# data_cache_memory_responder

**src/rtl/data_cache_pkg.sv**
```systemverilog
`default_nettype none
// ============================================================================
// Module      : data_cache_pkg
// Description : Shared constants, types and address helpers for the data
//               cache memory responder and its refill word counter.
// Revision    : 1.0 - initial release
// ============================================================================
package data_cache_pkg;

    localparam int PORT_WIDTH    = 32;
    localparam int ADDR_WIDTH    = 32;
    localparam int BLOCK_WORDS   = 4;
    localparam int WORD_IDX_W    = $clog2(BLOCK_WORDS);
    localparam int LINE_OFFSET_W = WORD_IDX_W + 2;

    typedef logic [ADDR_WIDTH-1:0] data_cache_addr_t;
    typedef logic [PORT_WIDTH-1:0] data_cache_word_t;
    typedef logic [WORD_IDX_W-1:0] data_cache_widx_t;

    typedef enum logic [2:0] {
        ST_IDLE         = 3'd0,
        ST_REFILL_ISSUE = 3'd1,
        ST_REFILL_DRAIN = 3'd2,
        ST_WRITEBACK    = 3'd3,
        ST_INVALIDATE   = 3'd4
    } responder_state_t;

    // Clear the byte and word-in-line offset bits.
    function automatic data_cache_addr_t line_base(input data_cache_addr_t a);
        return a & ~data_cache_addr_t'((1 << LINE_OFFSET_W) - 1);
    endfunction

    // Clear only the byte offset bits.
    function automatic data_cache_addr_t word_align(input data_cache_addr_t a);
        return a & ~data_cache_addr_t'(3);
    endfunction

    // Base is line aligned, so OR-ing in the word index is an exact add.
    function automatic data_cache_addr_t word_addr(input data_cache_addr_t base,
                                                   input data_cache_widx_t idx);
        return base | (data_cache_addr_t'(idx) << 2);
    endfunction

endpackage
`default_nettype wire

```
**src/rtl/data_cache_refill_counter.sv**
```systemverilog
`default_nettype none
// ============================================================================
// Module      : data_cache_refill_counter
// Description : Word index and issue counter for one cache line refill.
//               load_i presets the word index to start_i and clears the issue
//               count; advance_i steps both. The word index wraps modulo
//               BLOCK_WORDS so a critical-word-first burst wraps naturally.
// Ports       : clk_i, rst_i       clock, synchronous active-high reset
//               load_i, start_i    begin a new line at word start_i
//               advance_i          one word issued this cycle
//               word_idx_o         word index to issue now
//               first_o / last_o   first / last word of the line
// Revision    : 1.0 - initial release
// ============================================================================
module data_cache_refill_counter
    import data_cache_pkg::*;
(
    input  logic                  clk_i,
    input  logic                  rst_i,
    input  logic                  load_i,
    input  logic [WORD_IDX_W-1:0] start_i,
    input  logic                  advance_i,
    output logic [WORD_IDX_W-1:0] word_idx_o,
    output logic                  first_o,
    output logic                  last_o
);

    localparam logic [WORD_IDX_W-1:0] C_LAST_COUNT = WORD_IDX_W'(BLOCK_WORDS - 1);

    logic [WORD_IDX_W-1:0] word_q;
    logic [WORD_IDX_W-1:0] issued_q;

    always_ff @(posedge clk_i) begin
        if (rst_i) begin
            word_q   <= '0;
            issued_q <= '0;
        end else if (load_i) begin
            word_q   <= start_i;
            issued_q <= '0;
        end else if (advance_i) begin
            word_q   <= word_q + 1'b1;
            issued_q <= issued_q + 1'b1;
        end
    end

    assign word_idx_o = word_q;
    assign first_o    = (issued_q == '0);
    assign last_o     = (issued_q == C_LAST_COUNT);

endmodule
`default_nettype wire

```
**src/rtl/data_cache_memory_responder.sv**
```systemverilog
`default_nettype none
// ============================================================================
// Module      : data_cache_memory_responder
// Description : Memory-side end of the data cache interface. Serves line
//               refills from a 1-cycle-latency backing memory, absorbs
//               single-word writebacks and forwards snoop invalidations to
//               the cache. One request at a time; in IDLE a snoop beats a
//               writeback, which beats a refill.
// Config      : REFILL_CRITICAL_WORD_FIRST_EN - refill starts at the requested
//               word and wraps; otherwise always word 0 upwards.
// Ports       : clk_i/rst_i            clock, synchronous active-high reset
//               cache_request_*        refill request, ack, data, valids
//               cache_writeback_*      writeback word and ready
//               snoop_* / cache_invalidate_*  invalidate forwarding handshake
//               mem_*                  backing memory strobes, address, data
// Revision    : 1.0 - initial release
// ============================================================================
module data_cache_memory_responder
    import data_cache_pkg::*;
(
    input  logic                  clk_i,
    input  logic                  rst_i,
    input  logic                  cache_request_i,
    input  logic [ADDR_WIDTH-1:0] cache_request_address_i,
    output logic                  cache_acknowledge_o,
    output logic [PORT_WIDTH-1:0] cache_data_o,
    output logic                  cache_data_valid_o,
    output logic                  cache_line_valid_o,
    input  logic                  cache_writeback_i,
    input  logic [ADDR_WIDTH-1:0] cache_writeback_address_i,
    input  logic [PORT_WIDTH-1:0] cache_writeback_data_i,
    output logic                  cache_writeback_ready_o,
    input  logic                  snoop_invalidate_i,
    input  logic [ADDR_WIDTH-1:0] snoop_address_i,
    output logic                  snoop_ready_o,
    output logic                  cache_invalidate_o,
    output logic [ADDR_WIDTH-1:0] cache_invalidate_address_o,
    input  logic                  cache_invalidate_ack_i,
    output logic                  mem_read_o,
    output logic                  mem_write_o,
    output logic [ADDR_WIDTH-1:0] mem_address_o,
    output logic [PORT_WIDTH-1:0] mem_write_data_o,
    input  logic [PORT_WIDTH-1:0] mem_read_data_i
);

    responder_state_t state_q, state_d;
    data_cache_addr_t addr_q, addr_d;     // refill base, writeback or snoop address
    data_cache_word_t wdata_q, wdata_d;
    logic             rd_pend_q;          // a read was issued last cycle
    logic             line_last_q;        // ...and it was the last of the line

    logic             cnt_load;
    logic             cnt_adv;
    data_cache_widx_t cnt_start;
    data_cache_widx_t cnt_idx;
    logic             cnt_first;
    logic             cnt_last;

`ifdef REFILL_CRITICAL_WORD_FIRST_EN
    assign cnt_start = cache_request_address_i[LINE_OFFSET_W-1:2];
`else
    assign cnt_start = '0;
`endif

    data_cache_refill_counter u_refill_counter (
        .clk_i      (clk_i),
        .rst_i      (rst_i),
        .load_i     (cnt_load),
        .start_i    (cnt_start),
        .advance_i  (cnt_adv),
        .word_idx_o (cnt_idx),
        .first_o    (cnt_first),
        .last_o     (cnt_last)
    );

    always_ff @(posedge clk_i) begin
        if (rst_i) begin
            state_q     <= ST_IDLE;
            addr_q      <= '0;
            wdata_q     <= '0;
            rd_pend_q   <= 1'b0;
            line_last_q <= 1'b0;
        end else begin
            state_q     <= state_d;
            addr_q      <= addr_d;
            wdata_q     <= wdata_d;
            rd_pend_q   <= mem_read_o;
            line_last_q <= mem_read_o & cnt_last;
        end
    end

    always_comb begin
        state_d                    = state_q;
        addr_d                     = addr_q;
        wdata_d                    = wdata_q;
        cnt_load                   = 1'b0;
        cnt_adv                    = 1'b0;
        cache_acknowledge_o        = 1'b0;
        cache_writeback_ready_o    = 1'b0;
        snoop_ready_o              = 1'b0;
        cache_invalidate_o         = 1'b0;
        cache_invalidate_address_o = '0;
        mem_read_o                 = 1'b0;
        mem_write_o                = 1'b0;
        mem_address_o              = '0;
        mem_write_data_o           = '0;

        unique case (state_q)
            ST_IDLE: begin
                if (snoop_invalidate_i) begin
                    addr_d  = snoop_address_i;
                    state_d = ST_INVALIDATE;
                end else if (cache_writeback_i) begin
                    addr_d  = word_align(cache_writeback_address_i);
                    wdata_d = cache_writeback_data_i;
                    state_d = ST_WRITEBACK;
                end else if (cache_request_i) begin
                    addr_d   = line_base(cache_request_address_i);
                    cnt_load = 1'b1;
                    state_d  = ST_REFILL_ISSUE;
                end
            end
            ST_REFILL_ISSUE: begin
                cache_acknowledge_o = cnt_first;
                mem_read_o          = 1'b1;
                mem_address_o       = word_addr(addr_q, cnt_idx);
                cnt_adv             = 1'b1;
                if (cnt_last) begin
                    state_d = ST_REFILL_DRAIN;
                end
            end
            ST_REFILL_DRAIN: begin
                // Only the final returning word remains; nothing to drive.
                state_d = ST_IDLE;
            end
            ST_WRITEBACK: begin
                mem_write_o             = 1'b1;
                mem_address_o           = addr_q;
                mem_write_data_o        = wdata_q;
                cache_writeback_ready_o = 1'b1;
                state_d                 = ST_IDLE;
            end
            ST_INVALIDATE: begin
                cache_invalidate_o         = 1'b1;
                cache_invalidate_address_o = addr_q;
                if (cache_invalidate_ack_i) begin
                    snoop_ready_o = 1'b1;
                    state_d       = ST_IDLE;
                end
            end
            default: begin
                state_d = ST_IDLE;
            end
        endcase
    end

    // Memory read data returns one cycle after the strobe and passes straight
    // through; gated so the cache never sees stale bus values.
    assign cache_data_valid_o = rd_pend_q;
    assign cache_line_valid_o = line_last_q;
    assign cache_data_o       = rd_pend_q ? mem_read_data_i : '0;

endmodule
`default_nettype wire

```
**config.mk**
```make
export PLATFORM = sky130hd
export DESIGN_NAME = data_cache_memory_responder
export DESIGN_NICKNAME = d
export VERILOG_FILES = /design/src/rtl/data_cache_pkg.sv /design/src/rtl/data_cache_refill_counter.sv /design/src/rtl/data_cache_memory_responder.sv
export SDC_FILE = /design/constraint.sdc
export NUM_CORES = 1
export LEC_CHECK = 0
export CORE_AREA = 2 2 118 120
export CTS_CLUSTER_DIAMETER = 120
export DETAILED_ROUTE_END_ITERATION = 8
export DIE_AREA = 0 0 120 122
export PLACE_DENSITY = 0.83
export REMOVE_ABC_BUFFERS = 1
export SYNTH_ARGS = -nofsm -noshare
export SYNTH_HDL_FRONTEND = slang
export SYNTH_SLANG_ARGS = --single-unit
```
**constraint.sdc**
```tcl
create_clock -name clk_i -period 2.13 [get_ports clk_i]
set_input_delay 0.639 -clock clk_i [delete_from_list [all_inputs] [get_ports clk_i]]
set_output_delay 0.639 -clock clk_i [all_outputs]
set_load 0.01 [all_outputs]
```
data_cache_memory_responder/clock_wires.png
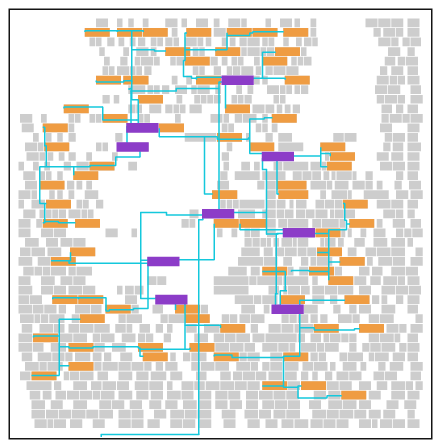
Key: clock-net drivers = purple [count 9]; clock wires = cyan [length 1,090 µm]; flip-flops = orange [count 73]
There are 10 routed clock nets.
Clk power: 1390 µW
clock share of power: 0.304
worst clock skew: 0.00833 ns

data_cache_memory_responder/clock_nets.png
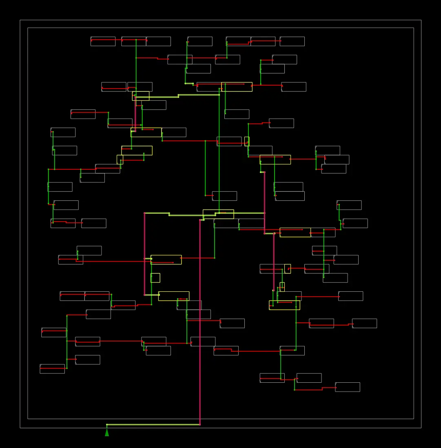
CTS buffer count: 9
clk_buf instances: 12
flop count: 73

==> results.ini <==
[die]
fp.dieW_um = 120

[synth]
ys_types = 34
synthAoiAreaFrac = 0.167
synthSimpleGateAreaFrac = 0.294
yosys.area.top_type_share = 0.330
mux_area_frac = 0.135
synth-async-reset-ratio = 0

[timing]
setup_viol = 50
setup_ws_ns = -0.123
setup_tns_ns = -2.88

[final_layout]
syn_to_final_growth_pct = 86.1
lay_top_count = clkdlybuf4s50_1
sh_comb_area = 0.346

[cts]
cts_hold_buf = 0

[hold_path]
min_path_cells = 2
hp-start = wdata_q[27]

[run_status]
violations = setup timing
outcome = complete, but fails checks

[critical_path]
crit_family = buffers and inverters
crit_end = cache_invalidate_address_o[14]

[global_routing]
gr-max-usage-layer = met2
grt_pass1_wl_um = 26300

[pwr]
irDropWorstVdd_v = 0.000313

[place]
place_ws_ns = -0.399

data_cache_memory_responder/class_map.png
Scale bar: 20 µm.
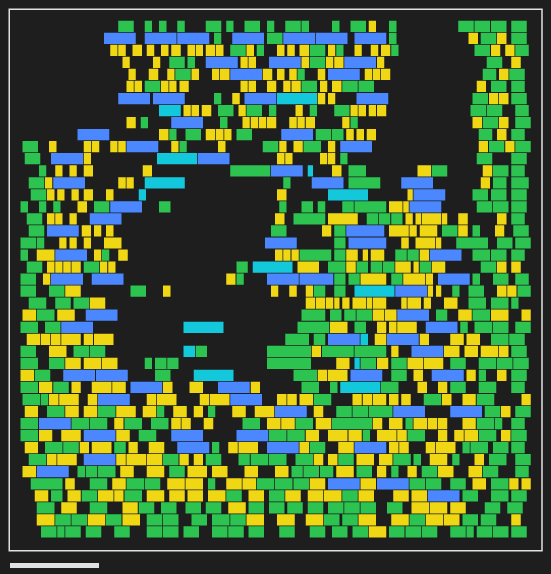
Key: sequential cells = blue [cells 73, share of their area 18%]; remaining buffers and delay cells = green [cells 356, share of their area 43%]; clock drivers and dummy loads = cyan [cells 15, share of their area 3.3%]; remaining logic cells = yellow [cells 393, share of their area 36%]
fin area: 8240 µm²
flop share of the area: 0.178
row count: 43
Util after Layout: 0.610
core area: 13,500 µm²

flip-flops by register name (all words and copies together) (netlist names):
name	count
wdata_q	32
u_refill_counter.word_idx_o	2
cache_line_valid_o	1
addr_q	32
cache_data_valid_o	1
state_q	3
u_refill_counter.issued_q	2
kinds of logic after synthesis:
logic type,Yosys count
AOI/OAI and AO/OA,111
xor gates and xnor gates,3
adders and majority gates,2
buffers and inverters,58
DFF,73
muxes,56
and+or+nand+nor,218
power breakdown:
group,leakage (µW),switching (µW),total [µW],internal [µW]
sequential,0.000599,95.8,1590,1500
clock,0.000128,578,1390,811
combinational,0.00291,697,1590,890
total,0.00364,1370,4570,3200

# wrr_arbiter_lock

wrr_arbiter_lock/m1.png
Supply wires on this layer in grey. Cells faint in the background.
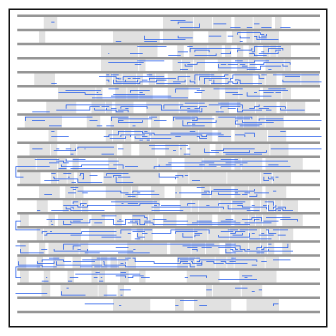
wrr_arbiter_lock/sizing.png
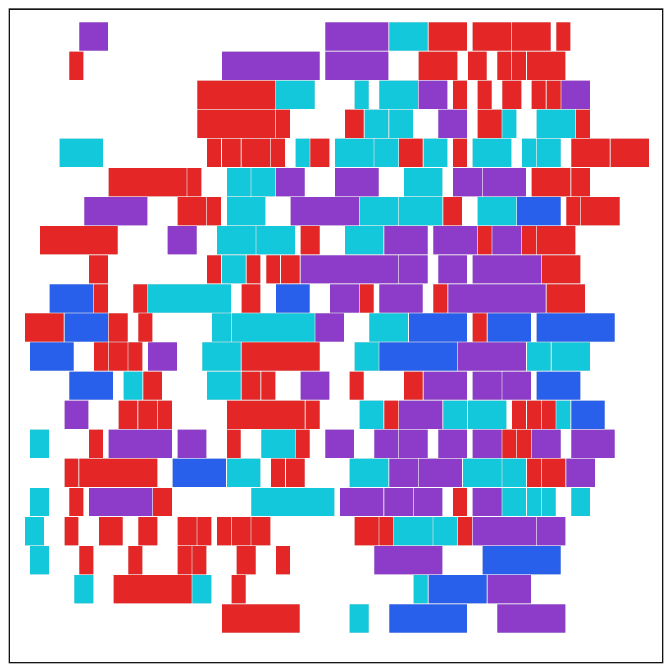
`config.mk`:
```
export PLATFORM = sky130hd
export DESIGN_NAME = wrr_arbiter_lock
export DESIGN_NICKNAME = d
export VERILOG_FILES = /design/src/rtl/arb_pkg.sv /design/src/rtl/rr_pick.sv /design/src/rtl/wrr_arbiter_lock.sv
export SDC_FILE = /design/constraint.sdc
export NUM_CORES = 1
export LEC_CHECK = 0
export ABC_AREA = 1
export CAP_MARGIN = 20
export CELL_PAD_IN_SITES_DETAIL_PLACEMENT = 0
export CELL_PAD_IN_SITES_GLOBAL_PLACEMENT = 1
export CORE_UTILIZATION = 34
export DETAILED_ROUTE_END_ITERATION = 12
export GPL_TIMING_DRIVEN = 0
export PLACE_DENSITY = 0.81
export SETUP_SLACK_MARGIN = 0.2
export SYNTH_ARGS = -nofsm -noshare
export SYNTH_HDL_FRONTEND = slang
export SYNTH_SLANG_ARGS = --single-unit
```
`constraint.sdc`:
```
create_clock -name clk -period 2.8 [get_ports clk]
set_input_delay 0.84 -clock clk [delete_from_list [all_inputs] [get_ports clk]]
set_output_delay 0.84 -clock clk [all_outputs]
set_load 0.005 [all_outputs]
```
`src/rtl/arb_pkg.sv`:
```
// -----------------------------------------------------------------------------
// arb_pkg
// Types and helpers shared by the weighted round-robin lock arbiter.
//   arb_state_e    : arbiter FSM states (IDLE, LOCKED)
//   MaxReq         : widest one-hot vector onehot_to_idx accepts
//   onehot_to_idx  : binary index of a one-hot vector (0 for all-zero)
// No ports (package).
// -----------------------------------------------------------------------------
package arb_pkg;

  typedef enum logic [0:0] {
    IDLE   = 1'b0,
    LOCKED = 1'b1
  } arb_state_e;

  localparam int unsigned MaxReq      = 32;
  localparam int unsigned MaxIdxWidth = 5;

  // OR-ing indices is exact for a one-hot input and yields 0 for all-zero.
  function automatic logic [MaxIdxWidth-1:0] onehot_to_idx(input logic [MaxReq-1:0] onehot);
    logic [MaxIdxWidth-1:0] idx;
    idx = '0;
    for (int i = 0; i < MaxReq; i++) begin
      if (onehot[i]) begin
        idx = idx | i[MaxIdxWidth-1:0];
      end
    end
    return idx;
  endfunction

endpackage

```
`src/rtl/rr_pick.sv`:
```
// -----------------------------------------------------------------------------
// rr_pick
// Combinational round-robin pick: returns the first set req bit at or above
// the one-hot pointer, wrapping from NumReq-1 back to 0.
// Ports:
//   req   [NumReq-1:0]  request vector
//   ptr   [NumReq-1:0]  one-hot priority pointer
//   grant [NumReq-1:0]  one-hot winner, all-zero when req is all-zero
// -----------------------------------------------------------------------------
module rr_pick #(
  parameter int unsigned NumReq = 4
) (
  input  logic [NumReq-1:0] req,
  input  logic [NumReq-1:0] ptr,
  output logic [NumReq-1:0] grant
);

  logic [NumReq-1:0]   upper_mask;
  logic [2*NumReq-1:0] dbl;
  logic [2*NumReq-1:0] lowest;

  // The low half holds only requests at/above ptr, the high half holds all of
  // them; isolating the lowest set bit of the doubled vector gives the wrapped
  // priority winner, folded back onto NumReq bits.
  always_comb begin
    upper_mask = ~(ptr - NumReq'(1));
    dbl        = {req, req & upper_mask};
    lowest     = dbl & ~(dbl - (2*NumReq)'(1));
    grant      = lowest[NumReq-1:0] | lowest[2*NumReq-1:NumReq];
  end

endmodule

```
`src/rtl/wrr_arbiter_lock.sv`:
```
// -----------------------------------------------------------------------------
// wrr_arbiter_lock
// Weighted round-robin arbiter with grant locking. In IDLE the winner is
// granted combinationally and latched; the arbiter then stays LOCKED on that
// requester until unlock_i. A requester of weight W that keeps requesting
// gets W consecutive locks before the pointer moves past it.
// Optional feature (macro WRR_ARB_TIMEOUT_EN): a lock held for MaxHold cycles
// without unlock_i is forcibly released and timeout_o pulses for one cycle.
// Ports:
//   clk            clock, rising edge
//   rst_n          synchronous active-low reset
//   req_i          [NumReq-1:0] request vector
//   weight_i       [NumReq-1:0][WeightWidth-1:0] grants per turn (0 acts as 1)
//   unlock_i       releases the current lock
//   grant_o        [NumReq-1:0] one-hot grant or zero
//   grant_idx_o    [IdxWidth-1:0] binary index of grant_o
//   grant_valid_o  OR of grant_o
//   timeout_o      one-cycle pulse after a forced release
// -----------------------------------------------------------------------------
module wrr_arbiter_lock
  import arb_pkg::*;
#(
  parameter int unsigned NumReq      = 4,
  parameter int unsigned WeightWidth = 3,
  parameter int unsigned MaxHold     = 64,
  localparam int unsigned IdxWidth   = (NumReq > 1) ? $clog2(NumReq) : 1
) (
  input  logic                                clk,
  input  logic                                rst_n,
  input  logic [NumReq-1:0]                   req_i,
  input  logic [NumReq-1:0][WeightWidth-1:0]  weight_i,
  input  logic                                unlock_i,
  output logic [NumReq-1:0]                   grant_o,
  output logic [IdxWidth-1:0]                 grant_idx_o,
  output logic                                grant_valid_o,
  output logic                                timeout_o
);

  // Parameter sanity, caught at elaboration.
  if (NumReq < 2 || NumReq > MaxReq || MaxHold < 2) begin : g_param_check
    $error("wrr_arbiter_lock: NumReq must be 2..32 and MaxHold >= 2");
  end

  arb_state_e             state_q, state_d;
  logic [NumReq-1:0]      ptr_q, ptr_d;
  logic [WeightWidth-1:0] cnt_q, cnt_d;
  logic [NumReq-1:0]      grant_q, grant_d;
  logic [NumReq-1:0]      grant_int;
  logic [NumReq-1:0]      pick;
  logic [NumReq-1:0]      pick_next;
  logic [NumReq-1:0]      grant_q_next;
  logic [IdxWidth-1:0]    pick_idx;
  logic [WeightWidth-1:0] w_eff;
  logic [WeightWidth-1:0] new_cnt;
  logic [NumReq-1:0]      new_ptr;

`ifdef WRR_ARB_TIMEOUT_EN
  localparam int unsigned HoldWidth = $clog2(MaxHold);
  logic [HoldWidth-1:0] hold_q, hold_d;
  logic                 timeout_q, timeout_d;
`endif

  rr_pick #(
    .NumReq(NumReq)
  ) u_rr_pick (
    .req   (req_i),
    .ptr   (ptr_q),
    .grant (pick)
  );

  // Credit and pointer that a new grant to the current pick would produce.
  // Staying on the same requester spends one credit; landing on a different
  // one reloads its weight. An exhausted credit moves the pointer past it.
  always_comb begin
    pick_next    = {pick[NumReq-2:0], pick[NumReq-1]};
    grant_q_next = {grant_q[NumReq-2:0], grant_q[NumReq-1]};
    pick_idx     = IdxWidth'(onehot_to_idx(MaxReq'(pick)));
    w_eff        = (weight_i[pick_idx] == '0) ? WeightWidth'(1) : weight_i[pick_idx];
    if ((ptr_q == pick) && (cnt_q != '0)) begin
      new_cnt = cnt_q - WeightWidth'(1);
    end else begin
      new_cnt = w_eff - WeightWidth'(1);
    end
    new_ptr = (new_cnt == '0) ? pick_next : pick;
  end

  // Next-state logic: IDLE grants the live pick and locks it; LOCKED replays
  // the latched grant until unlock_i (or the hold limit, when enabled).
  always_comb begin
    state_d   = state_q;
    ptr_d     = ptr_q;
    cnt_d     = cnt_q;
    grant_d   = grant_q;
    grant_int = '0;
`ifdef WRR_ARB_TIMEOUT_EN
    hold_d    = '0;
    timeout_d = 1'b0;
`endif
    case (state_q)
      IDLE: begin
        grant_int = pick;
        if (|req_i) begin
          state_d = LOCKED;
          grant_d = pick;
          cnt_d   = new_cnt;
          ptr_d   = new_ptr;
        end
      end
      LOCKED: begin
        grant_int = grant_q;
        if (unlock_i) begin
          state_d = IDLE;
`ifdef WRR_ARB_TIMEOUT_EN
        end else if (hold_q == HoldWidth'(MaxHold - 1)) begin
          // Forced release forfeits the remaining credit.
          state_d   = IDLE;
          cnt_d     = '0;
          ptr_d     = grant_q_next;
          timeout_d = 1'b1;
        end else begin
          hold_d = hold_q + HoldWidth'(1);
`endif
        end
      end
      default: begin
        state_d = IDLE;
      end
    endcase
  end

  // State register with synchronous active-low reset.
  always_ff @(posedge clk) begin
    if (!rst_n) begin
      state_q   <= IDLE;
      ptr_q     <= NumReq'(1);
      cnt_q     <= '0;
      grant_q   <= '0;
`ifdef WRR_ARB_TIMEOUT_EN
      hold_q    <= '0;
      timeout_q <= 1'b0;
`endif
    end else begin
      state_q   <= state_d;
      ptr_q     <= ptr_d;
      cnt_q     <= cnt_d;
      grant_q   <= grant_d;
`ifdef WRR_ARB_TIMEOUT_EN
      hold_q    <= hold_d;
      timeout_q <= timeout_d;
`endif
    end
  end

  // Outputs are forced quiet while reset is asserted, even before the edge.
  always_comb begin
    grant_o       = rst_n ? grant_int : '0;
    grant_idx_o   = IdxWidth'(onehot_to_idx(MaxReq'(grant_o)));
    grant_valid_o = |grant_o;
`ifdef WRR_ARB_TIMEOUT_EN
    timeout_o     = rst_n & timeout_q;
`else
    timeout_o     = 1'b0;
`endif
  end

endmodule

```
==> results.ini <==
[final_layout]
final_util = 0.621
sh_comb_area = 0.502
drive_gt1_frac = 0.541
nNonClkInverters = 34
fin_cells = 290

[critical_path]
crit_end = grant_valid_o
r2r_slack_ns = 0.09
worstSetupStartpoint = req_i[0]

[pwr]
p_per_area_nw_per_um2 = 1080

[run_status]
outcome = complete, no violations

[synth]
ys_cells = 182
syn_area_per_cell_um2 = 6.50

[cts]
cts.clk_slew.worst_paths_ns = 0.08

[timing]
clock.fmax_ghz = 0.366

[run]
tool_warnings = 29

[detailed_routing]
wl_per_cell_um = 12.9

Notes on wrr_arbiter_lock/m1.png above:
The wires run mostly horizontal. The longest straight run is 29.0 µm. The layer holds 44% of the routed length.
Total Wirelength: 3740 µm
vias: 1,418
GRT met1 Usage: 0.255

Notes on wrr_arbiter_lock/sizing.png above:
Key: x3 and x4 = purple [cells 55, share 23%]; x1 and smaller = red [cells 112, share 46%]; x2 = cyan [cells 61, share 25%]; x6 and larger = blue [cells 16, share 6.6%]

-- timing repair --
item | in CTS | in global routing
gates resized | 101 | 26
setup buffers | 27 | 6
endpoints found under the hold margin | 0 | 0
pin swaps | 20 | 30
endpoints found under the setup margin | 14 | 13
gates cloned | 0 | 0
-- routing by layer --
metal	vias to the layer above	global-route usage	share of wire
li1	714	-	-
met1	670	0.255	0.44
met2	30	0.366	0.53
met3	4	0.00853	0.026
met4	0	0.0682	0.0083
met5	-	0	0
-- flip-flops by register name, summed over array words and instances (netlist names) --
name / cells
grant_q: 4
state_q: 1
ptr_q: 4
cnt_q: 3

# pkg_req_port

**config.mk**
```make
export PLATFORM = sky130hd
export DESIGN_NAME = pkg_req_port
export DESIGN_NICKNAME = d
export VERILOG_FILES = /design/src/rtl/pkg_req_port.sv
export SDC_FILE = /design/constraint.sdc
export NUM_CORES = 1
export LEC_CHECK = 0
export CAP_MARGIN = 30
export CORE_MARGIN = 4
export CORE_UTILIZATION = 58
export DETAILED_ROUTE_END_ITERATION = 10
export PLACE_DENSITY = 0.8
export SYNTH_ARGS = -nofsm -noshare
export SYNTH_HDL_FRONTEND = slang
export SYNTH_SLANG_ARGS = --single-unit
```
**constraint.sdc**
```tcl
create_clock -name clk -period 4.4 [get_ports clk]
set_clock_uncertainty 0.05 [all_clocks]
set_input_delay 0.66 -clock clk [delete_from_list [all_inputs] [get_ports clk]]
set_output_delay 0.66 -clock clk [all_outputs]
set_load 0.01 [all_outputs]
```
**src/rtl/pkg_req_port.sv**
```systemverilog
// Requester-side input port for the round-robin package arbiter: buffers flits,
// requests the decoded destination, streams the granted packet and pulses release.
module pkg_req_port #(
  parameter int unsigned NUM_REQUESTERS = 5,
  parameter int unsigned DATA_WIDTH     = 32,
  parameter int unsigned DEPTH          = 8
) (
  input  logic                      clk,
  input  logic                      rst,
  input  logic                      in_valid,
  input  logic [DATA_WIDTH-1:0]     in_flit,
  output logic                      in_ready,
  output logic [NUM_REQUESTERS-1:0] req,
  input  logic                      gnt,
  output logic                      out_valid,
  output logic [DATA_WIDTH-1:0]     out_flit,
  input  logic                      out_ready,
  output logic                      pkt_release,
  output logic [7:0]                drop_cnt
);

  localparam int unsigned AW = $clog2(DEPTH);

  typedef enum logic [2:0] {StIdle, StReq, StXfer, StRel, StDrop} state_e;

  logic [DATA_WIDTH-1:0] mem_q [DEPTH];
  logic [AW:0]           wr_ptr_q, rd_ptr_q;
  logic                  empty, full, push, pop, drop_evt;
  logic [1:0]            front_type;
  logic [2:0]            front_dest;
  logic                  dest_ok;
  logic [2:0]            dest_q, dest_d;
  logic [7:0]            drop_cnt_q;
  state_e                state_q, state_d;

  // Wrap bit differs with equal index bits when the FIFO is full.
  assign empty    = (wr_ptr_q == rd_ptr_q);
  assign full     = (wr_ptr_q[AW] != rd_ptr_q[AW]) && (wr_ptr_q[AW-1:0] == rd_ptr_q[AW-1:0]);
  assign in_ready = !full;
  assign push     = in_valid && !full;
  assign drop_cnt = drop_cnt_q;

  assign out_flit   = mem_q[rd_ptr_q[AW-1:0]];
  assign front_type = out_flit[1:0];
  assign front_dest = out_flit[4:2];
  assign dest_ok    = 32'(front_dest) < NUM_REQUESTERS;

  always_ff @(posedge clk) begin
    if (push) begin
      mem_q[wr_ptr_q[AW-1:0]] <= in_flit;
    end
  end

  always_ff @(posedge clk or posedge rst) begin
    if (rst) begin
      wr_ptr_q   <= '0;
      rd_ptr_q   <= '0;
      drop_cnt_q <= '0;
      dest_q     <= '0;
      state_q    <= StIdle;
    end else begin
      if (push) wr_ptr_q <= wr_ptr_q + 1'b1;
      if (pop)  rd_ptr_q <= rd_ptr_q + 1'b1;
      if (drop_evt && drop_cnt_q != 8'hFF) drop_cnt_q <= drop_cnt_q + 8'd1;
      dest_q  <= dest_d;
      state_q <= state_d;
    end
  end

  // type[0] marks a packet start (head/single), type[1] a packet end (tail/single).
  always_comb begin
    state_d  = state_q;
    dest_d   = dest_q;
    pop      = 1'b0;
    drop_evt = 1'b0;
    unique case (state_q)
      StIdle: begin
        if (!empty) begin
          if (front_type[0]) begin
            drop_evt = !dest_ok;
            if (dest_ok) begin
              dest_d  = front_dest;
              state_d = StReq;
            end else begin
              state_d = StDrop;
            end
          end else begin
            pop      = 1'b1;
            drop_evt = 1'b1;
          end
        end
      end
      StReq: begin
        if (gnt) state_d = StXfer;
      end
      StXfer: begin
        if (!empty && out_ready) begin
          pop = 1'b1;
          if (front_type[1]) state_d = StRel;
        end
      end
      StRel: state_d = StIdle;
      StDrop: begin
        if (!empty) begin
          pop = 1'b1;
          if (front_type[1]) state_d = StIdle;
        end
      end
      default: state_d = StIdle;
    endcase
  end

  always_comb begin
    req         = '0;
    out_valid   = 1'b0;
    pkt_release = 1'b0;
    case (state_q)
      StReq:   req = NUM_REQUESTERS'(1) << dest_q;
      StXfer: begin
        req       = NUM_REQUESTERS'(1) << dest_q;
        out_valid = !empty;
      end
      StRel:   pkt_release = 1'b1;
      default: ;
    endcase
  end

endmodule
```
==> results.ini <==
[run_status]
outcome = complete, no violations

[detailed_routing]
met2_length_um = 11000

[hold_path]
hp-start = wr_ptr_q[3]

[synth]
ys.flop_type = edfxtp_1
top_cells_by_area = edfxtp_1 (71%), mux4_2 (13%), dfrtp_1 (5.1%)
edf_count = 256

[cts]
cts_tree = done
cts_num_sinks = 278

[final_layout]
seq_area_um2 = 8240
final_util = 0.718

[timing]
whs_ns = 0.444
setup_tns_ns = 0

[global_routing]
grt.met1_usage = 0.278
grt_remaining_overflow = 0

[pwr]
pg_comb_uw = 3110
p_sw_frac = 0.292
p_seq_uw = 3720

[die]
core_um2 = 18200
tap-cell-count = 229

[critical_path]
r2r_end = mem_q[5][14]

worst max-delay path: stages, from the launching register on:
cell and delay, ns:
dfrtp_4 0.73, buf_12 0.29, mux4_2 0.55, mux2_2 0.31, clkdlybuf4s50_1 0.49
cell families after synthesis:
logic type / share of synthesized area
flip-flops: 0.758
multiplexers: 0.172
AND/OR/NAND/NOR: 0.0268
buffers and inverters: 0.0125
XOR/XNOR: 0.0145
AND-OR/OR-AND: 0.0125
adder cells (fa/ha/maj): 0.00345
state kept, by name, summed over array words and instances, names as in the netlist:
signal,count
dest_q,3
state_q,3
wr_ptr_q,4
rd_ptr_q,4
drop_cnt,8
mem_q,256
pkg_req_port/class_map.png
Scale bar: 50 µm.
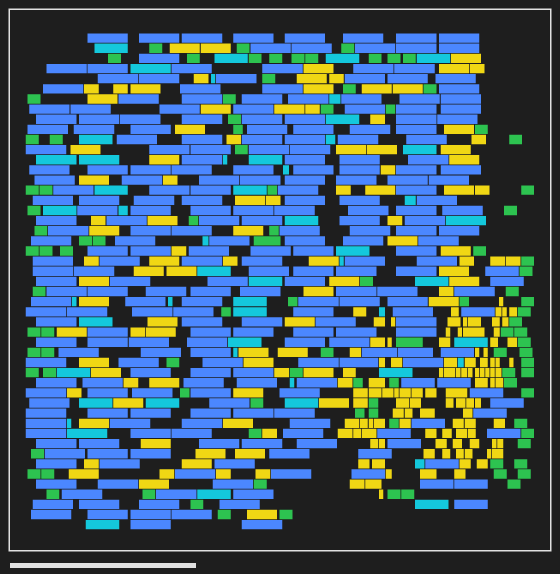
Key: sequential cells = blue [cells 278, share of their area 64%]; remaining logic cells = yellow [cells 202, share of their area 20%]; remaining buffers and delay cells = green [cells 101, share of their area 7.8%]; clock drivers and dummy loads = cyan [cells 51, share of their area 7.6%]

pkg_req_port/sizing.png
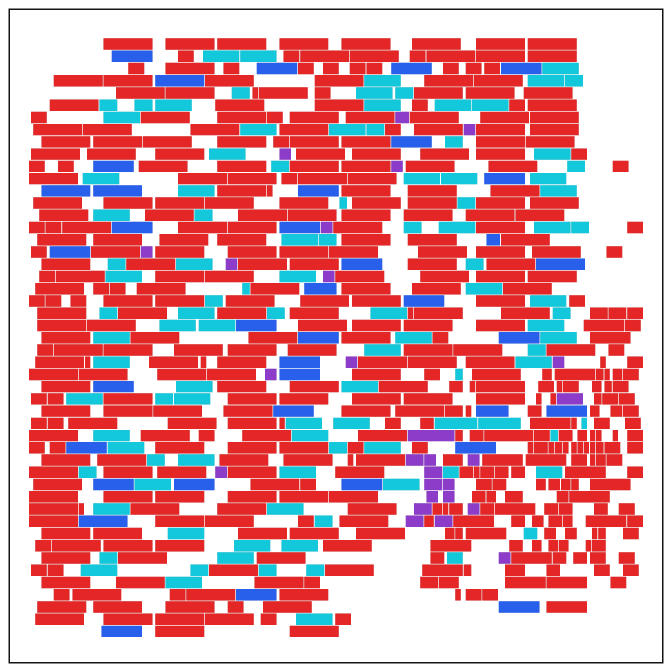
Key: x3 and x4 = purple [cells 27, share 4.3%]; x6 and larger = blue [cells 37, share 5.9%]; x1 and smaller = red [cells 463, share 73%]; x2 = cyan [cells 105, share 17%]


# ps2_rx_fifo

### src/rtl/ps2_pkg.sv
// Shared constants and types for the PS/2 receiver and its event FIFO.
package ps2_pkg;

  // Prefix bytes that modify the following scan code.
  localparam logic [7:0] PS2_EXT = 8'hE0;
  localparam logic [7:0] PS2_BRK = 8'hF0;

  // Start bit, 8 data bits, parity, stop bit.
  localparam int PS2_FRAME_LEN = 11;

  // Output modes.
  localparam int MODE_RAW   = 0;
  localparam int MODE_EVENT = 1;

  // One FIFO entry.
  typedef struct packed {
    logic       ext;
    logic       brk;
    logic [7:0] code;
  } ps2_event_t;

  // Framer states.
  typedef enum logic [1:0] {
    ST_IDLE  = 2'd0,
    ST_SHIFT = 2'd1,
    ST_CHECK = 2'd2
  } ps2_state_t;

endpackage

### src/rtl/sync_fifo.sv
// Single-clock first-word fall-through FIFO with occupancy output.
// A push into a full FIFO is accepted only when a pop happens in the same clock.
module sync_fifo #(
  parameter int DEPTH = 8,
  parameter int WIDTH = 10
) (
  input  logic                     clk,
  input  logic                     rst,
  input  logic                     i_push,
  input  logic [WIDTH-1:0]         i_din,
  input  logic                     i_pop,
  output logic [WIDTH-1:0]         o_dout,
  output logic                     o_full,
  output logic                     o_empty,
  output logic [$clog2(DEPTH):0]   o_level
);

  localparam int AW = $clog2(DEPTH);
  localparam int LW = AW + 1;

  logic [WIDTH-1:0] r_mem [DEPTH];
  logic [AW-1:0]    r_wr_ptr;
  logic [AW-1:0]    r_rd_ptr;
  logic [LW-1:0]    r_level;
  logic             w_push_ok;
  logic             w_pop_ok;

  assign o_full    = (r_level == LW'(DEPTH));
  assign o_empty   = (r_level == '0);
  assign o_level   = r_level;
  assign o_dout    = r_mem[r_rd_ptr];
  assign w_pop_ok  = i_pop & ~o_empty;
  assign w_push_ok = i_push & (~o_full | w_pop_ok);

  // Storage write; contents need no reset because empty entries are never shown.
  always_ff @(posedge clk) begin
    if (w_push_ok) r_mem[r_wr_ptr] <= i_din;
  end

  // Pointers wrap naturally because DEPTH is a power of two.
  always_ff @(posedge clk or posedge rst) begin
    if (rst) begin
      r_wr_ptr <= '0;
      r_rd_ptr <= '0;
      r_level  <= '0;
    end else begin
      if (w_push_ok) r_wr_ptr <= r_wr_ptr + AW'(1);
      if (w_pop_ok)  r_rd_ptr <= r_rd_ptr + AW'(1);
      case ({w_push_ok, w_pop_ok})
        2'b10:   r_level <= r_level + LW'(1);
        2'b01:   r_level <= r_level - LW'(1);
        default: r_level <= r_level;
      endcase
    end
  end

endmodule

### src/rtl/ps2_rx_fifo.sv
// PS/2 keyboard receiver: synchronise, glitch-filter, frame and check packets,
// optionally fold E0/F0 prefixes, and queue results for the key mapper.
//
// Consumer handshake: an entry transfers on any clk edge where ev_valid and
// ev_ready are both high; ev_code/ev_ext/ev_brk hold the head entry stable
// while ev_valid is high and ev_ready is low, and ev_ready with ev_valid low
// has no effect.
module ps2_rx_fifo
  import ps2_pkg::*;
#(
  parameter int CLK_DIV  = 250,
  parameter int FILT_LEN = 3,
  parameter int TIMEOUT  = 4000,
  parameter int DEPTH    = 8,
  parameter int MODE     = 1
) (
  input  logic                     clk,
  input  logic                     rst,
  input  logic                     ps2_clk,
  input  logic                     ps2_dat,
  output logic [7:0]               ev_code,
  output logic                     ev_ext,
  output logic                     ev_brk,
  output logic                     ev_valid,
  input  logic                     ev_ready,
  output logic                     frame_err,
  output logic [7:0]               err_cnt,
  output logic                     ovf,
  input  logic                     clr,
  output logic [$clog2(DEPTH):0]   level,
  output logic [1:0]               dbg_state
);

  localparam int DW = (CLK_DIV > 2) ? $clog2(CLK_DIV) : 1;
  localparam int TW = $clog2(TIMEOUT + 1);
  localparam logic [DW-1:0] DIV_LAST  = DW'(CLK_DIV - 1);
  localparam logic [3:0]    FILT_LAST = 4'(FILT_LEN - 1);
  localparam logic [TW-1:0] TO_LAST   = TW'(TIMEOUT - 1);
  localparam logic [3:0]    BIT_LAST  = 4'(PS2_FRAME_LEN - 1);
  localparam logic          EV_MODE   = (MODE == MODE_EVENT);

  logic [DW-1:0] r_div;
  logic          w_tick;
  logic [1:0]    r_clk_s;
  logic [1:0]    r_dat_s;
  logic          r_clk_f;
  logic          r_dat_f;
  logic [3:0]    r_clk_cnt;
  logic [3:0]    r_dat_cnt;
  logic          r_clk_f_d;
  logic          w_fall;

  ps2_state_t    r_state;
  ps2_state_t    w_state_nxt;
  logic [10:0]   r_shift;
  logic [3:0]    r_bitcnt;
  logic [TW-1:0] r_to_cnt;
  logic          w_frame_ok;
  logic [7:0]    w_byte;

  logic          r_ext;
  logic          r_brk;
  logic          r_push;
  ps2_event_t    r_push_data;
  logic          r_ferr;

  ps2_event_t    w_head;
  logic          w_full;
  logic          w_empty;
  logic          w_pop;

  // Sample tick: one clk high every CLK_DIV clocks.
  always_ff @(posedge clk or posedge rst) begin
    if (rst) r_div <= '0;
    else     r_div <= (r_div == DIV_LAST) ? '0 : r_div + DW'(1);
  end
  assign w_tick = (r_div == DIV_LAST);

  // Two-flop synchronisers for both asynchronous pins; idle level is high.
  always_ff @(posedge clk or posedge rst) begin
    if (rst) begin
      r_clk_s <= 2'b11;
      r_dat_s <= 2'b11;
    end else begin
      r_clk_s <= {r_clk_s[0], ps2_clk};
      r_dat_s <= {r_dat_s[0], ps2_dat};
    end
  end

  // Clock-line filter: change only after FILT_LEN consecutive differing ticks.
  always_ff @(posedge clk or posedge rst) begin
    if (rst) begin
      r_clk_f   <= 1'b1;
      r_clk_cnt <= '0;
    end else if (w_tick) begin
      if (r_clk_s[1] == r_clk_f) begin
        r_clk_cnt <= '0;
      end else if (r_clk_cnt == FILT_LAST) begin
        r_clk_f   <= r_clk_s[1];
        r_clk_cnt <= '0;
      end else begin
        r_clk_cnt <= r_clk_cnt + 4'd1;
      end
    end
  end

  // Data-line filter, same rule as the clock line.
  always_ff @(posedge clk or posedge rst) begin
    if (rst) begin
      r_dat_f   <= 1'b1;
      r_dat_cnt <= '0;
    end else if (w_tick) begin
      if (r_dat_s[1] == r_dat_f) begin
        r_dat_cnt <= '0;
      end else if (r_dat_cnt == FILT_LAST) begin
        r_dat_f   <= r_dat_s[1];
        r_dat_cnt <= '0;
      end else begin
        r_dat_cnt <= r_dat_cnt + 4'd1;
      end
    end
  end

  // Delayed filtered clock for falling-edge detection.
  always_ff @(posedge clk or posedge rst) begin
    if (rst) r_clk_f_d <= 1'b1;
    else     r_clk_f_d <= r_clk_f;
  end
  assign w_fall = r_clk_f_d & ~r_clk_f;

  // Framer state register.
  always_ff @(posedge clk or posedge rst) begin
    if (rst) r_state <= ST_IDLE;
    else     r_state <= w_state_nxt;
  end

  // Framer next-state: shift on falling edges, check after 11 bits, abandon on timeout.
  always_comb begin
    w_state_nxt = r_state;
    case (r_state)
      ST_IDLE: begin
        if (w_fall) w_state_nxt = ST_SHIFT;
      end
      ST_SHIFT: begin
        if (w_fall) begin
          w_state_nxt = (r_bitcnt == BIT_LAST) ? ST_CHECK : ST_SHIFT;
        end else if (w_tick && (r_to_cnt == TO_LAST)) begin
          w_state_nxt = ST_IDLE;
        end
      end
      ST_CHECK: w_state_nxt = ST_IDLE;
      default:  w_state_nxt = ST_IDLE;
    endcase
  end

  // Shift register, bit count and inactivity timer.
  always_ff @(posedge clk or posedge rst) begin
    if (rst) begin
      r_shift  <= '0;
      r_bitcnt <= '0;
      r_to_cnt <= '0;
    end else begin
      if (r_state == ST_CHECK) begin
        r_bitcnt <= '0;
        r_to_cnt <= '0;
      end else if (w_fall) begin
        r_shift  <= {r_dat_f, r_shift[10:1]};
        r_bitcnt <= r_bitcnt + 4'd1;
        r_to_cnt <= '0;
      end else if ((r_state == ST_SHIFT) && w_tick) begin
        if (r_to_cnt == TO_LAST) begin
          r_bitcnt <= '0;
          r_to_cnt <= '0;
        end else begin
          r_to_cnt <= r_to_cnt + TW'(1);
        end
      end
    end
  end

  // Frame is good with start=0, stop=1 and odd parity over data plus parity bit.
  assign w_byte     = r_shift[8:1];
  assign w_frame_ok = ~r_shift[0] & r_shift[10] & (^r_shift[9:1]);

  // Prefix folding and push staging; the push lands in the clk after CHECK.
  always_ff @(posedge clk or posedge rst) begin
    if (rst) begin
      r_ext       <= 1'b0;
      r_brk       <= 1'b0;
      r_push      <= 1'b0;
      r_push_data <= '0;
      r_ferr      <= 1'b0;
    end else begin
      r_push <= 1'b0;
      r_ferr <= 1'b0;
      if (r_state == ST_CHECK) begin
        if (!w_frame_ok) begin
          r_ferr <= 1'b1;
          r_ext  <= 1'b0;
          r_brk  <= 1'b0;
        end else if (EV_MODE && (w_byte == PS2_EXT)) begin
          r_ext <= 1'b1;
        end else if (EV_MODE && (w_byte == PS2_BRK)) begin
          r_brk <= 1'b1;
        end else begin
          r_push           <= 1'b1;
          r_push_data.ext  <= EV_MODE & r_ext;
          r_push_data.brk  <= EV_MODE & r_brk;
          r_push_data.code <= w_byte;
          r_ext            <= 1'b0;
          r_brk            <= 1'b0;
        end
      end
    end
  end

  // Error counter and sticky overflow; clr takes priority over both.
  always_ff @(posedge clk or posedge rst) begin
    if (rst) begin
      err_cnt <= '0;
      ovf     <= 1'b0;
    end else if (clr) begin
      err_cnt <= '0;
      ovf     <= 1'b0;
    end else begin
      if ((r_state == ST_CHECK) && !w_frame_ok && (err_cnt != 8'hFF)) begin
        err_cnt <= err_cnt + 8'd1;
      end
      if (r_push && w_full && !w_pop) ovf <= 1'b1;
    end
  end

  assign w_pop = ev_ready & ~w_empty;

  sync_fifo #(
    .DEPTH (DEPTH),
    .WIDTH ($bits(ps2_event_t))
  ) u_fifo (
    .clk     (clk),
    .rst     (rst),
    .i_push  (r_push),
    .i_din   (r_push_data),
    .i_pop   (w_pop),
    .o_dout  (w_head),
    .o_full  (w_full),
    .o_empty (w_empty),
    .o_level (level)
  );

  // Head fields are forced to zero while empty so stale storage never shows.
  assign ev_valid  = ~w_empty;
  assign ev_code   = w_empty ? 8'h00 : w_head.code;
  assign ev_ext    = ~w_empty & w_head.ext;
  assign ev_brk    = ~w_empty & w_head.brk;
  assign frame_err = r_ferr;
  assign dbg_state = r_state;

endmodule

### config.mk
export PLATFORM = sky130hd
export DESIGN_NAME = ps2_rx_fifo
export DESIGN_NICKNAME = d
export VERILOG_FILES = /design/src/rtl/ps2_pkg.sv /design/src/rtl/sync_fifo.sv /design/src/rtl/ps2_rx_fifo.sv
export SDC_FILE = /design/constraint.sdc
export NUM_CORES = 1
export LEC_CHECK = 0
export CORE_MARGIN = 5
export CORE_UTILIZATION = 38
export DETAILED_ROUTE_END_ITERATION = 6
export MAX_ROUTING_LAYER = met4
export PLACE_DENSITY = 0.51
export REMOVE_ABC_BUFFERS = 1
export SYNTH_ARGS = -nofsm -noshare
export SYNTH_HDL_FRONTEND = slang
export SYNTH_SLANG_ARGS = --single-unit
### constraint.sdc
create_clock -name clk -period 5.91 [get_ports clk]
set_input_delay 1.182 -clock clk [delete_from_list [all_inputs] [get_ports clk]]
set_output_delay 1.182 -clock clk [all_outputs]
set_load 0.02 [all_outputs]
ps2_rx_fifo/sizing.png
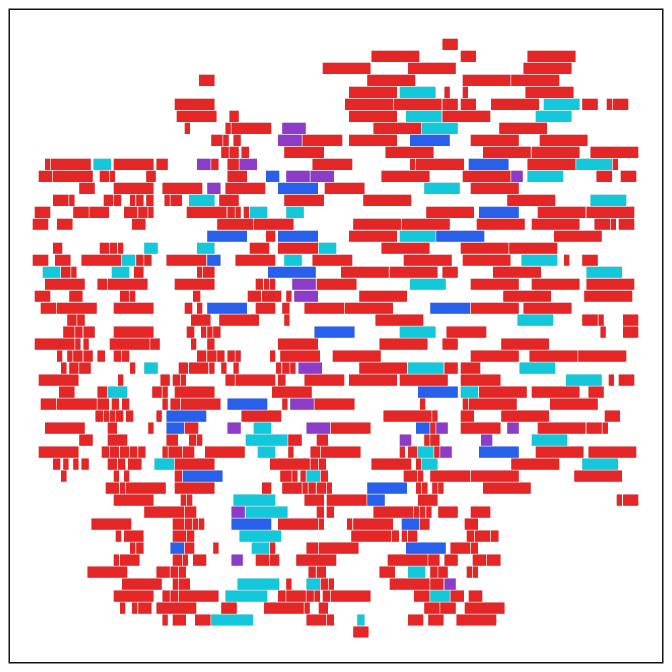
Key: x6 and larger = blue [cells 26, share 4.4%]; x2 = cyan [cells 52, share 8.9%]; x1 and smaller = red [cells 485, share 83%]; x3 and x4 = purple [cells 22, share 3.8%]
synth-to-layout area growth: 16.7%
final worst slack: 1.92 ns
fin area: 8430 µm²
bufs w/o clock: 39

==> results.ini <==
[final_layout]
lay_top_count = edfxtp_1
area_share_nonclk_buffers = 0.0442
dominant_cells = sequential cells
logic_area_um2 = 2580

[cts]
clk_latency_ns = 0.42
cts_num_sinks = 165
cts_hold_buf = 0

[timing]
finalCritPeriodShare = 0.676
finalClockSkew_ns = 0.0102

[critical_path]
cp_slowest_cell = dfrtp_1
critPathMaxStageDelay_ns = 0.74
r2r_end = u_fifo.o_level[2]

[detailed_routing]
wl_met3_um = 364

[synth]
top_cells_by_area = edfxtp_1 (33%), dfrtp_1 (27%), mux4_2 (6.2%)
ys_seq_frac = 0.628
ys_seq_elements = 165

[global_routing]
grt_pass1_vias = 4430

[place]
post-dp-hpwl_um = 9240

[die]
fp.dieW_um = 148
fp_util = 0.386

[run_status]
outcome = complete, no violations

ps2_rx_fifo/m1.png
Supply wires on this layer in grey. Cells faint in the background.
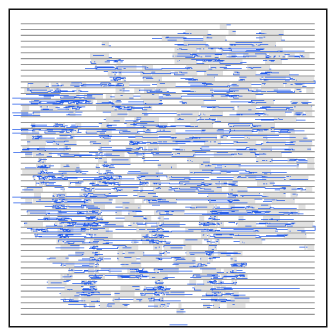
The layer holds 46% of the routed length. The wires run mostly horizontal. The layer carries 6,390 µm of wire.

state kept, by name, summed over array words and instances, names as in the netlist, 2 cells and up:
| register | cells |
|---|---|
| err_cnt | 8 |
| r_dat_cnt | 4 |
| r_div | 8 |
| r_to_cnt | 12 |
| u_fifo.r_mem | 80 |
| u_fifo.r_wr_ptr | 3 |
| u_fifo.o_level | 4 |
| u_fifo.r_rd_ptr | 3 |
| r_clk_cnt | 4 |
| dbg_state | 2 |
| r_shift | 11 |
| r_bitcnt | 4 |
| r_push_data | 10 |
| r_clk_s | 2 |
| r_dat_s | 2 |

# pc_fetch_unit

pc_fetch_unit/m1.png
Supply wires on this layer in grey. Cells faint in the background.
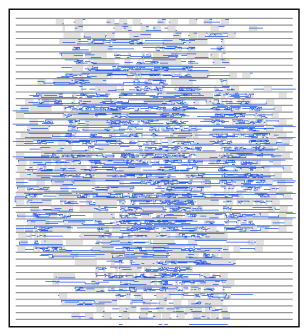
pc_fetch_unit/class_map.png
Scale bar: 20 µm.
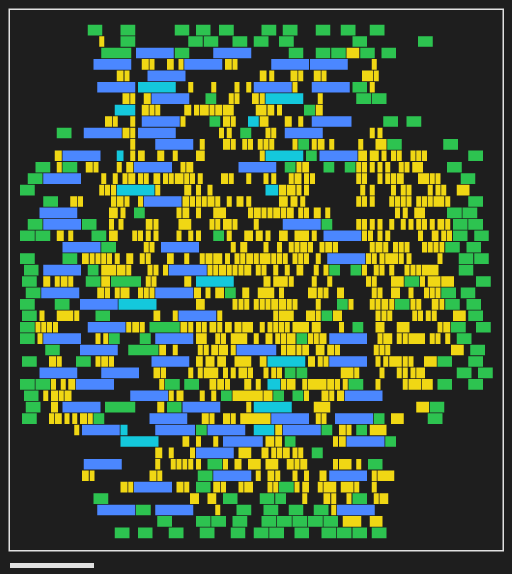
pc_fetch_unit/sizing.png
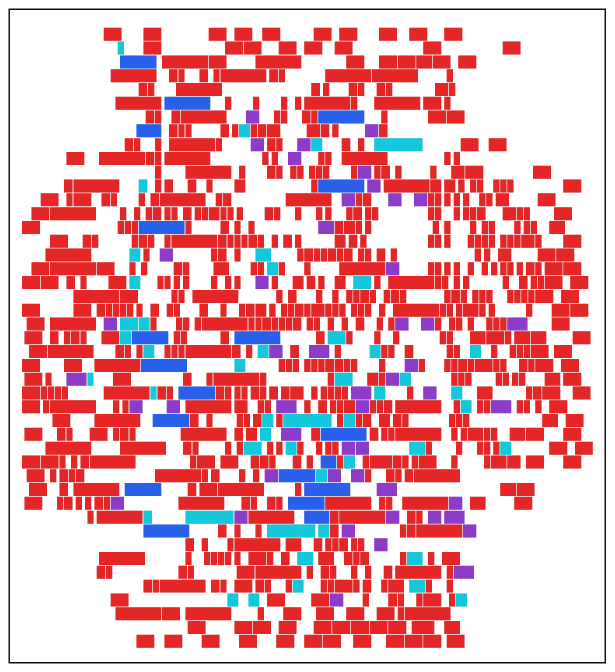
==> src/rtl/riscv_fetch_pkg.sv <==
// rtl/riscv_fetch_pkg.sv - shared state encoding, fault codes and range helper for the fetch stage
package riscv_fetch_pkg;

    typedef enum logic [1:0] {
        BOOT   = 2'b00,
        FETCH  = 2'b01,
        HALTED = 2'b10,
        FAULT  = 2'b11
    } fetch_state_t;

    localparam logic [1:0]  FAULT_NONE           = 2'b00;
    localparam logic [1:0]  FAULT_MISALIGN       = 2'b01;
    localparam logic [1:0]  FAULT_RANGE          = 2'b10;
    localparam logic [31:0] DEFAULT_RESET_VECTOR = 32'h0000_0000;

    // Byte address falls inside an instruction memory of depth words.
    function automatic logic addr_in_range(input logic [63:0] addr, input int unsigned depth);
        return (addr >> 2) < 64'(depth);
    endfunction

endpackage

==> src/rtl/pc_next_sel.sv <==
// rtl/pc_next_sel.sv - combinational next-PC candidate select with misalign and range flags
module pc_next_sel
    import riscv_fetch_pkg::*;
#(
    parameter int ADDRESS_WIDTH = 32,
    parameter int IMEM_DEPTH    = 64
) (
    input  logic [ADDRESS_WIDTH-1:0] i_pc,
    input  logic                     i_stall,
    input  logic                     i_redirect_valid,
    input  logic [ADDRESS_WIDTH-1:0] i_redirect_target,
    output logic [ADDRESS_WIDTH-1:0] o_next_pc,
    output logic                     o_misaligned,
    output logic                     o_range
);

    logic [ADDRESS_WIDTH-1:0] w_seq_pc;

    assign w_seq_pc = i_pc + ADDRESS_WIDTH'(4);

    always_comb begin
        o_next_pc = w_seq_pc;
        if (i_redirect_valid) begin
            o_next_pc = i_redirect_target;
        end else if (i_stall) begin
            o_next_pc = i_pc;
        end
    end

    assign o_misaligned = i_redirect_valid && (i_redirect_target[1:0] != 2'b00);
    // Sequential wrap to 0 is already folded into w_seq_pc, so it is range-checked like any other candidate.
    assign o_range      = !addr_in_range(64'(o_next_pc), IMEM_DEPTH);

endmodule

==> src/rtl/pc_fetch_unit.sv <==
// rtl/pc_fetch_unit.sv - PC register and fetch FSM; PC_FETCH_COUNTER_EN adds the fetch_count output
module pc_fetch_unit
    import riscv_fetch_pkg::*;
#(
    parameter int                       ADDRESS_WIDTH = 32,
    parameter logic [ADDRESS_WIDTH-1:0] RESET_VECTOR  = ADDRESS_WIDTH'(DEFAULT_RESET_VECTOR),
    parameter int                       IMEM_DEPTH    = 64
) (
    input  logic                     clk,
    input  logic                     rst,
    input  logic                     stall,
    input  logic                     redirect_valid,
    input  logic [ADDRESS_WIDTH-1:0] redirect_target,
    input  logic                     halt_req,
    output logic [ADDRESS_WIDTH-1:0] pc,
    output logic [ADDRESS_WIDTH-1:0] pc_plus4,
    output logic                     fetch_valid,
    output logic                     halted,
    output logic                     fault,
    output logic [1:0]               fault_code,
`ifdef PC_FETCH_COUNTER_EN
    output logic [ADDRESS_WIDTH-1:0] fault_addr,
    output logic [31:0]              fetch_count
`else
    output logic [ADDRESS_WIDTH-1:0] fault_addr
`endif
);

    localparam logic RV_IN_RANGE = addr_in_range(64'(RESET_VECTOR), IMEM_DEPTH);

    fetch_state_t             r_state;
    fetch_state_t             w_state_nxt;
    logic [ADDRESS_WIDTH-1:0] r_pc;
    logic [ADDRESS_WIDTH-1:0] w_pc_nxt;
    logic [1:0]               r_fault_code;
    logic [1:0]               w_fault_code_nxt;
    logic [ADDRESS_WIDTH-1:0] r_fault_addr;
    logic [ADDRESS_WIDTH-1:0] w_fault_addr_nxt;
    logic [ADDRESS_WIDTH-1:0] w_cand_pc;
    logic                     w_misaligned;
    logic                     w_range;

    pc_next_sel #(
        .ADDRESS_WIDTH (ADDRESS_WIDTH),
        .IMEM_DEPTH    (IMEM_DEPTH)
    ) u_pc_next_sel (
        .i_pc              (r_pc),
        .i_stall           (stall),
        .i_redirect_valid  (redirect_valid),
        .i_redirect_target (redirect_target),
        .o_next_pc         (w_cand_pc),
        .o_misaligned      (w_misaligned),
        .o_range           (w_range)
    );

    always_ff @(posedge clk or posedge rst) begin
        if (rst) begin
            r_state      <= BOOT;
            r_pc         <= RESET_VECTOR;
            r_fault_code <= FAULT_NONE;
            r_fault_addr <= '0;
        end else begin
            r_state      <= w_state_nxt;
            r_pc         <= w_pc_nxt;
            r_fault_code <= w_fault_code_nxt;
            r_fault_addr <= w_fault_addr_nxt;
        end
    end

    always_comb begin
        w_state_nxt      = r_state;
        w_pc_nxt         = r_pc;
        w_fault_code_nxt = r_fault_code;
        w_fault_addr_nxt = r_fault_addr;
        unique case (r_state)
            BOOT: begin
                if (RV_IN_RANGE) begin
                    w_state_nxt = FETCH;
                end else begin
                    w_state_nxt      = FAULT;
                    w_fault_code_nxt = FAULT_RANGE;
                    w_fault_addr_nxt = RESET_VECTOR;
                end
            end
            FETCH: begin
                // Any fault leaves the PC on the last good fetch address.
                if (halt_req) begin
                    w_state_nxt = HALTED;
                end else if (w_misaligned) begin
                    w_state_nxt      = FAULT;
                    w_fault_code_nxt = FAULT_MISALIGN;
                    w_fault_addr_nxt = w_cand_pc;
                end else if (w_range) begin
                    w_state_nxt      = FAULT;
                    w_fault_code_nxt = FAULT_RANGE;
                    w_fault_addr_nxt = w_cand_pc;
                end else begin
                    w_pc_nxt = w_cand_pc;
                end
            end
            default: begin
            end
        endcase
    end

`ifdef PC_FETCH_COUNTER_EN
    logic [31:0] r_fetch_count;

    always_ff @(posedge clk or posedge rst) begin
        if (rst) begin
            r_fetch_count <= '0;
        end else if (r_state == FETCH && !stall && !halt_req) begin
            r_fetch_count <= r_fetch_count + 32'd1;
        end
    end

    assign fetch_count = r_fetch_count;
`endif

    assign pc          = r_pc;
    assign pc_plus4    = r_pc + ADDRESS_WIDTH'(4);
    assign fetch_valid = (r_state == FETCH);
    assign halted      = (r_state == HALTED);
    assign fault       = (r_state == FAULT);
    assign fault_code  = r_fault_code;
    assign fault_addr  = r_fault_addr;

endmodule

==> config.mk <==
export PLATFORM = sky130hd
export DESIGN_NAME = pc_fetch_unit
export DESIGN_NICKNAME = d
export VERILOG_FILES = /design/src/rtl/riscv_fetch_pkg.sv /design/src/rtl/pc_next_sel.sv /design/src/rtl/pc_fetch_unit.sv
export SDC_FILE = /design/constraint.sdc
export NUM_CORES = 1
export LEC_CHECK = 0
export ABC_AREA = 1
export CAP_MARGIN = 40
export CORE_ASPECT_RATIO = 1.1
export CORE_MARGIN = 2
export CORE_UTILIZATION = 35
export DETAILED_ROUTE_END_ITERATION = 12
export PLACE_DENSITY = 0.7
export SKIP_CTS_REPAIR_TIMING = 1
export SLEW_MARGIN = 10
export SYNTH_ARGS = -nofsm -noshare
export SYNTH_HDL_FRONTEND = slang
export SYNTH_HIERARCHICAL = 1
export SYNTH_SLANG_ARGS = --single-unit
==> constraint.sdc <==
create_clock -name clk -period 2.9 [get_ports clk]
set_input_delay 0.29 -clock clk [delete_from_list [all_inputs] [get_ports clk]]
set_output_delay 0.29 -clock clk [all_outputs]
set_load 0.005 [all_outputs]
==> results.ini <==
[synth]
floorplan.nets = 797
edf_count = 0
ys_types = 34
synthSimpleGateAreaFrac = 0.418
mux_area_frac = 0

[pwr]
p_int_uw = 1650
cellLeakagePower_uw = 0.00312

[final_layout]
drive_gt1_frac = 0.123
lay_top_count = nand2_1

[run]
max-cap-violations = 0

[cts]
cts_inserted_buffers = 9
cts_root_buffer = clkbuf_16

[run_status]
outcome = complete, no violations

[critical_path]
cp_slowest_cell = clkdlybuf4s50_1
start_kind = flip-flop

[hold_path]
hp-class = in2async

[global_routing]
grt_use_total = 0.216

[place]
post-dp-hpwl_um = 12200

Notes on pc_fetch_unit/m1.png above:
The wires run mostly horizontal. The layer carries 6,980 µm of wire.

Notes on pc_fetch_unit/class_map.png above:
Key: clock drivers and dummy loads = cyan [cells 16, share of their area 4.2%]; remaining buffers and delay cells = green [cells 178, share of their area 26%]; sequential cells = blue [cells 68, share of their area 25%]; remaining logic cells = yellow [cells 665, share of their area 45%]

Notes on pc_fetch_unit/sizing.png above:
Key: x3 and x4 = purple [cells 48, share 5.2%]; x1 and smaller = red [cells 813, share 88%]; x2 = cyan [cells 47, share 5.1%]; x6 and larger = blue [cells 19, share 2.0%]

## area by class of cell
cell class	instances	area share
Multi-Input combinational cell	567	0.385
Timing Repair Buffer	178	0.247
Inverter	98	0.0521
Sequential cell	68	0.242
Clock buffer	11	0.0358
Clock inverter	5	0.00497
Tap cell	188	0.0333
## power by group through the flow
stage / registers, µW / clock network [µW] / logic, µW
3_5_place_dp: 966 / 0 / 176
4_1_cts: 949 / 1070 / 177
2_1_floorplan: 966 / 0 / 82.5
5_1_grt: 948 / 1110 / 197
3_3_place_gp: 966 / 0 / 176
6_report: 949 / 1050 / 177

# bit_unstuff_rx_flat

bit_unstuff_rx_flat/clock_wires.png
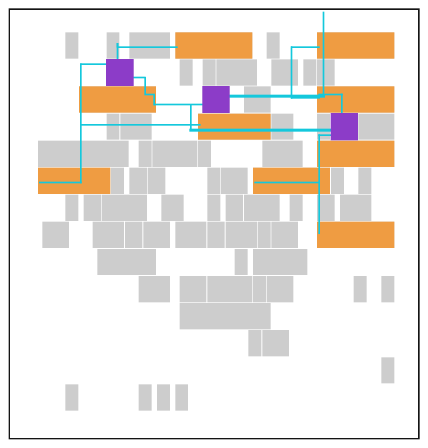
$ cat src/rtl/bit_unstuff_rx_if.sv
// Handshake and status bundle between the NRZI decoder side and bit_unstuff_rx.
// master drives the qualified bit stream; slave (the unstuffer) drives payload and error status.
interface bit_unstuff_rx_if #(
    parameter int RUN_LEN = 6,
    parameter int CNT_W   = 8
);
    localparam int RUN_W = $clog2(RUN_LEN + 1);

    logic             Bit_Unstuff_Pkt_Start;
    logic             Bit_Unstuff_Eop;
    logic             Bit_Unstuff_Valid_In;
    logic             Bit_Unstuff_Data_In;
    logic             Bit_Unstuff_Valid_Out;
    logic             Bit_Unstuff_Data_Out;
    logic             Bit_Unstuff_Error_Flag;
    logic             Bit_Unstuff_Error_Sticky;
    logic [CNT_W-1:0] Bit_Unstuff_Error_Count;
    logic [RUN_W-1:0] Bit_Unstuff_Run_Count;

    modport master (
        output Bit_Unstuff_Pkt_Start, Bit_Unstuff_Eop, Bit_Unstuff_Valid_In, Bit_Unstuff_Data_In,
        input  Bit_Unstuff_Valid_Out, Bit_Unstuff_Data_Out, Bit_Unstuff_Error_Flag,
               Bit_Unstuff_Error_Sticky, Bit_Unstuff_Error_Count, Bit_Unstuff_Run_Count
    );

    modport slave (
        input  Bit_Unstuff_Pkt_Start, Bit_Unstuff_Eop, Bit_Unstuff_Valid_In, Bit_Unstuff_Data_In,
        output Bit_Unstuff_Valid_Out, Bit_Unstuff_Data_Out, Bit_Unstuff_Error_Flag,
               Bit_Unstuff_Error_Sticky, Bit_Unstuff_Error_Count, Bit_Unstuff_Run_Count
    );
endinterface

$ cat src/rtl/bit_unstuff_rx.sv
// USB receive bit-unstuffer: drops the zero after RUN_LEN ones and flags stuff errors.
// Define BIT_UNSTUFF_ERR_CNT_EN to build the saturating Error_Count register; otherwise it reads 0.
module bit_unstuff_rx #(
    parameter int RUN_LEN = 6,
    parameter int CNT_W   = 8
) (
    input  logic              Bit_Unstuff_Clk,
    input  logic              Bit_Unstuff_Reset,
    bit_unstuff_rx_if.slave   bus
);
    localparam int RUN_W = $clog2(RUN_LEN + 1);

    localparam logic [1:0] ST_IDLE   = 2'd0;
    localparam logic [1:0] ST_ACTIVE = 2'd1;
    localparam logic [1:0] ST_STUFF  = 2'd2;
    localparam logic [1:0] ST_ERROR  = 2'd3;

    logic [1:0]       state_q, state_d;
    logic [RUN_W-1:0] run_q, run_d;
    logic             vout_q, vout_d;
    logic             dout_q, dout_d;
    logic             eflag_q, eflag_d;
    logic             sticky_q, sticky_d;

    logic [1:0]       cur_state;
    logic [RUN_W-1:0] cur_run;
    logic [RUN_W-1:0] run_inc;

    always_comb begin
        state_d  = state_q;
        run_d    = run_q;
        vout_d   = 1'b0;
        dout_d   = dout_q;
        eflag_d  = 1'b0;
        sticky_d = sticky_q;

        // Pkt_Start takes effect before a same-cycle bit so that bit sees a fresh, zero run.
        cur_state = state_q;
        cur_run   = run_q;
        if (bus.Bit_Unstuff_Pkt_Start) begin
            cur_state = ST_ACTIVE;
            cur_run   = '0;
            state_d   = ST_ACTIVE;
            run_d     = '0;
            sticky_d  = 1'b0;
        end
        run_inc = cur_run + 1'b1;

        if (bus.Bit_Unstuff_Valid_In) begin
            case (cur_state)
                ST_ACTIVE: begin
                    vout_d = 1'b1;
                    dout_d = bus.Bit_Unstuff_Data_In;
                    if (bus.Bit_Unstuff_Data_In) begin
                        run_d   = run_inc;
                        state_d = (run_inc == RUN_W'(RUN_LEN)) ? ST_STUFF : ST_ACTIVE;
                    end else begin
                        run_d   = '0;
                        state_d = ST_ACTIVE;
                    end
                end
                ST_STUFF: begin
                    run_d = '0;
                    if (bus.Bit_Unstuff_Data_In) begin
                        eflag_d  = 1'b1;
                        sticky_d = 1'b1;
                        state_d  = ST_ERROR;
                    end else begin
                        state_d  = ST_ACTIVE;
                    end
                end
                default: ;
            endcase
        end

        // End of packet closes the packet after any same-cycle bit; a coincident Pkt_Start wins.
        if (bus.Bit_Unstuff_Eop && !bus.Bit_Unstuff_Pkt_Start) begin
            state_d = ST_IDLE;
            run_d   = '0;
        end
    end

    always_ff @(posedge Bit_Unstuff_Clk) begin
        if (Bit_Unstuff_Reset) begin
            state_q  <= ST_IDLE;
            run_q    <= '0;
            vout_q   <= 1'b0;
            dout_q   <= 1'b0;
            eflag_q  <= 1'b0;
            sticky_q <= 1'b0;
        end else begin
            state_q  <= state_d;
            run_q    <= run_d;
            vout_q   <= vout_d;
            dout_q   <= dout_d;
            eflag_q  <= eflag_d;
            sticky_q <= sticky_d;
        end
    end

`ifdef BIT_UNSTUFF_ERR_CNT_EN
    logic [CNT_W-1:0] cnt_q, cnt_d;

    always_comb begin
        cnt_d = cnt_q;
        if (eflag_d && (cnt_q != {CNT_W{1'b1}}))
            cnt_d = cnt_q + 1'b1;
    end

    always_ff @(posedge Bit_Unstuff_Clk) begin
        if (Bit_Unstuff_Reset)
            cnt_q <= '0;
        else
            cnt_q <= cnt_d;
    end

    assign bus.Bit_Unstuff_Error_Count = cnt_q;
`else
    assign bus.Bit_Unstuff_Error_Count = '0;
`endif

    assign bus.Bit_Unstuff_Valid_Out    = vout_q;
    assign bus.Bit_Unstuff_Data_Out     = dout_q;
    assign bus.Bit_Unstuff_Error_Flag   = eflag_q;
    assign bus.Bit_Unstuff_Error_Sticky = sticky_q;
    assign bus.Bit_Unstuff_Run_Count    = run_q;
endmodule

$ cat src/flat_wrapper.sv
// flat-port wrapper written by rule: the top's interface ports become plain ports
module bit_unstuff_rx_flat 
#(
    parameter int RUN_LEN = 6,
    parameter int CNT_W   = 8
)
  (Bit_Unstuff_Clk, Bit_Unstuff_Reset, bus_Bit_Unstuff_Pkt_Start, bus_Bit_Unstuff_Eop, bus_Bit_Unstuff_Valid_In, bus_Bit_Unstuff_Data_In, bus_Bit_Unstuff_Valid_Out, bus_Bit_Unstuff_Data_Out, bus_Bit_Unstuff_Error_Flag, bus_Bit_Unstuff_Error_Sticky, bus_Bit_Unstuff_Error_Count, bus_Bit_Unstuff_Run_Count);
  bit_unstuff_rx_if #(.RUN_LEN(RUN_LEN), .CNT_W(CNT_W)) bus_i ();
  input  logic Bit_Unstuff_Clk;
  input  logic Bit_Unstuff_Reset;
  input wire logic [$bits(bus_i.Bit_Unstuff_Pkt_Start)-1:0] bus_Bit_Unstuff_Pkt_Start;
  input wire logic [$bits(bus_i.Bit_Unstuff_Eop)-1:0] bus_Bit_Unstuff_Eop;
  input wire logic [$bits(bus_i.Bit_Unstuff_Valid_In)-1:0] bus_Bit_Unstuff_Valid_In;
  input wire logic [$bits(bus_i.Bit_Unstuff_Data_In)-1:0] bus_Bit_Unstuff_Data_In;
  output wire logic [$bits(bus_i.Bit_Unstuff_Valid_Out)-1:0] bus_Bit_Unstuff_Valid_Out;
  output wire logic [$bits(bus_i.Bit_Unstuff_Data_Out)-1:0] bus_Bit_Unstuff_Data_Out;
  output wire logic [$bits(bus_i.Bit_Unstuff_Error_Flag)-1:0] bus_Bit_Unstuff_Error_Flag;
  output wire logic [$bits(bus_i.Bit_Unstuff_Error_Sticky)-1:0] bus_Bit_Unstuff_Error_Sticky;
  output wire logic [$bits(bus_i.Bit_Unstuff_Error_Count)-1:0] bus_Bit_Unstuff_Error_Count;
  output wire logic [$bits(bus_i.Bit_Unstuff_Run_Count)-1:0] bus_Bit_Unstuff_Run_Count;
  assign bus_i.Bit_Unstuff_Pkt_Start = bus_Bit_Unstuff_Pkt_Start;
  assign bus_i.Bit_Unstuff_Eop = bus_Bit_Unstuff_Eop;
  assign bus_i.Bit_Unstuff_Valid_In = bus_Bit_Unstuff_Valid_In;
  assign bus_i.Bit_Unstuff_Data_In = bus_Bit_Unstuff_Data_In;
  assign bus_Bit_Unstuff_Valid_Out = bus_i.Bit_Unstuff_Valid_Out;
  assign bus_Bit_Unstuff_Data_Out = bus_i.Bit_Unstuff_Data_Out;
  assign bus_Bit_Unstuff_Error_Flag = bus_i.Bit_Unstuff_Error_Flag;
  assign bus_Bit_Unstuff_Error_Sticky = bus_i.Bit_Unstuff_Error_Sticky;
  assign bus_Bit_Unstuff_Error_Count = bus_i.Bit_Unstuff_Error_Count;
  assign bus_Bit_Unstuff_Run_Count = bus_i.Bit_Unstuff_Run_Count;
  bit_unstuff_rx #(.RUN_LEN(RUN_LEN), .CNT_W(CNT_W)) u_core (.Bit_Unstuff_Clk(Bit_Unstuff_Clk), .Bit_Unstuff_Reset(Bit_Unstuff_Reset), .bus(bus_i));
endmodule
$ cat config.mk
export PLATFORM = sky130hd
export DESIGN_NAME = bit_unstuff_rx_flat
export DESIGN_NICKNAME = d
export VERILOG_FILES = /design/src/rtl/bit_unstuff_rx_if.sv /design/src/rtl/bit_unstuff_rx.sv /design/src/flat_wrapper.sv
export SDC_FILE = /design/constraint.sdc
export NUM_CORES = 1
export LEC_CHECK = 0
export CORE_AREA = 2 2 39 41
export DETAILED_ROUTE_END_ITERATION = 16
export DIE_AREA = 0 0 41 43
export DONT_BUFFER_PORTS = 1
export PLACE_DENSITY_LB_ADDON = 0.3
export SETUP_SLACK_MARGIN = 0.4
export SYNTH_ARGS = -nofsm -noshare
export SYNTH_HDL_FRONTEND = slang
export SYNTH_SLANG_ARGS = --single-unit
export TNS_END_PERCENT = 100
$ cat constraint.sdc
create_clock -name Bit_Unstuff_Clk -period 1.3 [get_ports Bit_Unstuff_Clk]
set_input_delay 0.195 -clock Bit_Unstuff_Clk [delete_from_list [all_inputs] [get_ports Bit_Unstuff_Clk]]
set_output_delay 0.195 -clock Bit_Unstuff_Clk [all_outputs]
set_load 0.02 [all_outputs]
==> results.ini <==
[run_status]
outcome = complete, but fails checks
violations = setup timing

[global_routing]
grt_pass1_vias = 378
grt_pass1_wl_um = 1520

[timing]
setup_viol = 2
finalCritPeriodShare = 1.02
setup_ws_ns = -0.0241

[final_layout]
syn_to_final_growth_pct = 32.3
fin_cells = 93
seq_area_um2 = 189

[synth]
ys_cells = 64
ys.flop_type = dfxtp_1
ys_sh_xor = 0.0170
yosys_warnings = 0
ys_seq_elements = 9
synthSimpleGateAreaFrac = 0.245

[place]
routabilityCongestion = 0.761
io_buffers = 0
place_ws_ns = -0.0799

[critical_path]
cp_max_fo = 4
cp_data_required_time_ns = 1.50
cp.arrival_ns = 1.52

[detailed_routing]
wl_met3_um = 71
dr.first_iter.drc_count = 8
drt_first_pass_iters = 3
dr.max_layer_used = met3

[pwr]
p_per_area_nw_per_um2 = 901

[cts]
cts_hold_buf = 1

Notes on bit_unstuff_rx_flat/clock_wires.png above:
Key: clock-net drivers = purple [count 3]; flip-flops = orange [count 9]; clock wires = cyan [length 125 µm]
There are 4 routed clock nets.
Clk power: 213 µW
Latency at later pin: 0.26 ns
clock share of power: 0.346
worst clock skew: 0.00306 ns

critical path, cell delays in order (launching register included):
cell and delay, ns:
dfxtp_1 0.32, nand2_2 0.06, inv_2 0.08, ha_4 0.20, nand4b_1 0.26, o21ai_1 0.19
a21oi_1 0.08, nor2_1 0.08
power by group through the flow:
| stage | logic (µW) | clock network, µW | registers (µW) |
|---|---|---|---|
| final | 105 | 213 | 297 |
| after global routing | 118 | 234 | 299 |
| after CTS | 104 | 221 | 296 |
| after detailed placement | 88.8 | 0 | 300 |
| after global placement | 88.9 | 0 | 299 |
| after floorplan | 84.4 | 0 | 300 |

# fpaddsub_issue

fpaddsub_issue/sizing.png
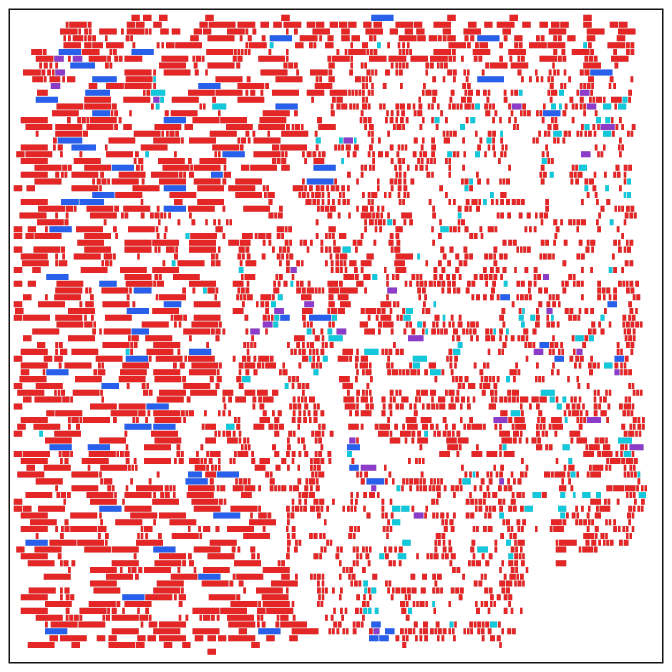
fpaddsub_issue/class_map.png
Scale bar: 100 µm.
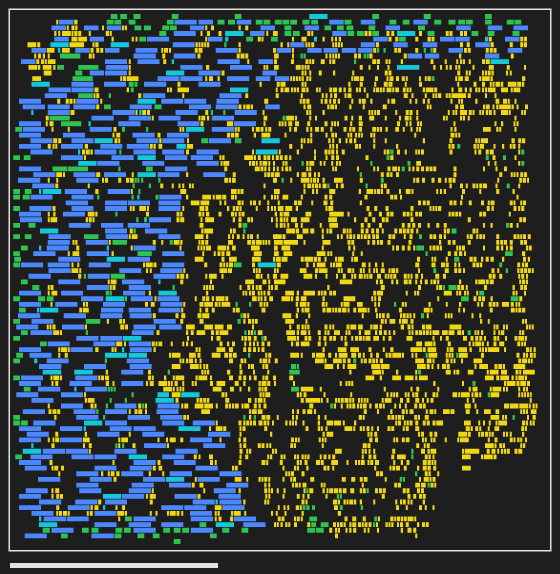
fpaddsub_issue/clock_nets.png
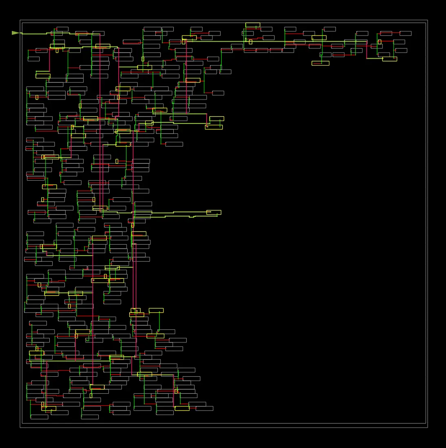
<file path="config.mk">
export PLATFORM = sky130hd
export DESIGN_NAME = fpaddsub_issue
export DESIGN_NICKNAME = d
export VERILOG_FILES = /design/src/rtl/fpu_pkg.sv /design/src/rtl/fpaddsub.sv /design/src/rtl/fpaddsub_issue.sv
export SDC_FILE = /design/constraint.sdc
export NUM_CORES = 1
export LEC_CHECK = 0
export ABC_AREA = 1
export CAP_MARGIN = 20
export CORE_UTILIZATION = 35
export CTS_CLUSTER_DIAMETER = 200
export DETAILED_ROUTE_END_ITERATION = 6
export GPL_TIMING_DRIVEN = 0
export PLACE_DENSITY_LB_ADDON = 0.05
export SLEW_MARGIN = 20
export SYNTH_ARGS = -nofsm -noshare
export SYNTH_HDL_FRONTEND = slang
export SYNTH_SLANG_ARGS = --single-unit
</file>
<file path="constraint.sdc">
create_clock -name clk -period 32 [get_ports clk]
set_input_delay 8 -clock clk [delete_from_list [all_inputs] [get_ports clk]]
set_output_delay 8 -clock clk [all_outputs]
set_load 0.005 [all_outputs]
</file>
<file path="src/rtl/fpu_pkg.sv">
// Shared FP types and constants for the add/sub issue stage and its neighbours.
package fpu_pkg;

   localparam int unsigned FP_N_BIT   = 32;
   localparam int unsigned FP_TAG_BIT = 4;

   localparam logic [FP_N_BIT-1:0] FP_QNAN    = 32'h7FC0_0000;
   localparam logic [FP_N_BIT-1:0] FP_POS_INF = 32'h7F80_0000;
   localparam logic [FP_N_BIT-1:0] FP_NEG_INF = 32'hFF80_0000;

   typedef struct packed {
      logic [FP_N_BIT-1:0]   a;
      logic [FP_N_BIT-1:0]   b;
      logic                  sub;
      logic [FP_TAG_BIT-1:0] tag;
   } fp_req_t;

   typedef struct packed {
      logic nan;
      logic inf;
      logic zero;
   } fp_flags_t;

endpackage

</file>
<file path="src/rtl/fpaddsub.sv">
// Combinational IEEE-754 add/subtract, round-to-nearest-even, subnormals supported.
// Every NaN outcome is the sign-set default quiet NaN.
module fpaddsub #(
   parameter  int unsigned LOG_BIT = 5,
   parameter  int unsigned EXP_BIT = 8,
   localparam int unsigned N_BIT   = 1 << LOG_BIT
) (
   input  logic [N_BIT-1:0] a,
   input  logic [N_BIT-1:0] b,
   input  logic             addnot_sub,
   output logic [N_BIT-1:0] result_c
);

   localparam int unsigned MW  = N_BIT - EXP_BIT - 1;
   localparam int unsigned SW  = MW + 1;
   localparam int unsigned XW  = SW + 3;
   localparam int unsigned EW  = EXP_BIT + 2;
   localparam int unsigned LZW = $clog2(XW + 1);

   localparam logic [EXP_BIT-1:0] EXP_ONES = '1;
   localparam logic [N_BIT-1:0]   QNAN     = {1'b1, EXP_ONES, 1'b1, (MW-1)'(0)};

   logic               sa, sb, sx, sy, swap;
   logic [EXP_BIT-1:0] ea, eb, ex, ey, diff;
   logic               a_nan, b_nan, a_inf, b_inf;
   logic [N_BIT-2:0]   ax, ay;
   logic [SW-1:0]      mx, my;
   logic [XW-1:0]      y_ext, y_al, norm;
   logic [XW:0]        x_ext, sum;
   logic [LZW-1:0]     lz;
   logic [EW-1:0]      lim, sh, e_n;
   logic [EXP_BIT-1:0] e_fld;
   logic               rnd;
   logic [N_BIT-2:0]   mag;

   function automatic logic [LZW-1:0] lzc(input logic [XW-1:0] v);
      logic [LZW-1:0] n;
      n = LZW'(XW);
      for (int i = 0; i < XW; i++) begin
         if (v[i]) n = LZW'(XW - 1 - i);
      end
      return n;
   endfunction

   always_comb begin
      sh    = '0;
      sa    = a[N_BIT-1];
      sb    = b[N_BIT-1] ^ addnot_sub;
      ea    = a[N_BIT-2 -: EXP_BIT];
      eb    = b[N_BIT-2 -: EXP_BIT];
      a_nan = (ea == EXP_ONES) && (a[MW-1:0] != '0);
      b_nan = (eb == EXP_ONES) && (b[MW-1:0] != '0);
      a_inf = (ea == EXP_ONES) && (a[MW-1:0] == '0);
      b_inf = (eb == EXP_ONES) && (b[MW-1:0] == '0);

      // Larger magnitude goes to x so the aligned difference is never negative
      swap = b[N_BIT-2:0] > a[N_BIT-2:0];
      sx   = swap ? sb : sa;
      sy   = swap ? sa : sb;
      ax   = swap ? b[N_BIT-2:0] : a[N_BIT-2:0];
      ay   = swap ? a[N_BIT-2:0] : b[N_BIT-2:0];
      ex   = (ax[N_BIT-2 -: EXP_BIT] == '0) ? EXP_BIT'(1) : ax[N_BIT-2 -: EXP_BIT];
      ey   = (ay[N_BIT-2 -: EXP_BIT] == '0) ? EXP_BIT'(1) : ay[N_BIT-2 -: EXP_BIT];
      mx   = {ax[N_BIT-2 -: EXP_BIT] != '0, ax[MW-1:0]};
      my   = {ay[N_BIT-2 -: EXP_BIT] != '0, ay[MW-1:0]};
      diff = ex - ey;

      // Guard, round and sticky bits below the significand
      y_ext = {my, 3'b000};
      if (32'(diff) >= XW) y_al = XW'(|y_ext);
      else y_al = (y_ext >> diff) | XW'(|(y_ext & ~({XW{1'b1}} << diff)));

      x_ext = {1'b0, mx, 3'b000};
      sum   = (sx == sy) ? x_ext + {1'b0, y_al} : x_ext - {1'b0, y_al};

      // Left shift is capped so the exponent never drops below the subnormal floor
      lz  = lzc(sum[XW-1:0]);
      lim = EW'(ex) - EW'(1);
      if (sum[XW]) begin
         norm = {sum[XW:2], sum[1] | sum[0]};
         e_n  = EW'(ex) + EW'(1);
      end else begin
         sh   = (EW'(lz) > lim) ? lim : EW'(lz);
         norm = sum[XW-1:0] << sh;
         e_n  = EW'(ex) - sh;
      end

      e_fld = norm[XW-1] ? e_n[EXP_BIT-1:0] : '0;
      rnd   = norm[2] & (norm[3] | norm[1] | norm[0]);
      mag   = {e_fld, norm[XW-2 -: MW]} + (N_BIT-1)'(rnd);

      if (a_nan || b_nan || (a_inf && b_inf && (sa != sb))) result_c = QNAN;
      else if (a_inf)                                        result_c = {sa, EXP_ONES, MW'(0)};
      else if (b_inf)                                        result_c = {sb, EXP_ONES, MW'(0)};
      else if (sum == '0)                                    result_c = {sa & sb, (N_BIT-1)'(0)};
      else if (e_n >= EW'(EXP_ONES))                         result_c = {sx, EXP_ONES, MW'(0)};
      else                                                   result_c = {sx, mag};
   end

endmodule

</file>
<file path="src/rtl/fpaddsub_issue.sv">
// Issue/retire wrapper around fpaddsub: in-order request queue feeding a
// registered output stage, both with valid/ready handshakes.
module fpaddsub_issue
   import fpu_pkg::*;
#(
   parameter  int unsigned LOG_BIT = 5,
   parameter  int unsigned EXP_BIT = 8,
   parameter  int unsigned TAG_BIT = 4,
   parameter  int unsigned DEPTH   = 4,
   localparam int unsigned N_BIT   = 1 << LOG_BIT
) (
   input  logic               clk,
   input  logic               rst,
   input  logic               flush,
   input  logic               in_valid,
   output logic               in_ready,
   input  logic [N_BIT-1:0]   in_a,
   input  logic [N_BIT-1:0]   in_b,
   input  logic               in_sub,
   input  logic [TAG_BIT-1:0] in_tag,
   output logic               out_valid,
   input  logic               out_ready,
   output logic [N_BIT-1:0]   out_result,
   output logic [TAG_BIT-1:0] out_tag,
   output logic               out_nan,
   output logic               out_inf,
   output logic               out_zero
);

   localparam int unsigned PW = $clog2(DEPTH);
   localparam int unsigned MW = N_BIT - EXP_BIT - 1;

   fp_req_t          mem [DEPTH];
   fp_req_t          req, head;
   logic [PW-1:0]    wr_ptr, rd_ptr;
   logic [PW:0]      count, count_nxt;
   logic             push, load;
   logic [N_BIT-1:0] res_c;
   fp_flags_t        flags_c;

   assign req.a   = in_a;
   assign req.b   = in_b;
   assign req.sub = in_sub;
   assign req.tag = in_tag;
   assign head    = mem[rd_ptr];

   assign push      = in_valid && in_ready;
   assign load      = (count != '0) && (!out_valid || out_ready);
   assign count_nxt = count + (PW+1)'(push) - (PW+1)'(load);

   fpaddsub #(
      .LOG_BIT (LOG_BIT),
      .EXP_BIT (EXP_BIT)
   ) u_fpaddsub (
      .a          (head.a),
      .b          (head.b),
      .addnot_sub (head.sub),
      .result_c   (res_c)
   );

   // Classification ignores sign for inf and zero
   always_comb begin
      flags_c.nan  = (res_c[N_BIT-2 -: EXP_BIT] == '1) && (res_c[MW-1:0] != '0);
      flags_c.inf  = (res_c[N_BIT-2 -: EXP_BIT] == '1) && (res_c[MW-1:0] == '0);
      flags_c.zero = (res_c[N_BIT-2:0] == '0);
   end

   always_ff @(posedge clk) begin
      if (push) mem[wr_ptr] <= req;
   end

   // Queue control and output valid; flush shares the reset path
   always_ff @(posedge clk) begin
      if (rst || flush) begin
         wr_ptr    <= '0;
         rd_ptr    <= '0;
         count     <= '0;
         in_ready  <= 1'b1;
         out_valid <= 1'b0;
      end else begin
         if (push) wr_ptr <= wr_ptr + PW'(1);
         if (load) rd_ptr <= rd_ptr + PW'(1);
         count    <= count_nxt;
         in_ready <= (count_nxt != (PW+1)'(DEPTH));
         if (load)           out_valid <= 1'b1;
         else if (out_ready) out_valid <= 1'b0;
      end
   end

   always_ff @(posedge clk) begin
      if (rst) begin
         out_result <= '0;
         out_tag    <= '0;
         out_nan    <= 1'b0;
         out_inf    <= 1'b0;
         out_zero   <= 1'b0;
      end else if (load && !flush) begin
         out_result <= res_c;
         out_tag    <= head.tag;
         out_nan    <= flags_c.nan;
         out_inf    <= flags_c.inf;
         out_zero   <= flags_c.zero;
      end
   end

endmodule

</file>
==> results.ini <==
[run_status]
outcome = complete, no violations

[final_layout]
lay_top_count = nand2_1
num-fill-cells = 6863
final_cell_mix = nand2_1 (790), nand3_1 (374), inv_1 (282)

[global_routing]
grt_remaining_overflow = 0
grt_use_total = 0.247

[cts]
ctsResizeCount = 0
post_cts_buffers = 0
cts.clk_slew.worst_paths_ns = 0.06

[detailed_routing]
dr.first_iter.drc_count = 1945
drt_first_pass_iters = 5
drcViolationCount = 0

[critical_path]
rr_worst_depth = 99

[synth]
synthSimpleGateAreaFrac = 0.314
ys_area_um2 = 23300
ys_seq_frac = 0.398

[timing]
slew_violations = 0

[die]
fp_util = 0.354

[run]
tool_warnings = 55

About fpaddsub_issue/sizing.png:
Key: x1 and smaller = red [cells 3,039, share 92%]; x6 and larger = blue [cells 69, share 2.1%]; x3 and x4 = purple [cells 33, share 1.0%]; x2 = cyan [cells 146, share 4.4%]
bufs w/o clock: 266
synth-to-layout area growth: 15.9%
final worst slack: 12.53 ns
fin area: 27,000 µm²

About fpaddsub_issue/class_map.png:
Key: sequential cells = blue [cells 326, share of their area 36%]; remaining logic cells = yellow [cells 2,630, share of their area 52%]; clock drivers and dummy loads = cyan [cells 65, share of their area 4.4%]; remaining buffers and delay cells = green [cells 266, share of their area 8.2%]
Util after Layout: 0.411
core area: 65,900 µm²

About fpaddsub_issue/clock_nets.png:
CTS buffer count: 36
worst clock skew: 0.0194 ns
clock sink total: 326

metal layers:
| metal | GRT usage | vias to the layer above | share of wire |
|---|---|---|---|
| li1 | - | 10900 | - |
| met1 | 0.342 | 10700 | 0.47 |
| met2 | 0.415 | 544 | 0.47 |
| met3 | 0.0256 | 93 | 0.042 |
| met4 | 0.0479 | 0 | 0.017 |
| met5 | 0 | - | 0 |

# dff_pipe

$ cat src/rtl/dff_pipe.sv
// rtl/dff_pipe.sv - valid/ready register pipeline with bubble collapse, flush and occupancy count
module dff_pipe #(
  parameter int              WIDTH     = 8,
  parameter int              DEPTH     = 3,
  parameter logic [WIDTH-1:0] RESET_VAL = '0,
  localparam int             CW        = $clog2(DEPTH + 1)
) (
  input  logic             clk,
  input  logic             reset,
  input  logic             flush_i,
  input  logic             in_valid_i,
  output logic             in_ready_o,
  input  logic [WIDTH-1:0] in_data_i,
  output logic             out_valid_o,
  input  logic             out_ready_i,
  output logic [WIDTH-1:0] out_data_o,
  output logic [CW-1:0]    count_o
);

  logic [DEPTH-1:0] v;
  logic [WIDTH-1:0] d    [DEPTH];
  logic [DEPTH-1:0] rdy;
  logic [DEPTH-1:0] up_v;
  logic [WIDTH-1:0] up_d [DEPTH];
  logic             full_tail;
  logic             in_xfer;
  logic             out_xfer;
  logic [CW-1:0]    count_q;

  // A stage can advance unless it and every stage downstream of it are full
  // while the sink stalls; unrolled as a suffix-AND to keep the chain acyclic.
  always_comb begin
    full_tail = 1'b1;
    rdy       = '0;
    for (int i = DEPTH - 1; i >= 0; i--) begin
      full_tail = full_tail & v[i];
      rdy[i]    = out_ready_i | ~full_tail;
    end
  end

  assign in_ready_o  = rdy[0] & ~flush_i;
  assign in_xfer     = in_valid_i & in_ready_o;
  assign out_valid_o = v[DEPTH-1];
  assign out_data_o  = d[DEPTH-1];
  assign out_xfer    = out_valid_o & out_ready_i;
  assign count_o     = count_q;

  always_comb begin
    up_v = '0;
    for (int i = 0; i < DEPTH; i++) begin
      up_d[i] = '0;
    end
    up_v[0] = in_xfer;
    up_d[0] = in_data_i;
    for (int i = 1; i < DEPTH; i++) begin
      up_v[i] = v[i-1];
      up_d[i] = d[i-1];
    end
  end

  always_ff @(posedge clk) begin
    if (reset) begin
      v       <= '0;
      count_q <= '0;
      for (int i = 0; i < DEPTH; i++) begin
        d[i] <= RESET_VAL;
      end
    end else if (flush_i) begin
      // Data registers keep their contents; only the valids are cleared.
      v       <= '0;
      count_q <= '0;
    end else begin
      for (int i = 0; i < DEPTH; i++) begin
        if (rdy[i]) begin
          v[i] <= up_v[i];
          if (up_v[i]) begin
            d[i] <= up_d[i];
          end
        end
      end
      count_q <= count_q + CW'(in_xfer) - CW'(out_xfer);
    end
  end

endmodule

$ cat config.mk
export PLATFORM = sky130hd
export DESIGN_NAME = dff_pipe
export DESIGN_NICKNAME = d
export VERILOG_FILES = /design/src/rtl/dff_pipe.sv
export SDC_FILE = /design/constraint.sdc
export NUM_CORES = 1
export LEC_CHECK = 0
export CELL_PAD_IN_SITES_DETAIL_PLACEMENT = 2
export CELL_PAD_IN_SITES_GLOBAL_PLACEMENT = 2
export CORE_MARGIN = 2
export CORE_UTILIZATION = 36
export CTS_CLUSTER_SIZE = 40
export DETAILED_ROUTE_END_ITERATION = 10
export HOLD_SLACK_MARGIN = 0.05
export PLACE_DENSITY_LB_ADDON = 0.1
export SLEW_MARGIN = 20
export SYNTH_ARGS = -nofsm -noshare
export SYNTH_HDL_FRONTEND = slang
export SYNTH_SLANG_ARGS = --single-unit
export TNS_END_PERCENT = 10
$ cat constraint.sdc
create_clock -name clk -period 4.8 [get_ports clk]
set_input_delay 0.72 -clock clk [delete_from_list [all_inputs] [get_ports clk]]
set_output_delay 0.72 -clock clk [all_outputs]
set_load 0.01 [all_outputs]
==> results.ini <==
[critical_path]
path_common_cell = clkdlybuf4s50_1
cp_data_required_time_ns = 4.08
crit_family = buffers and inverters
r2r_end = count_o[1]
start_kind = input port
cp.depth = 4
reg2reg_from = v[1]

[global_routing]
grt.met1_usage = 0.155
grt_use_total = 0.128
grt_pass1_wl_um = 4000

[detailed_routing]
dr.max_layer_used = met4
vias_per_cell = 4.65

[synth]
ys_area_um2 = 1400
synth-async-reset-ratio = 0
ys_types = 27
synthCells = 92

[cts]
ctsResizeCount = 0
clock_path_buffers = 2

[timing]
setup_tns_ns = 0

[pwr]
p_sw_frac = 0.212
comb_power_share = 0.090
pg_comb_uw = 47.1

[final_layout]
clk_share = 0.0495
dominant_cells = sequential cells
final_cell_area_um2 = 1670
nNonClkInverters = 4
nNetsFinal = 127

[place]
routabilityCongestion = 0.669

[run_status]
outcome = complete, no violations

-- cells by family (layout without fill, tap and decap cells) --
group | Yosys count | count (layout) | share of synthesized area
xor gates and xnor gates | 2 | 2 | 0.0125
AOI/OAI and AO/OA | 30 | 30 | 0.215
adders and majority gates | 2 | 2 | 0.0179
DFF | 29 | 29 | 0.586
and+or+nand+nor | 13 | 13 | 0.0705
buffers and inverters | 16 | 37 | 0.0982
-- metrics by stage --
step,worst slack [ns],power [µW],utilization
floorplan,2.83,326,-
global route,1.81,551,0.453
CTS,1.88,535,0.453
detailed placement,1.88,344,0.430
global placement,1.94,341,0.430
finish,1.88,524,0.453
dff_pipe/clock_wires.png
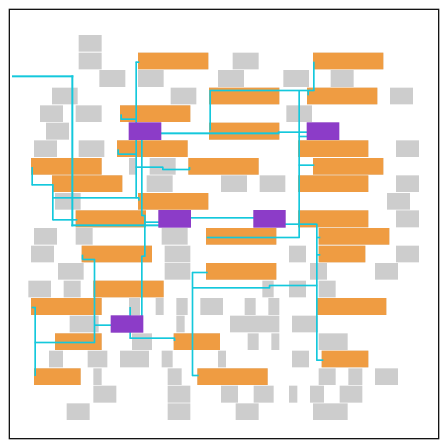
Key: clock wires = cyan [length 389 µm]; flip-flops = orange [count 29]; clock-net drivers = purple [count 5]
There are 6 routed clock nets.
Clk power: 187 µW
clock share of power: 0.357
Latency at later pin: 0.27 ns

dff_pipe/clock_nets.png
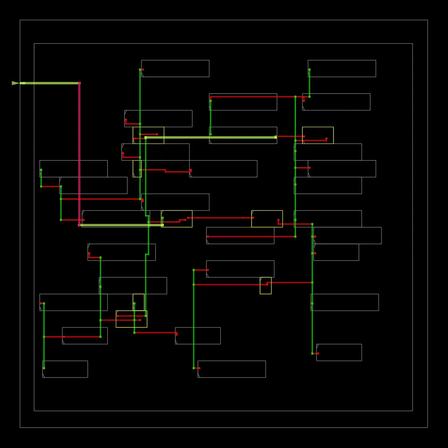
CTS buffer count: 5
worst clock skew: 0.00457 ns
clock sink total: 29
flop count: 29
clk_buf instances: 6


# gcc_result_collector

gcc_result_collector/sizing.png
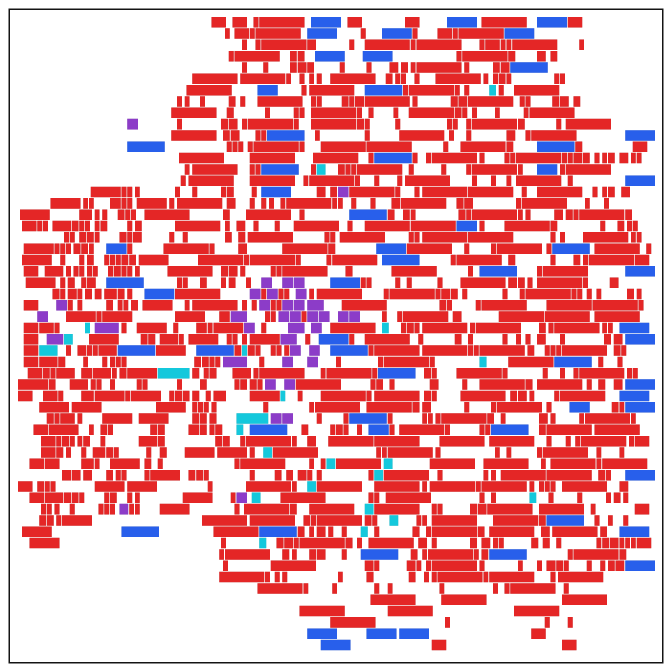
gcc_result_collector/clock_wires.png
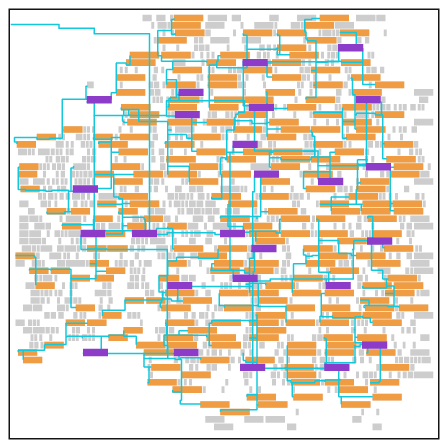
### src/rtl/gcc_result_collector.sv
// Result sink for the GCC centroid interface: tags each READY strobe with a sequence
// number and buffers it in a first-word-fall-through FIFO with drop and stall flags.
module gcc_result_collector #(
    parameter int unsigned DEPTH   = 8,
    parameter int unsigned SEQ_W   = 8,
    parameter int unsigned TIMEOUT = 1000
) (
    input  logic                     CLK,
    input  logic                     RESET,
    input  logic                     READY,
    input  logic [7:0]               Xc,
    input  logic [7:0]               Yc,
    output logic                     out_valid,
    input  logic                     out_ready,
    output logic [7:0]               out_x,
    output logic [7:0]               out_y,
    output logic [SEQ_W-1:0]         out_seq,
    output logic [$clog2(DEPTH):0]   level,
    output logic                     full,
    output logic                     overflow,
    output logic [7:0]               drop_cnt,
    output logic                     timeout
);

    localparam int unsigned PTR_W = $clog2(DEPTH);
    localparam int unsigned LVL_W = PTR_W + 1;
    localparam int unsigned WD_W  = (TIMEOUT > 0) ? $clog2(TIMEOUT + 1) : 1;

    typedef struct packed {
        logic [7:0]       x;
        logic [7:0]       y;
        logic [SEQ_W-1:0] seq;
    } entry_t;

    entry_t            mem_q [DEPTH];
    logic [PTR_W-1:0]  wr_ptr_q, wr_ptr_d;
    logic [PTR_W-1:0]  rd_ptr_q, rd_ptr_d;
    logic [LVL_W-1:0]  level_q, level_d;
    logic [SEQ_W-1:0]  seq_q, seq_d;
    logic              overflow_q, overflow_d;
    logic [7:0]        drop_q, drop_d;
    logic [WD_W-1:0]   idle_q, idle_d;
    logic              timeout_q, timeout_d;
    logic              full_c, pop_c, push_c, drop_c;

    // Handshake decode and next-state computation
    always_comb begin
        full_c     = (level_q == LVL_W'(DEPTH));
        pop_c      = (level_q != '0) && out_ready;
        push_c     = READY && (!full_c || pop_c);
        drop_c     = READY && full_c && !pop_c;

        wr_ptr_d   = wr_ptr_q;
        rd_ptr_d   = rd_ptr_q;
        seq_d      = seq_q;
        overflow_d = overflow_q;
        drop_d     = drop_q;
        idle_d     = idle_q;

        if (push_c) begin
            wr_ptr_d = wr_ptr_q + PTR_W'(1);
            seq_d    = seq_q + SEQ_W'(1);
        end
        if (pop_c) begin
            rd_ptr_d = rd_ptr_q + PTR_W'(1);
        end
        level_d = level_q + LVL_W'(push_c) - LVL_W'(pop_c);

        if (drop_c) begin
            overflow_d = 1'b1;
            if (drop_q != 8'hFF) begin
                drop_d = drop_q + 8'd1;
            end
        end

        // Watchdog: any READY (kept or dropped) counts as activity; TIMEOUT=0 parks the counter
        if (READY) begin
            idle_d = '0;
        end else if (idle_q != WD_W'(TIMEOUT)) begin
            idle_d = idle_q + WD_W'(1);
        end
        timeout_d = timeout_q || ((TIMEOUT != 0) && (idle_d == WD_W'(TIMEOUT)));
    end

    always_ff @(posedge CLK) begin
        if (RESET) begin
            wr_ptr_q   <= '0;
            rd_ptr_q   <= '0;
            level_q    <= '0;
            seq_q      <= '0;
            overflow_q <= 1'b0;
            drop_q     <= '0;
            idle_q     <= '0;
            timeout_q  <= 1'b0;
        end else begin
            wr_ptr_q   <= wr_ptr_d;
            rd_ptr_q   <= rd_ptr_d;
            level_q    <= level_d;
            seq_q      <= seq_d;
            overflow_q <= overflow_d;
            drop_q     <= drop_d;
            idle_q     <= idle_d;
            timeout_q  <= timeout_d;
        end
    end

    // Storage is cleared on reset so the idle head reads as zero
    always_ff @(posedge CLK) begin
        if (RESET) begin
            for (int i = 0; i < int'(DEPTH); i++) begin
                mem_q[i] <= '0;
            end
        end else if (push_c) begin
            mem_q[wr_ptr_q] <= '{x: Xc, y: Yc, seq: seq_q};
        end
    end

    assign out_valid = (level_q != '0);
    assign out_x     = mem_q[rd_ptr_q].x;
    assign out_y     = mem_q[rd_ptr_q].y;
    assign out_seq   = mem_q[rd_ptr_q].seq;
    assign level     = level_q;
    assign full      = full_c;
    assign overflow  = overflow_q;
    assign drop_cnt  = drop_q;
    assign timeout   = timeout_q;

endmodule

### config.mk
export PLATFORM = sky130hd
export DESIGN_NAME = gcc_result_collector
export DESIGN_NICKNAME = d
export VERILOG_FILES = /design/src/rtl/gcc_result_collector.sv
export SDC_FILE = /design/constraint.sdc
export NUM_CORES = 1
export LEC_CHECK = 0
export ABC_AREA = 1
export CAP_MARGIN = 0
export CORE_MARGIN = 1.5
export CORE_UTILIZATION = 44
export CTS_CLUSTER_SIZE = 25
export DETAILED_ROUTE_END_ITERATION = 7
export PLACE_DENSITY = 0.63
export SLEW_MARGIN = 5
export SYNTH_ARGS = -nofsm -noshare
export SYNTH_HDL_FRONTEND = slang
export SYNTH_SLANG_ARGS = --single-unit
### constraint.sdc
create_clock -name CLK -period 3.75 [get_ports CLK]
set_clock_uncertainty 0.05 [all_clocks]
set_input_delay 0.75 -clock CLK [delete_from_list [all_inputs] [get_ports CLK]]
set_output_delay 0.75 -clock CLK [all_outputs]
set_load 0.05 [all_outputs]
==> results.ini <==
[run_status]
outcome = complete, no violations

[final_layout]
top_regs = mem_q x192, idle_q x10
fin_cells = 1460
drive_gt1_frac = 0.105

[pwr]
irDropWorstVdd_v = 0.000510
p_int_uw = 5450

[synth]
top_area_cell = edfxtp_1
synth-async-reset-ratio = 0

[critical_path]
cp_slowest_cell = buf_4

[die]
die-area_um2 = 24500
fp.dieW_um = 157

[cts]
ctsResizeCount = 0
cts_num_sinks = 233

[timing]
clock.fmax_ghz = 0.299

[detailed_routing]
routed_wl_um = 24500

[global_routing]
grt_remaining_overflow = 0

About gcc_result_collector/sizing.png:
Key: x2 = cyan [cells 23, share 2.0%]; x6 and larger = blue [cells 59, share 5.2%]; x1 and smaller = red [cells 1,021, share 89%]; x3 and x4 = purple [cells 38, share 3.3%]
fin area: 12,400 µm²
bufs w/o clock: 92
synth-to-layout area growth: 19.3%
final worst slack: 0.411 ns

About gcc_result_collector/clock_wires.png:
Key: clock-net drivers = purple [count 25]; flip-flops = orange [count 233]; clock wires = cyan [length 2,800 µm]
Position of the flops: all over the die. There are 26 routed clock nets.
Latency at later pin: 0.52 ns
Clk power: 2320 µW

## worst register-to-register path: cells and delay by family, from the launching register on
family | cells | cell delay (ns)
adder cells (fa/ha/maj) | 1 | 0.18
flip-flops | 1 | 0.34
AND-OR/OR-AND | 1 | 0.36
buffers and inverters | 3 | 0.49
AND/OR/NAND/NOR | 4 | 0.88
## worst paths after layout
check                 start            to  slack (ns)  cells past startpoint
hold reg to reg     timeout       timeout        0.40                      2
hold / removal      timeout       timeout        0.40                      2
setup / recovery  flip-flop    out_seq[7]        0.41                      6
setup reg to reg   level[2]  mem_q[0][14]        1.14                      9

# gray_seq_ctrl

--- src/rtl/gray_seq_ctrl_pkg.sv ---
// Shared state encoding and direction constants for the Gray-code sequencer.
package gray_seq_ctrl_pkg;

    typedef enum logic [1:0] {
        IDLE = 2'd0,
        EMIT = 2'd1,
        DONE = 2'd2
    } state_t;

    localparam logic DIR_UP = 1'b1;
    localparam logic DIR_DN = 1'b0;

endpackage

--- src/rtl/gray_seq_ctrl_bin2gray_w.sv ---
// Combinational binary-to-Gray converter of parameterisable width.
module bin2gray_w #(
    parameter int WIDTH = 4
) (
    input  logic [WIDTH-1:0] b,
    output logic [WIDTH-1:0] g
);

    assign g = b ^ (b >> 1);

endmodule

--- src/rtl/gray_seq_ctrl.sv ---
// Steps a binary count up or down and streams each value as Gray code over valid/ready.
//
// state | meaning
// IDLE  | waiting for start; outputs idle, count holds its last value
// EMIT  | presenting the current code; advance on each transfer
// DONE  | one-cycle done pulse after the final transfer
module gray_seq_ctrl
    import gray_seq_ctrl_pkg::*;
#(
    parameter int WIDTH = 4
) (
    input  logic             clock,
    input  logic             reset_n,
    input  logic             start,
    input  logic             dir,
    input  logic [WIDTH-1:0] start_bin,
    input  logic [WIDTH-1:0] nsteps,
    input  logic             abort,
    input  logic             out_ready,
    output logic             out_valid,
    output logic [WIDTH-1:0] gray_out,
    output logic [WIDTH-1:0] bin_out,
    output logic             busy,
    output logic             done
);

    state_t           r_state;
    logic [WIDTH-1:0] r_cnt;
    logic [WIDTH-1:0] r_rem;
    logic [WIDTH-1:0] r_gray;
    logic             r_dir;
    logic             r_valid;
    logic             r_busy;
    logic             r_done;

    logic             w_xfer;
    logic [WIDTH-1:0] w_cnt_nxt;
    logic [WIDTH-1:0] w_gray_nxt;

    assign w_xfer = r_valid & out_ready;

    // The Gray output is converted from the next count so it lands on the same edge as bin_out.
    always_comb begin
        w_cnt_nxt = r_cnt;
        if (r_state == IDLE && start) begin
            w_cnt_nxt = start_bin;
        end else if (r_state == EMIT && !abort && w_xfer && r_rem != '0) begin
            w_cnt_nxt = (r_dir == DIR_UP) ? r_cnt + 1'b1 : r_cnt - 1'b1;
        end
    end

    bin2gray_w #(.WIDTH(WIDTH)) u_bin2gray (
        .b (w_cnt_nxt),
        .g (w_gray_nxt)
    );

    always_ff @(posedge clock or negedge reset_n) begin
        if (!reset_n) begin
            r_state <= IDLE;
            r_cnt   <= '0;
            r_rem   <= '0;
            r_gray  <= '0;
            r_dir   <= DIR_UP;
            r_valid <= 1'b0;
            r_busy  <= 1'b0;
            r_done  <= 1'b0;
        end else begin
            r_cnt  <= w_cnt_nxt;
            r_gray <= w_gray_nxt;
            r_done <= 1'b0;
            case (r_state)
                IDLE: begin
                    if (start) begin
                        r_dir   <= dir ? DIR_UP : DIR_DN;
                        r_rem   <= nsteps;
                        r_valid <= 1'b1;
                        r_busy  <= 1'b1;
                        r_state <= EMIT;
                    end
                end
                EMIT: begin
                    // Abort wins over completion: a transfer in the same cycle is accepted but no done pulse follows.
                    if (abort) begin
                        r_valid <= 1'b0;
                        r_busy  <= 1'b0;
                        r_state <= IDLE;
                    end else if (w_xfer) begin
                        if (r_rem == '0) begin
                            r_valid <= 1'b0;
                            r_done  <= 1'b1;
                            r_state <= DONE;
                        end else begin
                            r_rem <= r_rem - 1'b1;
                        end
                    end
                end
                DONE: begin
                    r_busy  <= 1'b0;
                    r_state <= IDLE;
                end
                default: begin
                    r_valid <= 1'b0;
                    r_busy  <= 1'b0;
                    r_state <= IDLE;
                end
            endcase
        end
    end

    assign out_valid = r_valid;
    assign gray_out  = r_gray;
    assign bin_out   = r_cnt;
    assign busy      = r_busy;
    assign done      = r_done;

endmodule
--- config.mk ---
export PLATFORM = sky130hd
export DESIGN_NAME = gray_seq_ctrl
export DESIGN_NICKNAME = d
export VERILOG_FILES = /design/src/rtl/gray_seq_ctrl_pkg.sv /design/src/rtl/gray_seq_ctrl_bin2gray_w.sv /design/src/rtl/gray_seq_ctrl.sv
export SDC_FILE = /design/constraint.sdc
export NUM_CORES = 1
export LEC_CHECK = 0
export ABC_AREA = 1
export CORE_MARGIN = 3
export CORE_UTILIZATION = 51
export CTS_BUF_LIST = sky130_fd_sc_hd__clkbuf_4
export CTS_CLUSTER_SIZE = 24
export DETAILED_ROUTE_END_ITERATION = 6
export GPL_TIMING_DRIVEN = 0
export PLACE_DENSITY = 0.9
export RECOVER_POWER = 100
export SYNTH_ARGS = -nofsm -noshare
export SYNTH_HDL_FRONTEND = slang
export SYNTH_SLANG_ARGS = --single-unit
--- constraint.sdc ---
create_clock -name clock -period 2.34 [get_ports clock]
set_clock_uncertainty 0.1 [all_clocks]
set_input_delay 0.234 -clock clock [delete_from_list [all_inputs] [get_ports clock]]
set_output_delay 0.234 -clock clock [all_outputs]
set_load 0.01 [all_outputs]
gray_seq_ctrl/class_map.png
Scale bar: 20 µm.
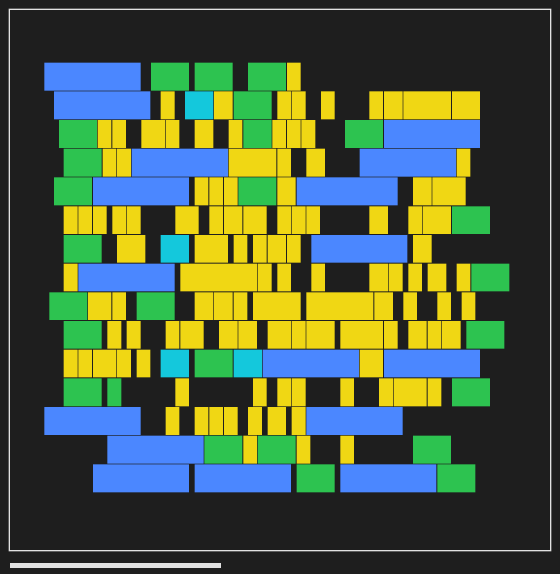
Key: remaining buffers and delay cells = green [cells 26, share of their area 20%]; sequential cells = blue [cells 17, share of their area 34%]; clock drivers and dummy loads = cyan [cells 4, share of their area 2.4%]; remaining logic cells = yellow [cells 112, share of their area 44%]
flop share of the area: 0.329
Util after Layout: 0.713

==> results.ini <==
[final_layout]
final_cell_mix = nand2_1 (47), inv_1 (16), dfrtp_1 (16)
sh_comb_area = 0.373
n_all_buffers = 26
area_share_nonclk_buffers = 0.194
fin_cells = 184
final_cell_area_um2 = 1300

[synth]
ys_area_um2 = 1040
yosys.area.top_type_share = 0.384
edf_count = 0

[critical_path]
rr_worst_depth = 8
path_common_cell = nand2_1

[hold_path]
hp-class = in2async

[pwr]
netSwitchingPower_uw = 766

[detailed_routing]
met2_length_um = 1160

[cts]
cts_root_buffer = clkbuf_4
clk_latency_ns = 0.29

[die]
core_um2 = 1820
fp.dieH_um = 51.2

[global_routing]
gr-max-usage-layer = met2
grt_pass1_vias = 901
met3_usage = 0.0466
grt_remaining_overflow = 0

[place]
post-dp-hpwl_um = 1830

[timing]
setup_viol = 0

[run_status]
outcome = complete, no violations

gray_seq_ctrl/m1.png
Supply wires on this layer in grey. Cells faint in the background.
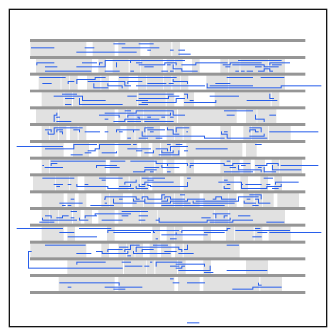
The layer holds 44% of the routed length. 164 nets have wire on it. The wires run mostly horizontal. The longest straight run is 15.2 µm.
Total Wirelength: 2260 µm
GRT met1 Usage: 0.232
vias: 880

registers in the layout, indices dropped and copies added, names as in the netlist:
name	count
done	1
out_valid	1
r_rem	4
r_state	2
bin_out	4
gray_out	3
r_dir	1
busy	1
worst max-delay path by stage:
stage | cells after the start | slack (ns) | end | start
final | 8 | 0.39 | r_rem[3] | r_state[0]
after global routing | 8 | 0.15 | r_rem[3] | r_state[0]
after CTS | 11 | 0.41 | gray_out[2] | r_dir
after detailed placement | 11 | 0.41 | gray_out[2] | r_dir
after global placement | 11 | 0.45 | gray_out[2] | r_dir
after floorplan | 11 | 0.55 | gray_out[2] | r_dir

# seg7_sync_counter_display

seg7_sync_counter_display/clock_nets.png
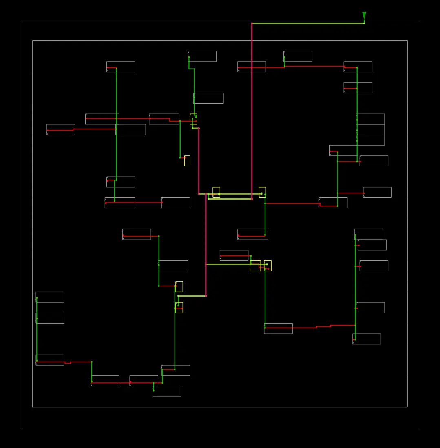
**src/rtl/seg7_sync_counter_display.sv**
```systemverilog
// Multi-digit synchronous BCD/hex up/down counter with a registered 7-segment
// decoder per digit. Byte layout per digit (bit 0..7): g f e d a b dp c.
module seg7_sync_counter_display #(
   parameter int DIGITS         = 3,
   parameter int BCD            = 1,
   parameter int BLANK_LZ       = 0,
   parameter int SEG_ACTIVE_LOW = 0
) (
   input  logic                  input_clock,
   input  logic                  input_reset,
   input  logic                  input_enable,
   input  logic                  input_up,
   input  logic                  input_clear,
   input  logic                  input_load,
   input  logic [4*DIGITS-1:0]   input_load_value,
   input  logic [DIGITS-1:0]     input_dp_mask,
   output logic [4*DIGITS-1:0]   output_count,
   output logic                  output_wrap,
   output logic                  output_load_error,
   output logic [8*DIGITS-1:0]   output_segments
);

   localparam logic [3:0]          DIGIT_MAX = (BCD != 0) ? 4'd9 : 4'd15;
   localparam logic [8*DIGITS-1:0] SEG_OFF   = (SEG_ACTIVE_LOW != 0) ?
                                               {(8*DIGITS){1'b1}} : {(8*DIGITS){1'b0}};

   logic [4*DIGITS-1:0] r_count;
   logic                r_wrap;
   logic                r_load_error;
   logic [8*DIGITS-1:0] r_seg;

   logic [4*DIGITS-1:0] w_step_count;
   logic                w_carry;
   logic [3:0]          w_digit;
   logic [4*DIGITS-1:0] w_load_count;
   logic                w_load_bad;
   logic [8*DIGITS-1:0] w_seg_next;
   logic                w_upper_zero;
   logic [7:0]          w_byte;

   // Active-high glyph bits; dp (bit 6) is always clear here and added later.
   function automatic logic [7:0] glyph(input logic [3:0] v);
      case (v)
         4'h0:    glyph = 8'hBE;
         4'h1:    glyph = 8'hA0;
         4'h2:    glyph = 8'h3D;
         4'h3:    glyph = 8'hB9;
         4'h4:    glyph = 8'hA3;
         4'h5:    glyph = 8'h9B;
         4'h6:    glyph = 8'h9F;
         4'h7:    glyph = 8'hB0;
         4'h8:    glyph = 8'hBF;
         4'h9:    glyph = 8'hBB;
         4'hA:    glyph = 8'hB7;
         4'hB:    glyph = 8'h8F;
         4'hC:    glyph = 8'h1E;
         4'hD:    glyph = 8'hAD;
         4'hE:    glyph = 8'h1F;
         default: glyph = 8'h17;
      endcase
   endfunction

   // Carry/borrow ripples through all digits; a carry out of the top is a wrap.
   always_comb begin
      w_step_count = r_count;
      w_carry      = 1'b1;
      w_digit      = 4'd0;
      for (int d = 0; d < DIGITS; d++) begin
         w_digit = r_count[4*d +: 4];
         if (w_carry) begin
            if (input_up) begin
               if (w_digit == DIGIT_MAX) begin
                  w_step_count[4*d +: 4] = 4'd0;
               end else begin
                  w_step_count[4*d +: 4] = w_digit + 4'd1;
                  w_carry                = 1'b0;
               end
            end else begin
               if (w_digit == 4'd0) begin
                  w_step_count[4*d +: 4] = DIGIT_MAX;
               end else begin
                  w_step_count[4*d +: 4] = w_digit - 4'd1;
                  w_carry                = 1'b0;
               end
            end
         end
      end
   end

   always_comb begin
      w_load_count = input_load_value;
      w_load_bad   = 1'b0;
      if (BCD != 0) begin
         for (int d = 0; d < DIGITS; d++) begin
            if (input_load_value[4*d +: 4] > 4'd9) begin
               w_load_count[4*d +: 4] = 4'd0;
               w_load_bad             = 1'b1;
            end
         end
      end
   end

   // Walk from the top digit down so blanking stops at the first non-zero digit.
   always_comb begin
      w_seg_next   = '0;
      w_upper_zero = 1'b1;
      w_byte       = 8'h00;
      for (int d = DIGITS - 1; d >= 0; d--) begin
         w_upper_zero = w_upper_zero && (r_count[4*d +: 4] == 4'd0);
         w_byte       = glyph(r_count[4*d +: 4]);
         if ((BLANK_LZ != 0) && (d != 0) && w_upper_zero) begin
            w_byte = 8'h00;
         end
         w_byte[6] = input_dp_mask[d];
         if (SEG_ACTIVE_LOW != 0) begin
            w_byte = ~w_byte;
         end
         w_seg_next[8*d +: 8] = w_byte;
      end
   end

   always_ff @(posedge input_clock) begin
      if (input_reset) begin
         r_count      <= '0;
         r_wrap       <= 1'b0;
         r_load_error <= 1'b0;
         r_seg        <= SEG_OFF;
      end else begin
         r_wrap       <= 1'b0;
         r_load_error <= 1'b0;
         r_seg        <= w_seg_next;
         if (input_clear) begin
            r_count <= '0;
         end else if (input_load) begin
            r_count      <= w_load_count;
            r_load_error <= w_load_bad;
         end else if (input_enable) begin
            r_count <= w_step_count;
            r_wrap  <= w_carry;
         end
      end
   end

   assign output_count      = r_count;
   assign output_wrap       = r_wrap;
   assign output_load_error = r_load_error;
   assign output_segments   = r_seg;

endmodule

```
**config.mk**
```make
export PLATFORM = sky130hd
export DESIGN_NAME = seg7_sync_counter_display
export DESIGN_NICKNAME = d
export VERILOG_FILES = /design/src/rtl/seg7_sync_counter_display.sv
export SDC_FILE = /design/constraint.sdc
export NUM_CORES = 1
export LEC_CHECK = 0
export CAP_MARGIN = 20
export CELL_PAD_IN_SITES_DETAIL_PLACEMENT = 1
export CELL_PAD_IN_SITES_GLOBAL_PLACEMENT = 2
export CORE_AREA = 3 3 101 103
export CTS_BUF_LIST = sky130_fd_sc_hd__clkbuf_2
export CTS_CLUSTER_SIZE = 30
export DETAILED_ROUTE_END_ITERATION = 7
export DIE_AREA = 0 0 104 106
export PLACE_DENSITY = 0.73
export REMOVE_ABC_BUFFERS = 1
export SKIP_LAST_GASP = 1
export SYNTH_ARGS = -nofsm -noshare
export SYNTH_HDL_FRONTEND = slang
export SYNTH_SLANG_ARGS = --single-unit
```
**constraint.sdc**
```tcl
create_clock -name input_clock -period 1.9 [get_ports input_clock]
set_input_delay 0.19 -clock input_clock [delete_from_list [all_inputs] [get_ports input_clock]]
set_output_delay 0.19 -clock input_clock [all_outputs]
set_load 0.005 [all_outputs]
```
==> results.ini <==
[place]
routabilityCongestion = 0.809

[final_layout]
n_all_buffers = 97
clk_share = 0.0116
nNetsFinal = 443
seq_area_um2 = 772
drive_gt1_frac = 0.184

[synth]
ys_sh_xor = 0
yosys_warnings = 0
synth_top_cell_by_count = dfxtp_1
top_cells_by_area = dfxtp_1 (30%), ha_1 (14%), o21ai_0 (5.6%)
synthSimpleGateAreaFrac = 0.224

[critical_path]
crit_family = buffers and inverters
cp_max_fo = 19
start_kind = flip-flop

[run]
tool_warnings = 47

[timing]
hold_viol_final = 0
post-route-min-period_ns = 1.80
setup_viol = 0

[run_status]
outcome = complete, no violations

[detailed_routing]
via_count = 2552

[cts]
cts_root_buffer = clkbuf_2

[global_routing]
grt_pass1_wl_um = 13100

[pwr]
p_per_area_nw_per_um2 = 498

[hold_path]
hp-start = input_dp_mask[1]

Notes on seg7_sync_counter_display/clock_nets.png above:
worst clock skew: 0.0215 ns
flop count: 38
CTS buffer count: 5

[power by group through the flow]
| stage | Combinational (µW) | Clock [µW] | Sequential [µW] |
|---|---|---|---|
| after global routing | 579 | 434 | 881 |
| after detailed placement | 509 | 0 | 891 |
| after global placement | 505 | 0 | 889 |
| after CTS | 511 | 422 | 875 |
| after floorplan | 193 | 0 | 911 |
| final | 520 | 378 | 873 |
[routing by layer]
layer,share of wire,GRT usage,wire length (µm)
met4,0.025,0.0579,192
met3,0.045,0.0249,349
met5,0,0,0
met2,0.45,0.246,3480
met1,0.48,0.182,3720


==> gallery <==
Drive-strength map.
picture 1
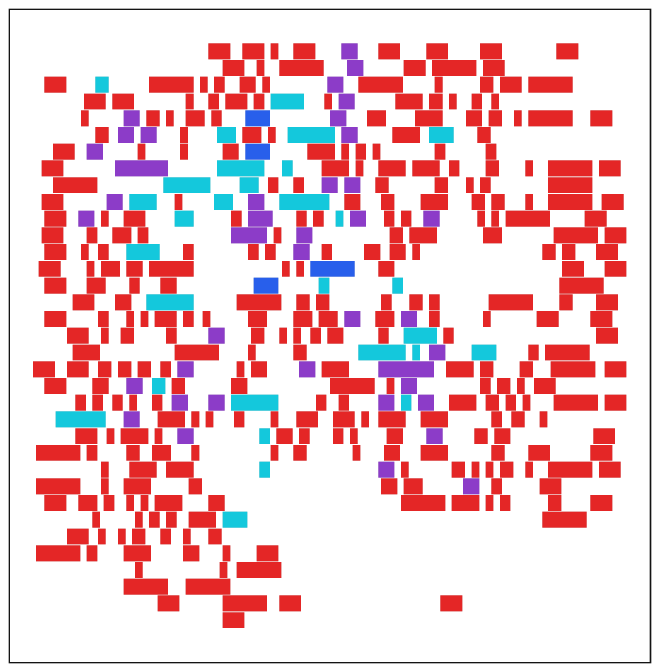
picture 2
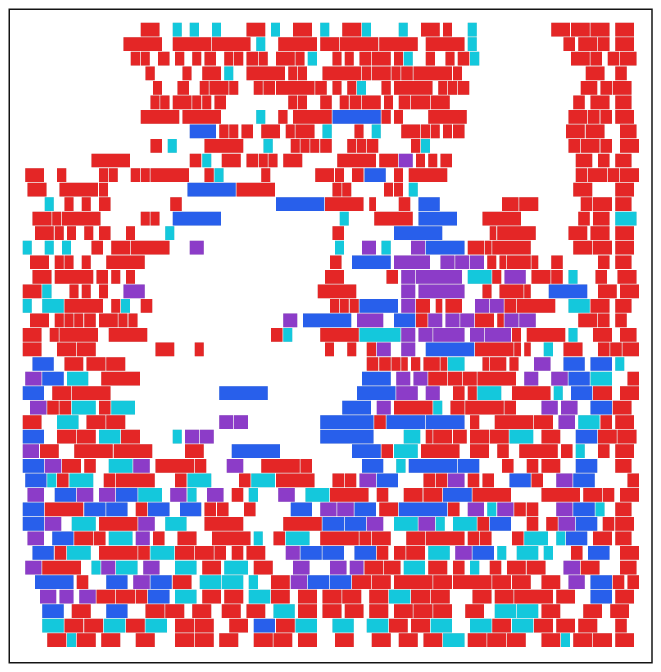
picture 3
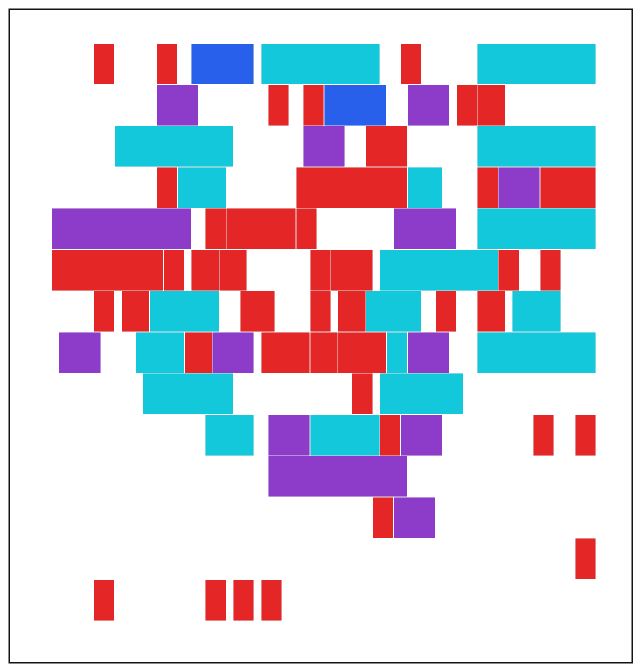
picture 4
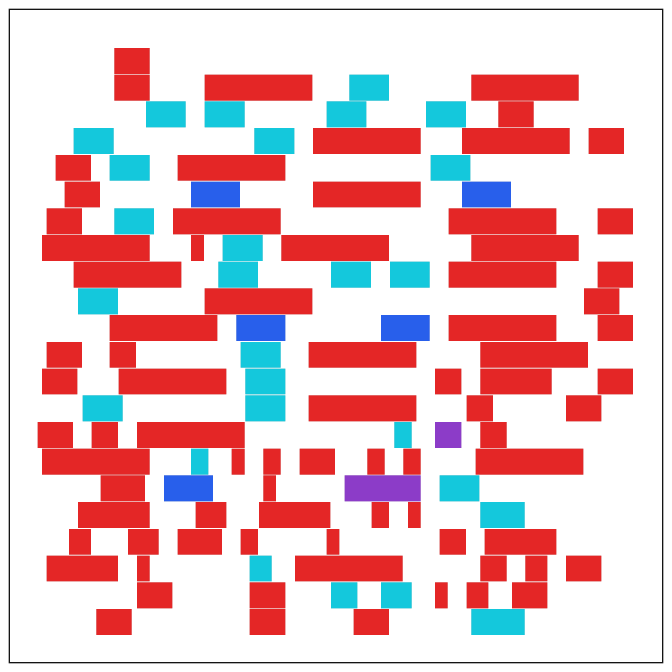
picture 5
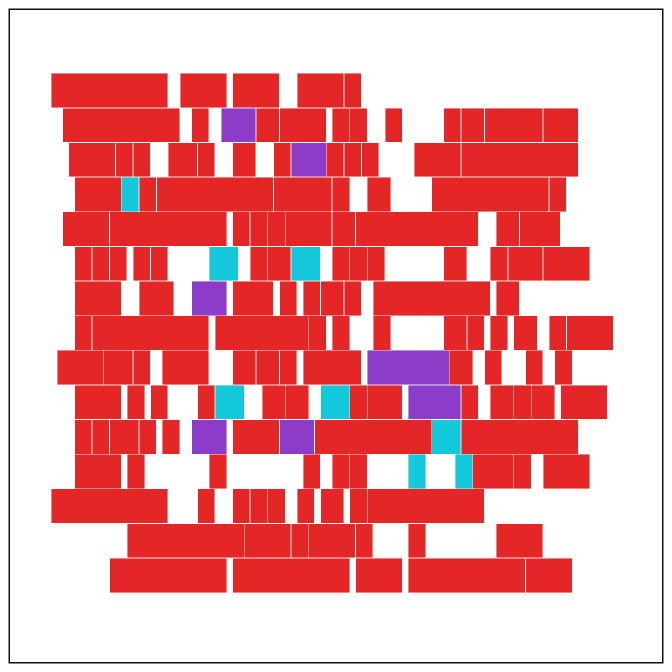
Picture 3 comes from bit_unstuff_rx_flat.
Picture 4 comes from dff_pipe.
Picture 2 comes from data_cache_memory_responder.
Picture 1 comes from seg7_sync_counter_display.
Picture 5 comes from gray_seq_ctrl.
Of these, fewest cells: picture 3
Of these, most cells: picture 2

Key to picture 4:
Key: x2 = cyan [cells 27, share 24%]; x1 and smaller = red [cells 79, share 70%]; x6 and larger = blue [cells 5, share 4.4%]; x3 and x4 = purple [cells 2, share 1.8%]


==> layout pictures side by side <==
The metal 1 layer.
Supply wires on this layer in grey. Cells faint in the background.
panel A
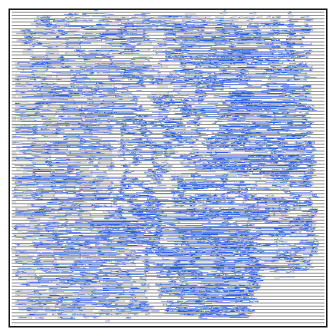
panel B
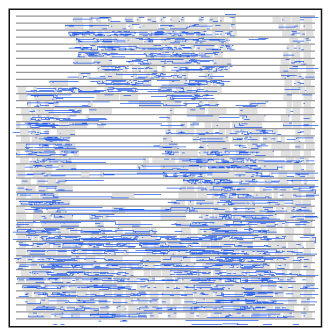
panel C
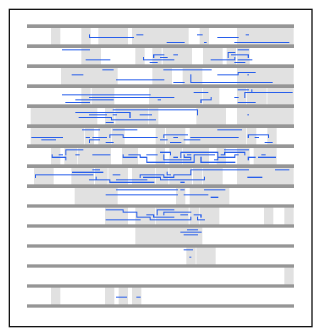
panel D
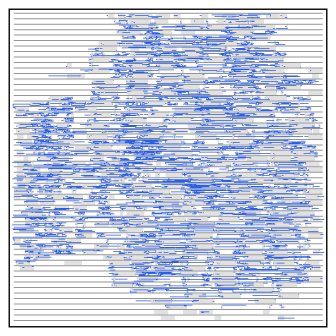
panel E
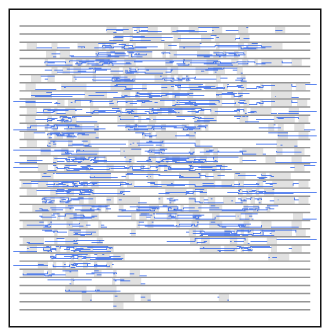
panel F
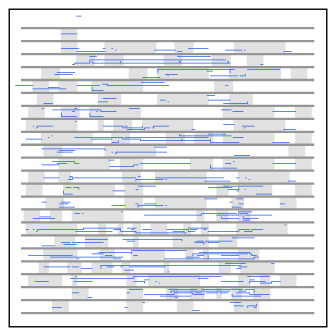
| from | picture |
|---|---|
| data_cache_memory_responder | panel B |
| bit_unstuff_rx_flat | panel C |
| seg7_sync_counter_display | panel E |
| dff_pipe | panel F |
| fpaddsub_issue | panel A |
| gcc_result_collector | panel D |

Key to panel B:
The wires run mostly horizontal. 826 nets have wire on it. The layer holds 40% of the routed length.

Power and IR drop assume default switching activity.
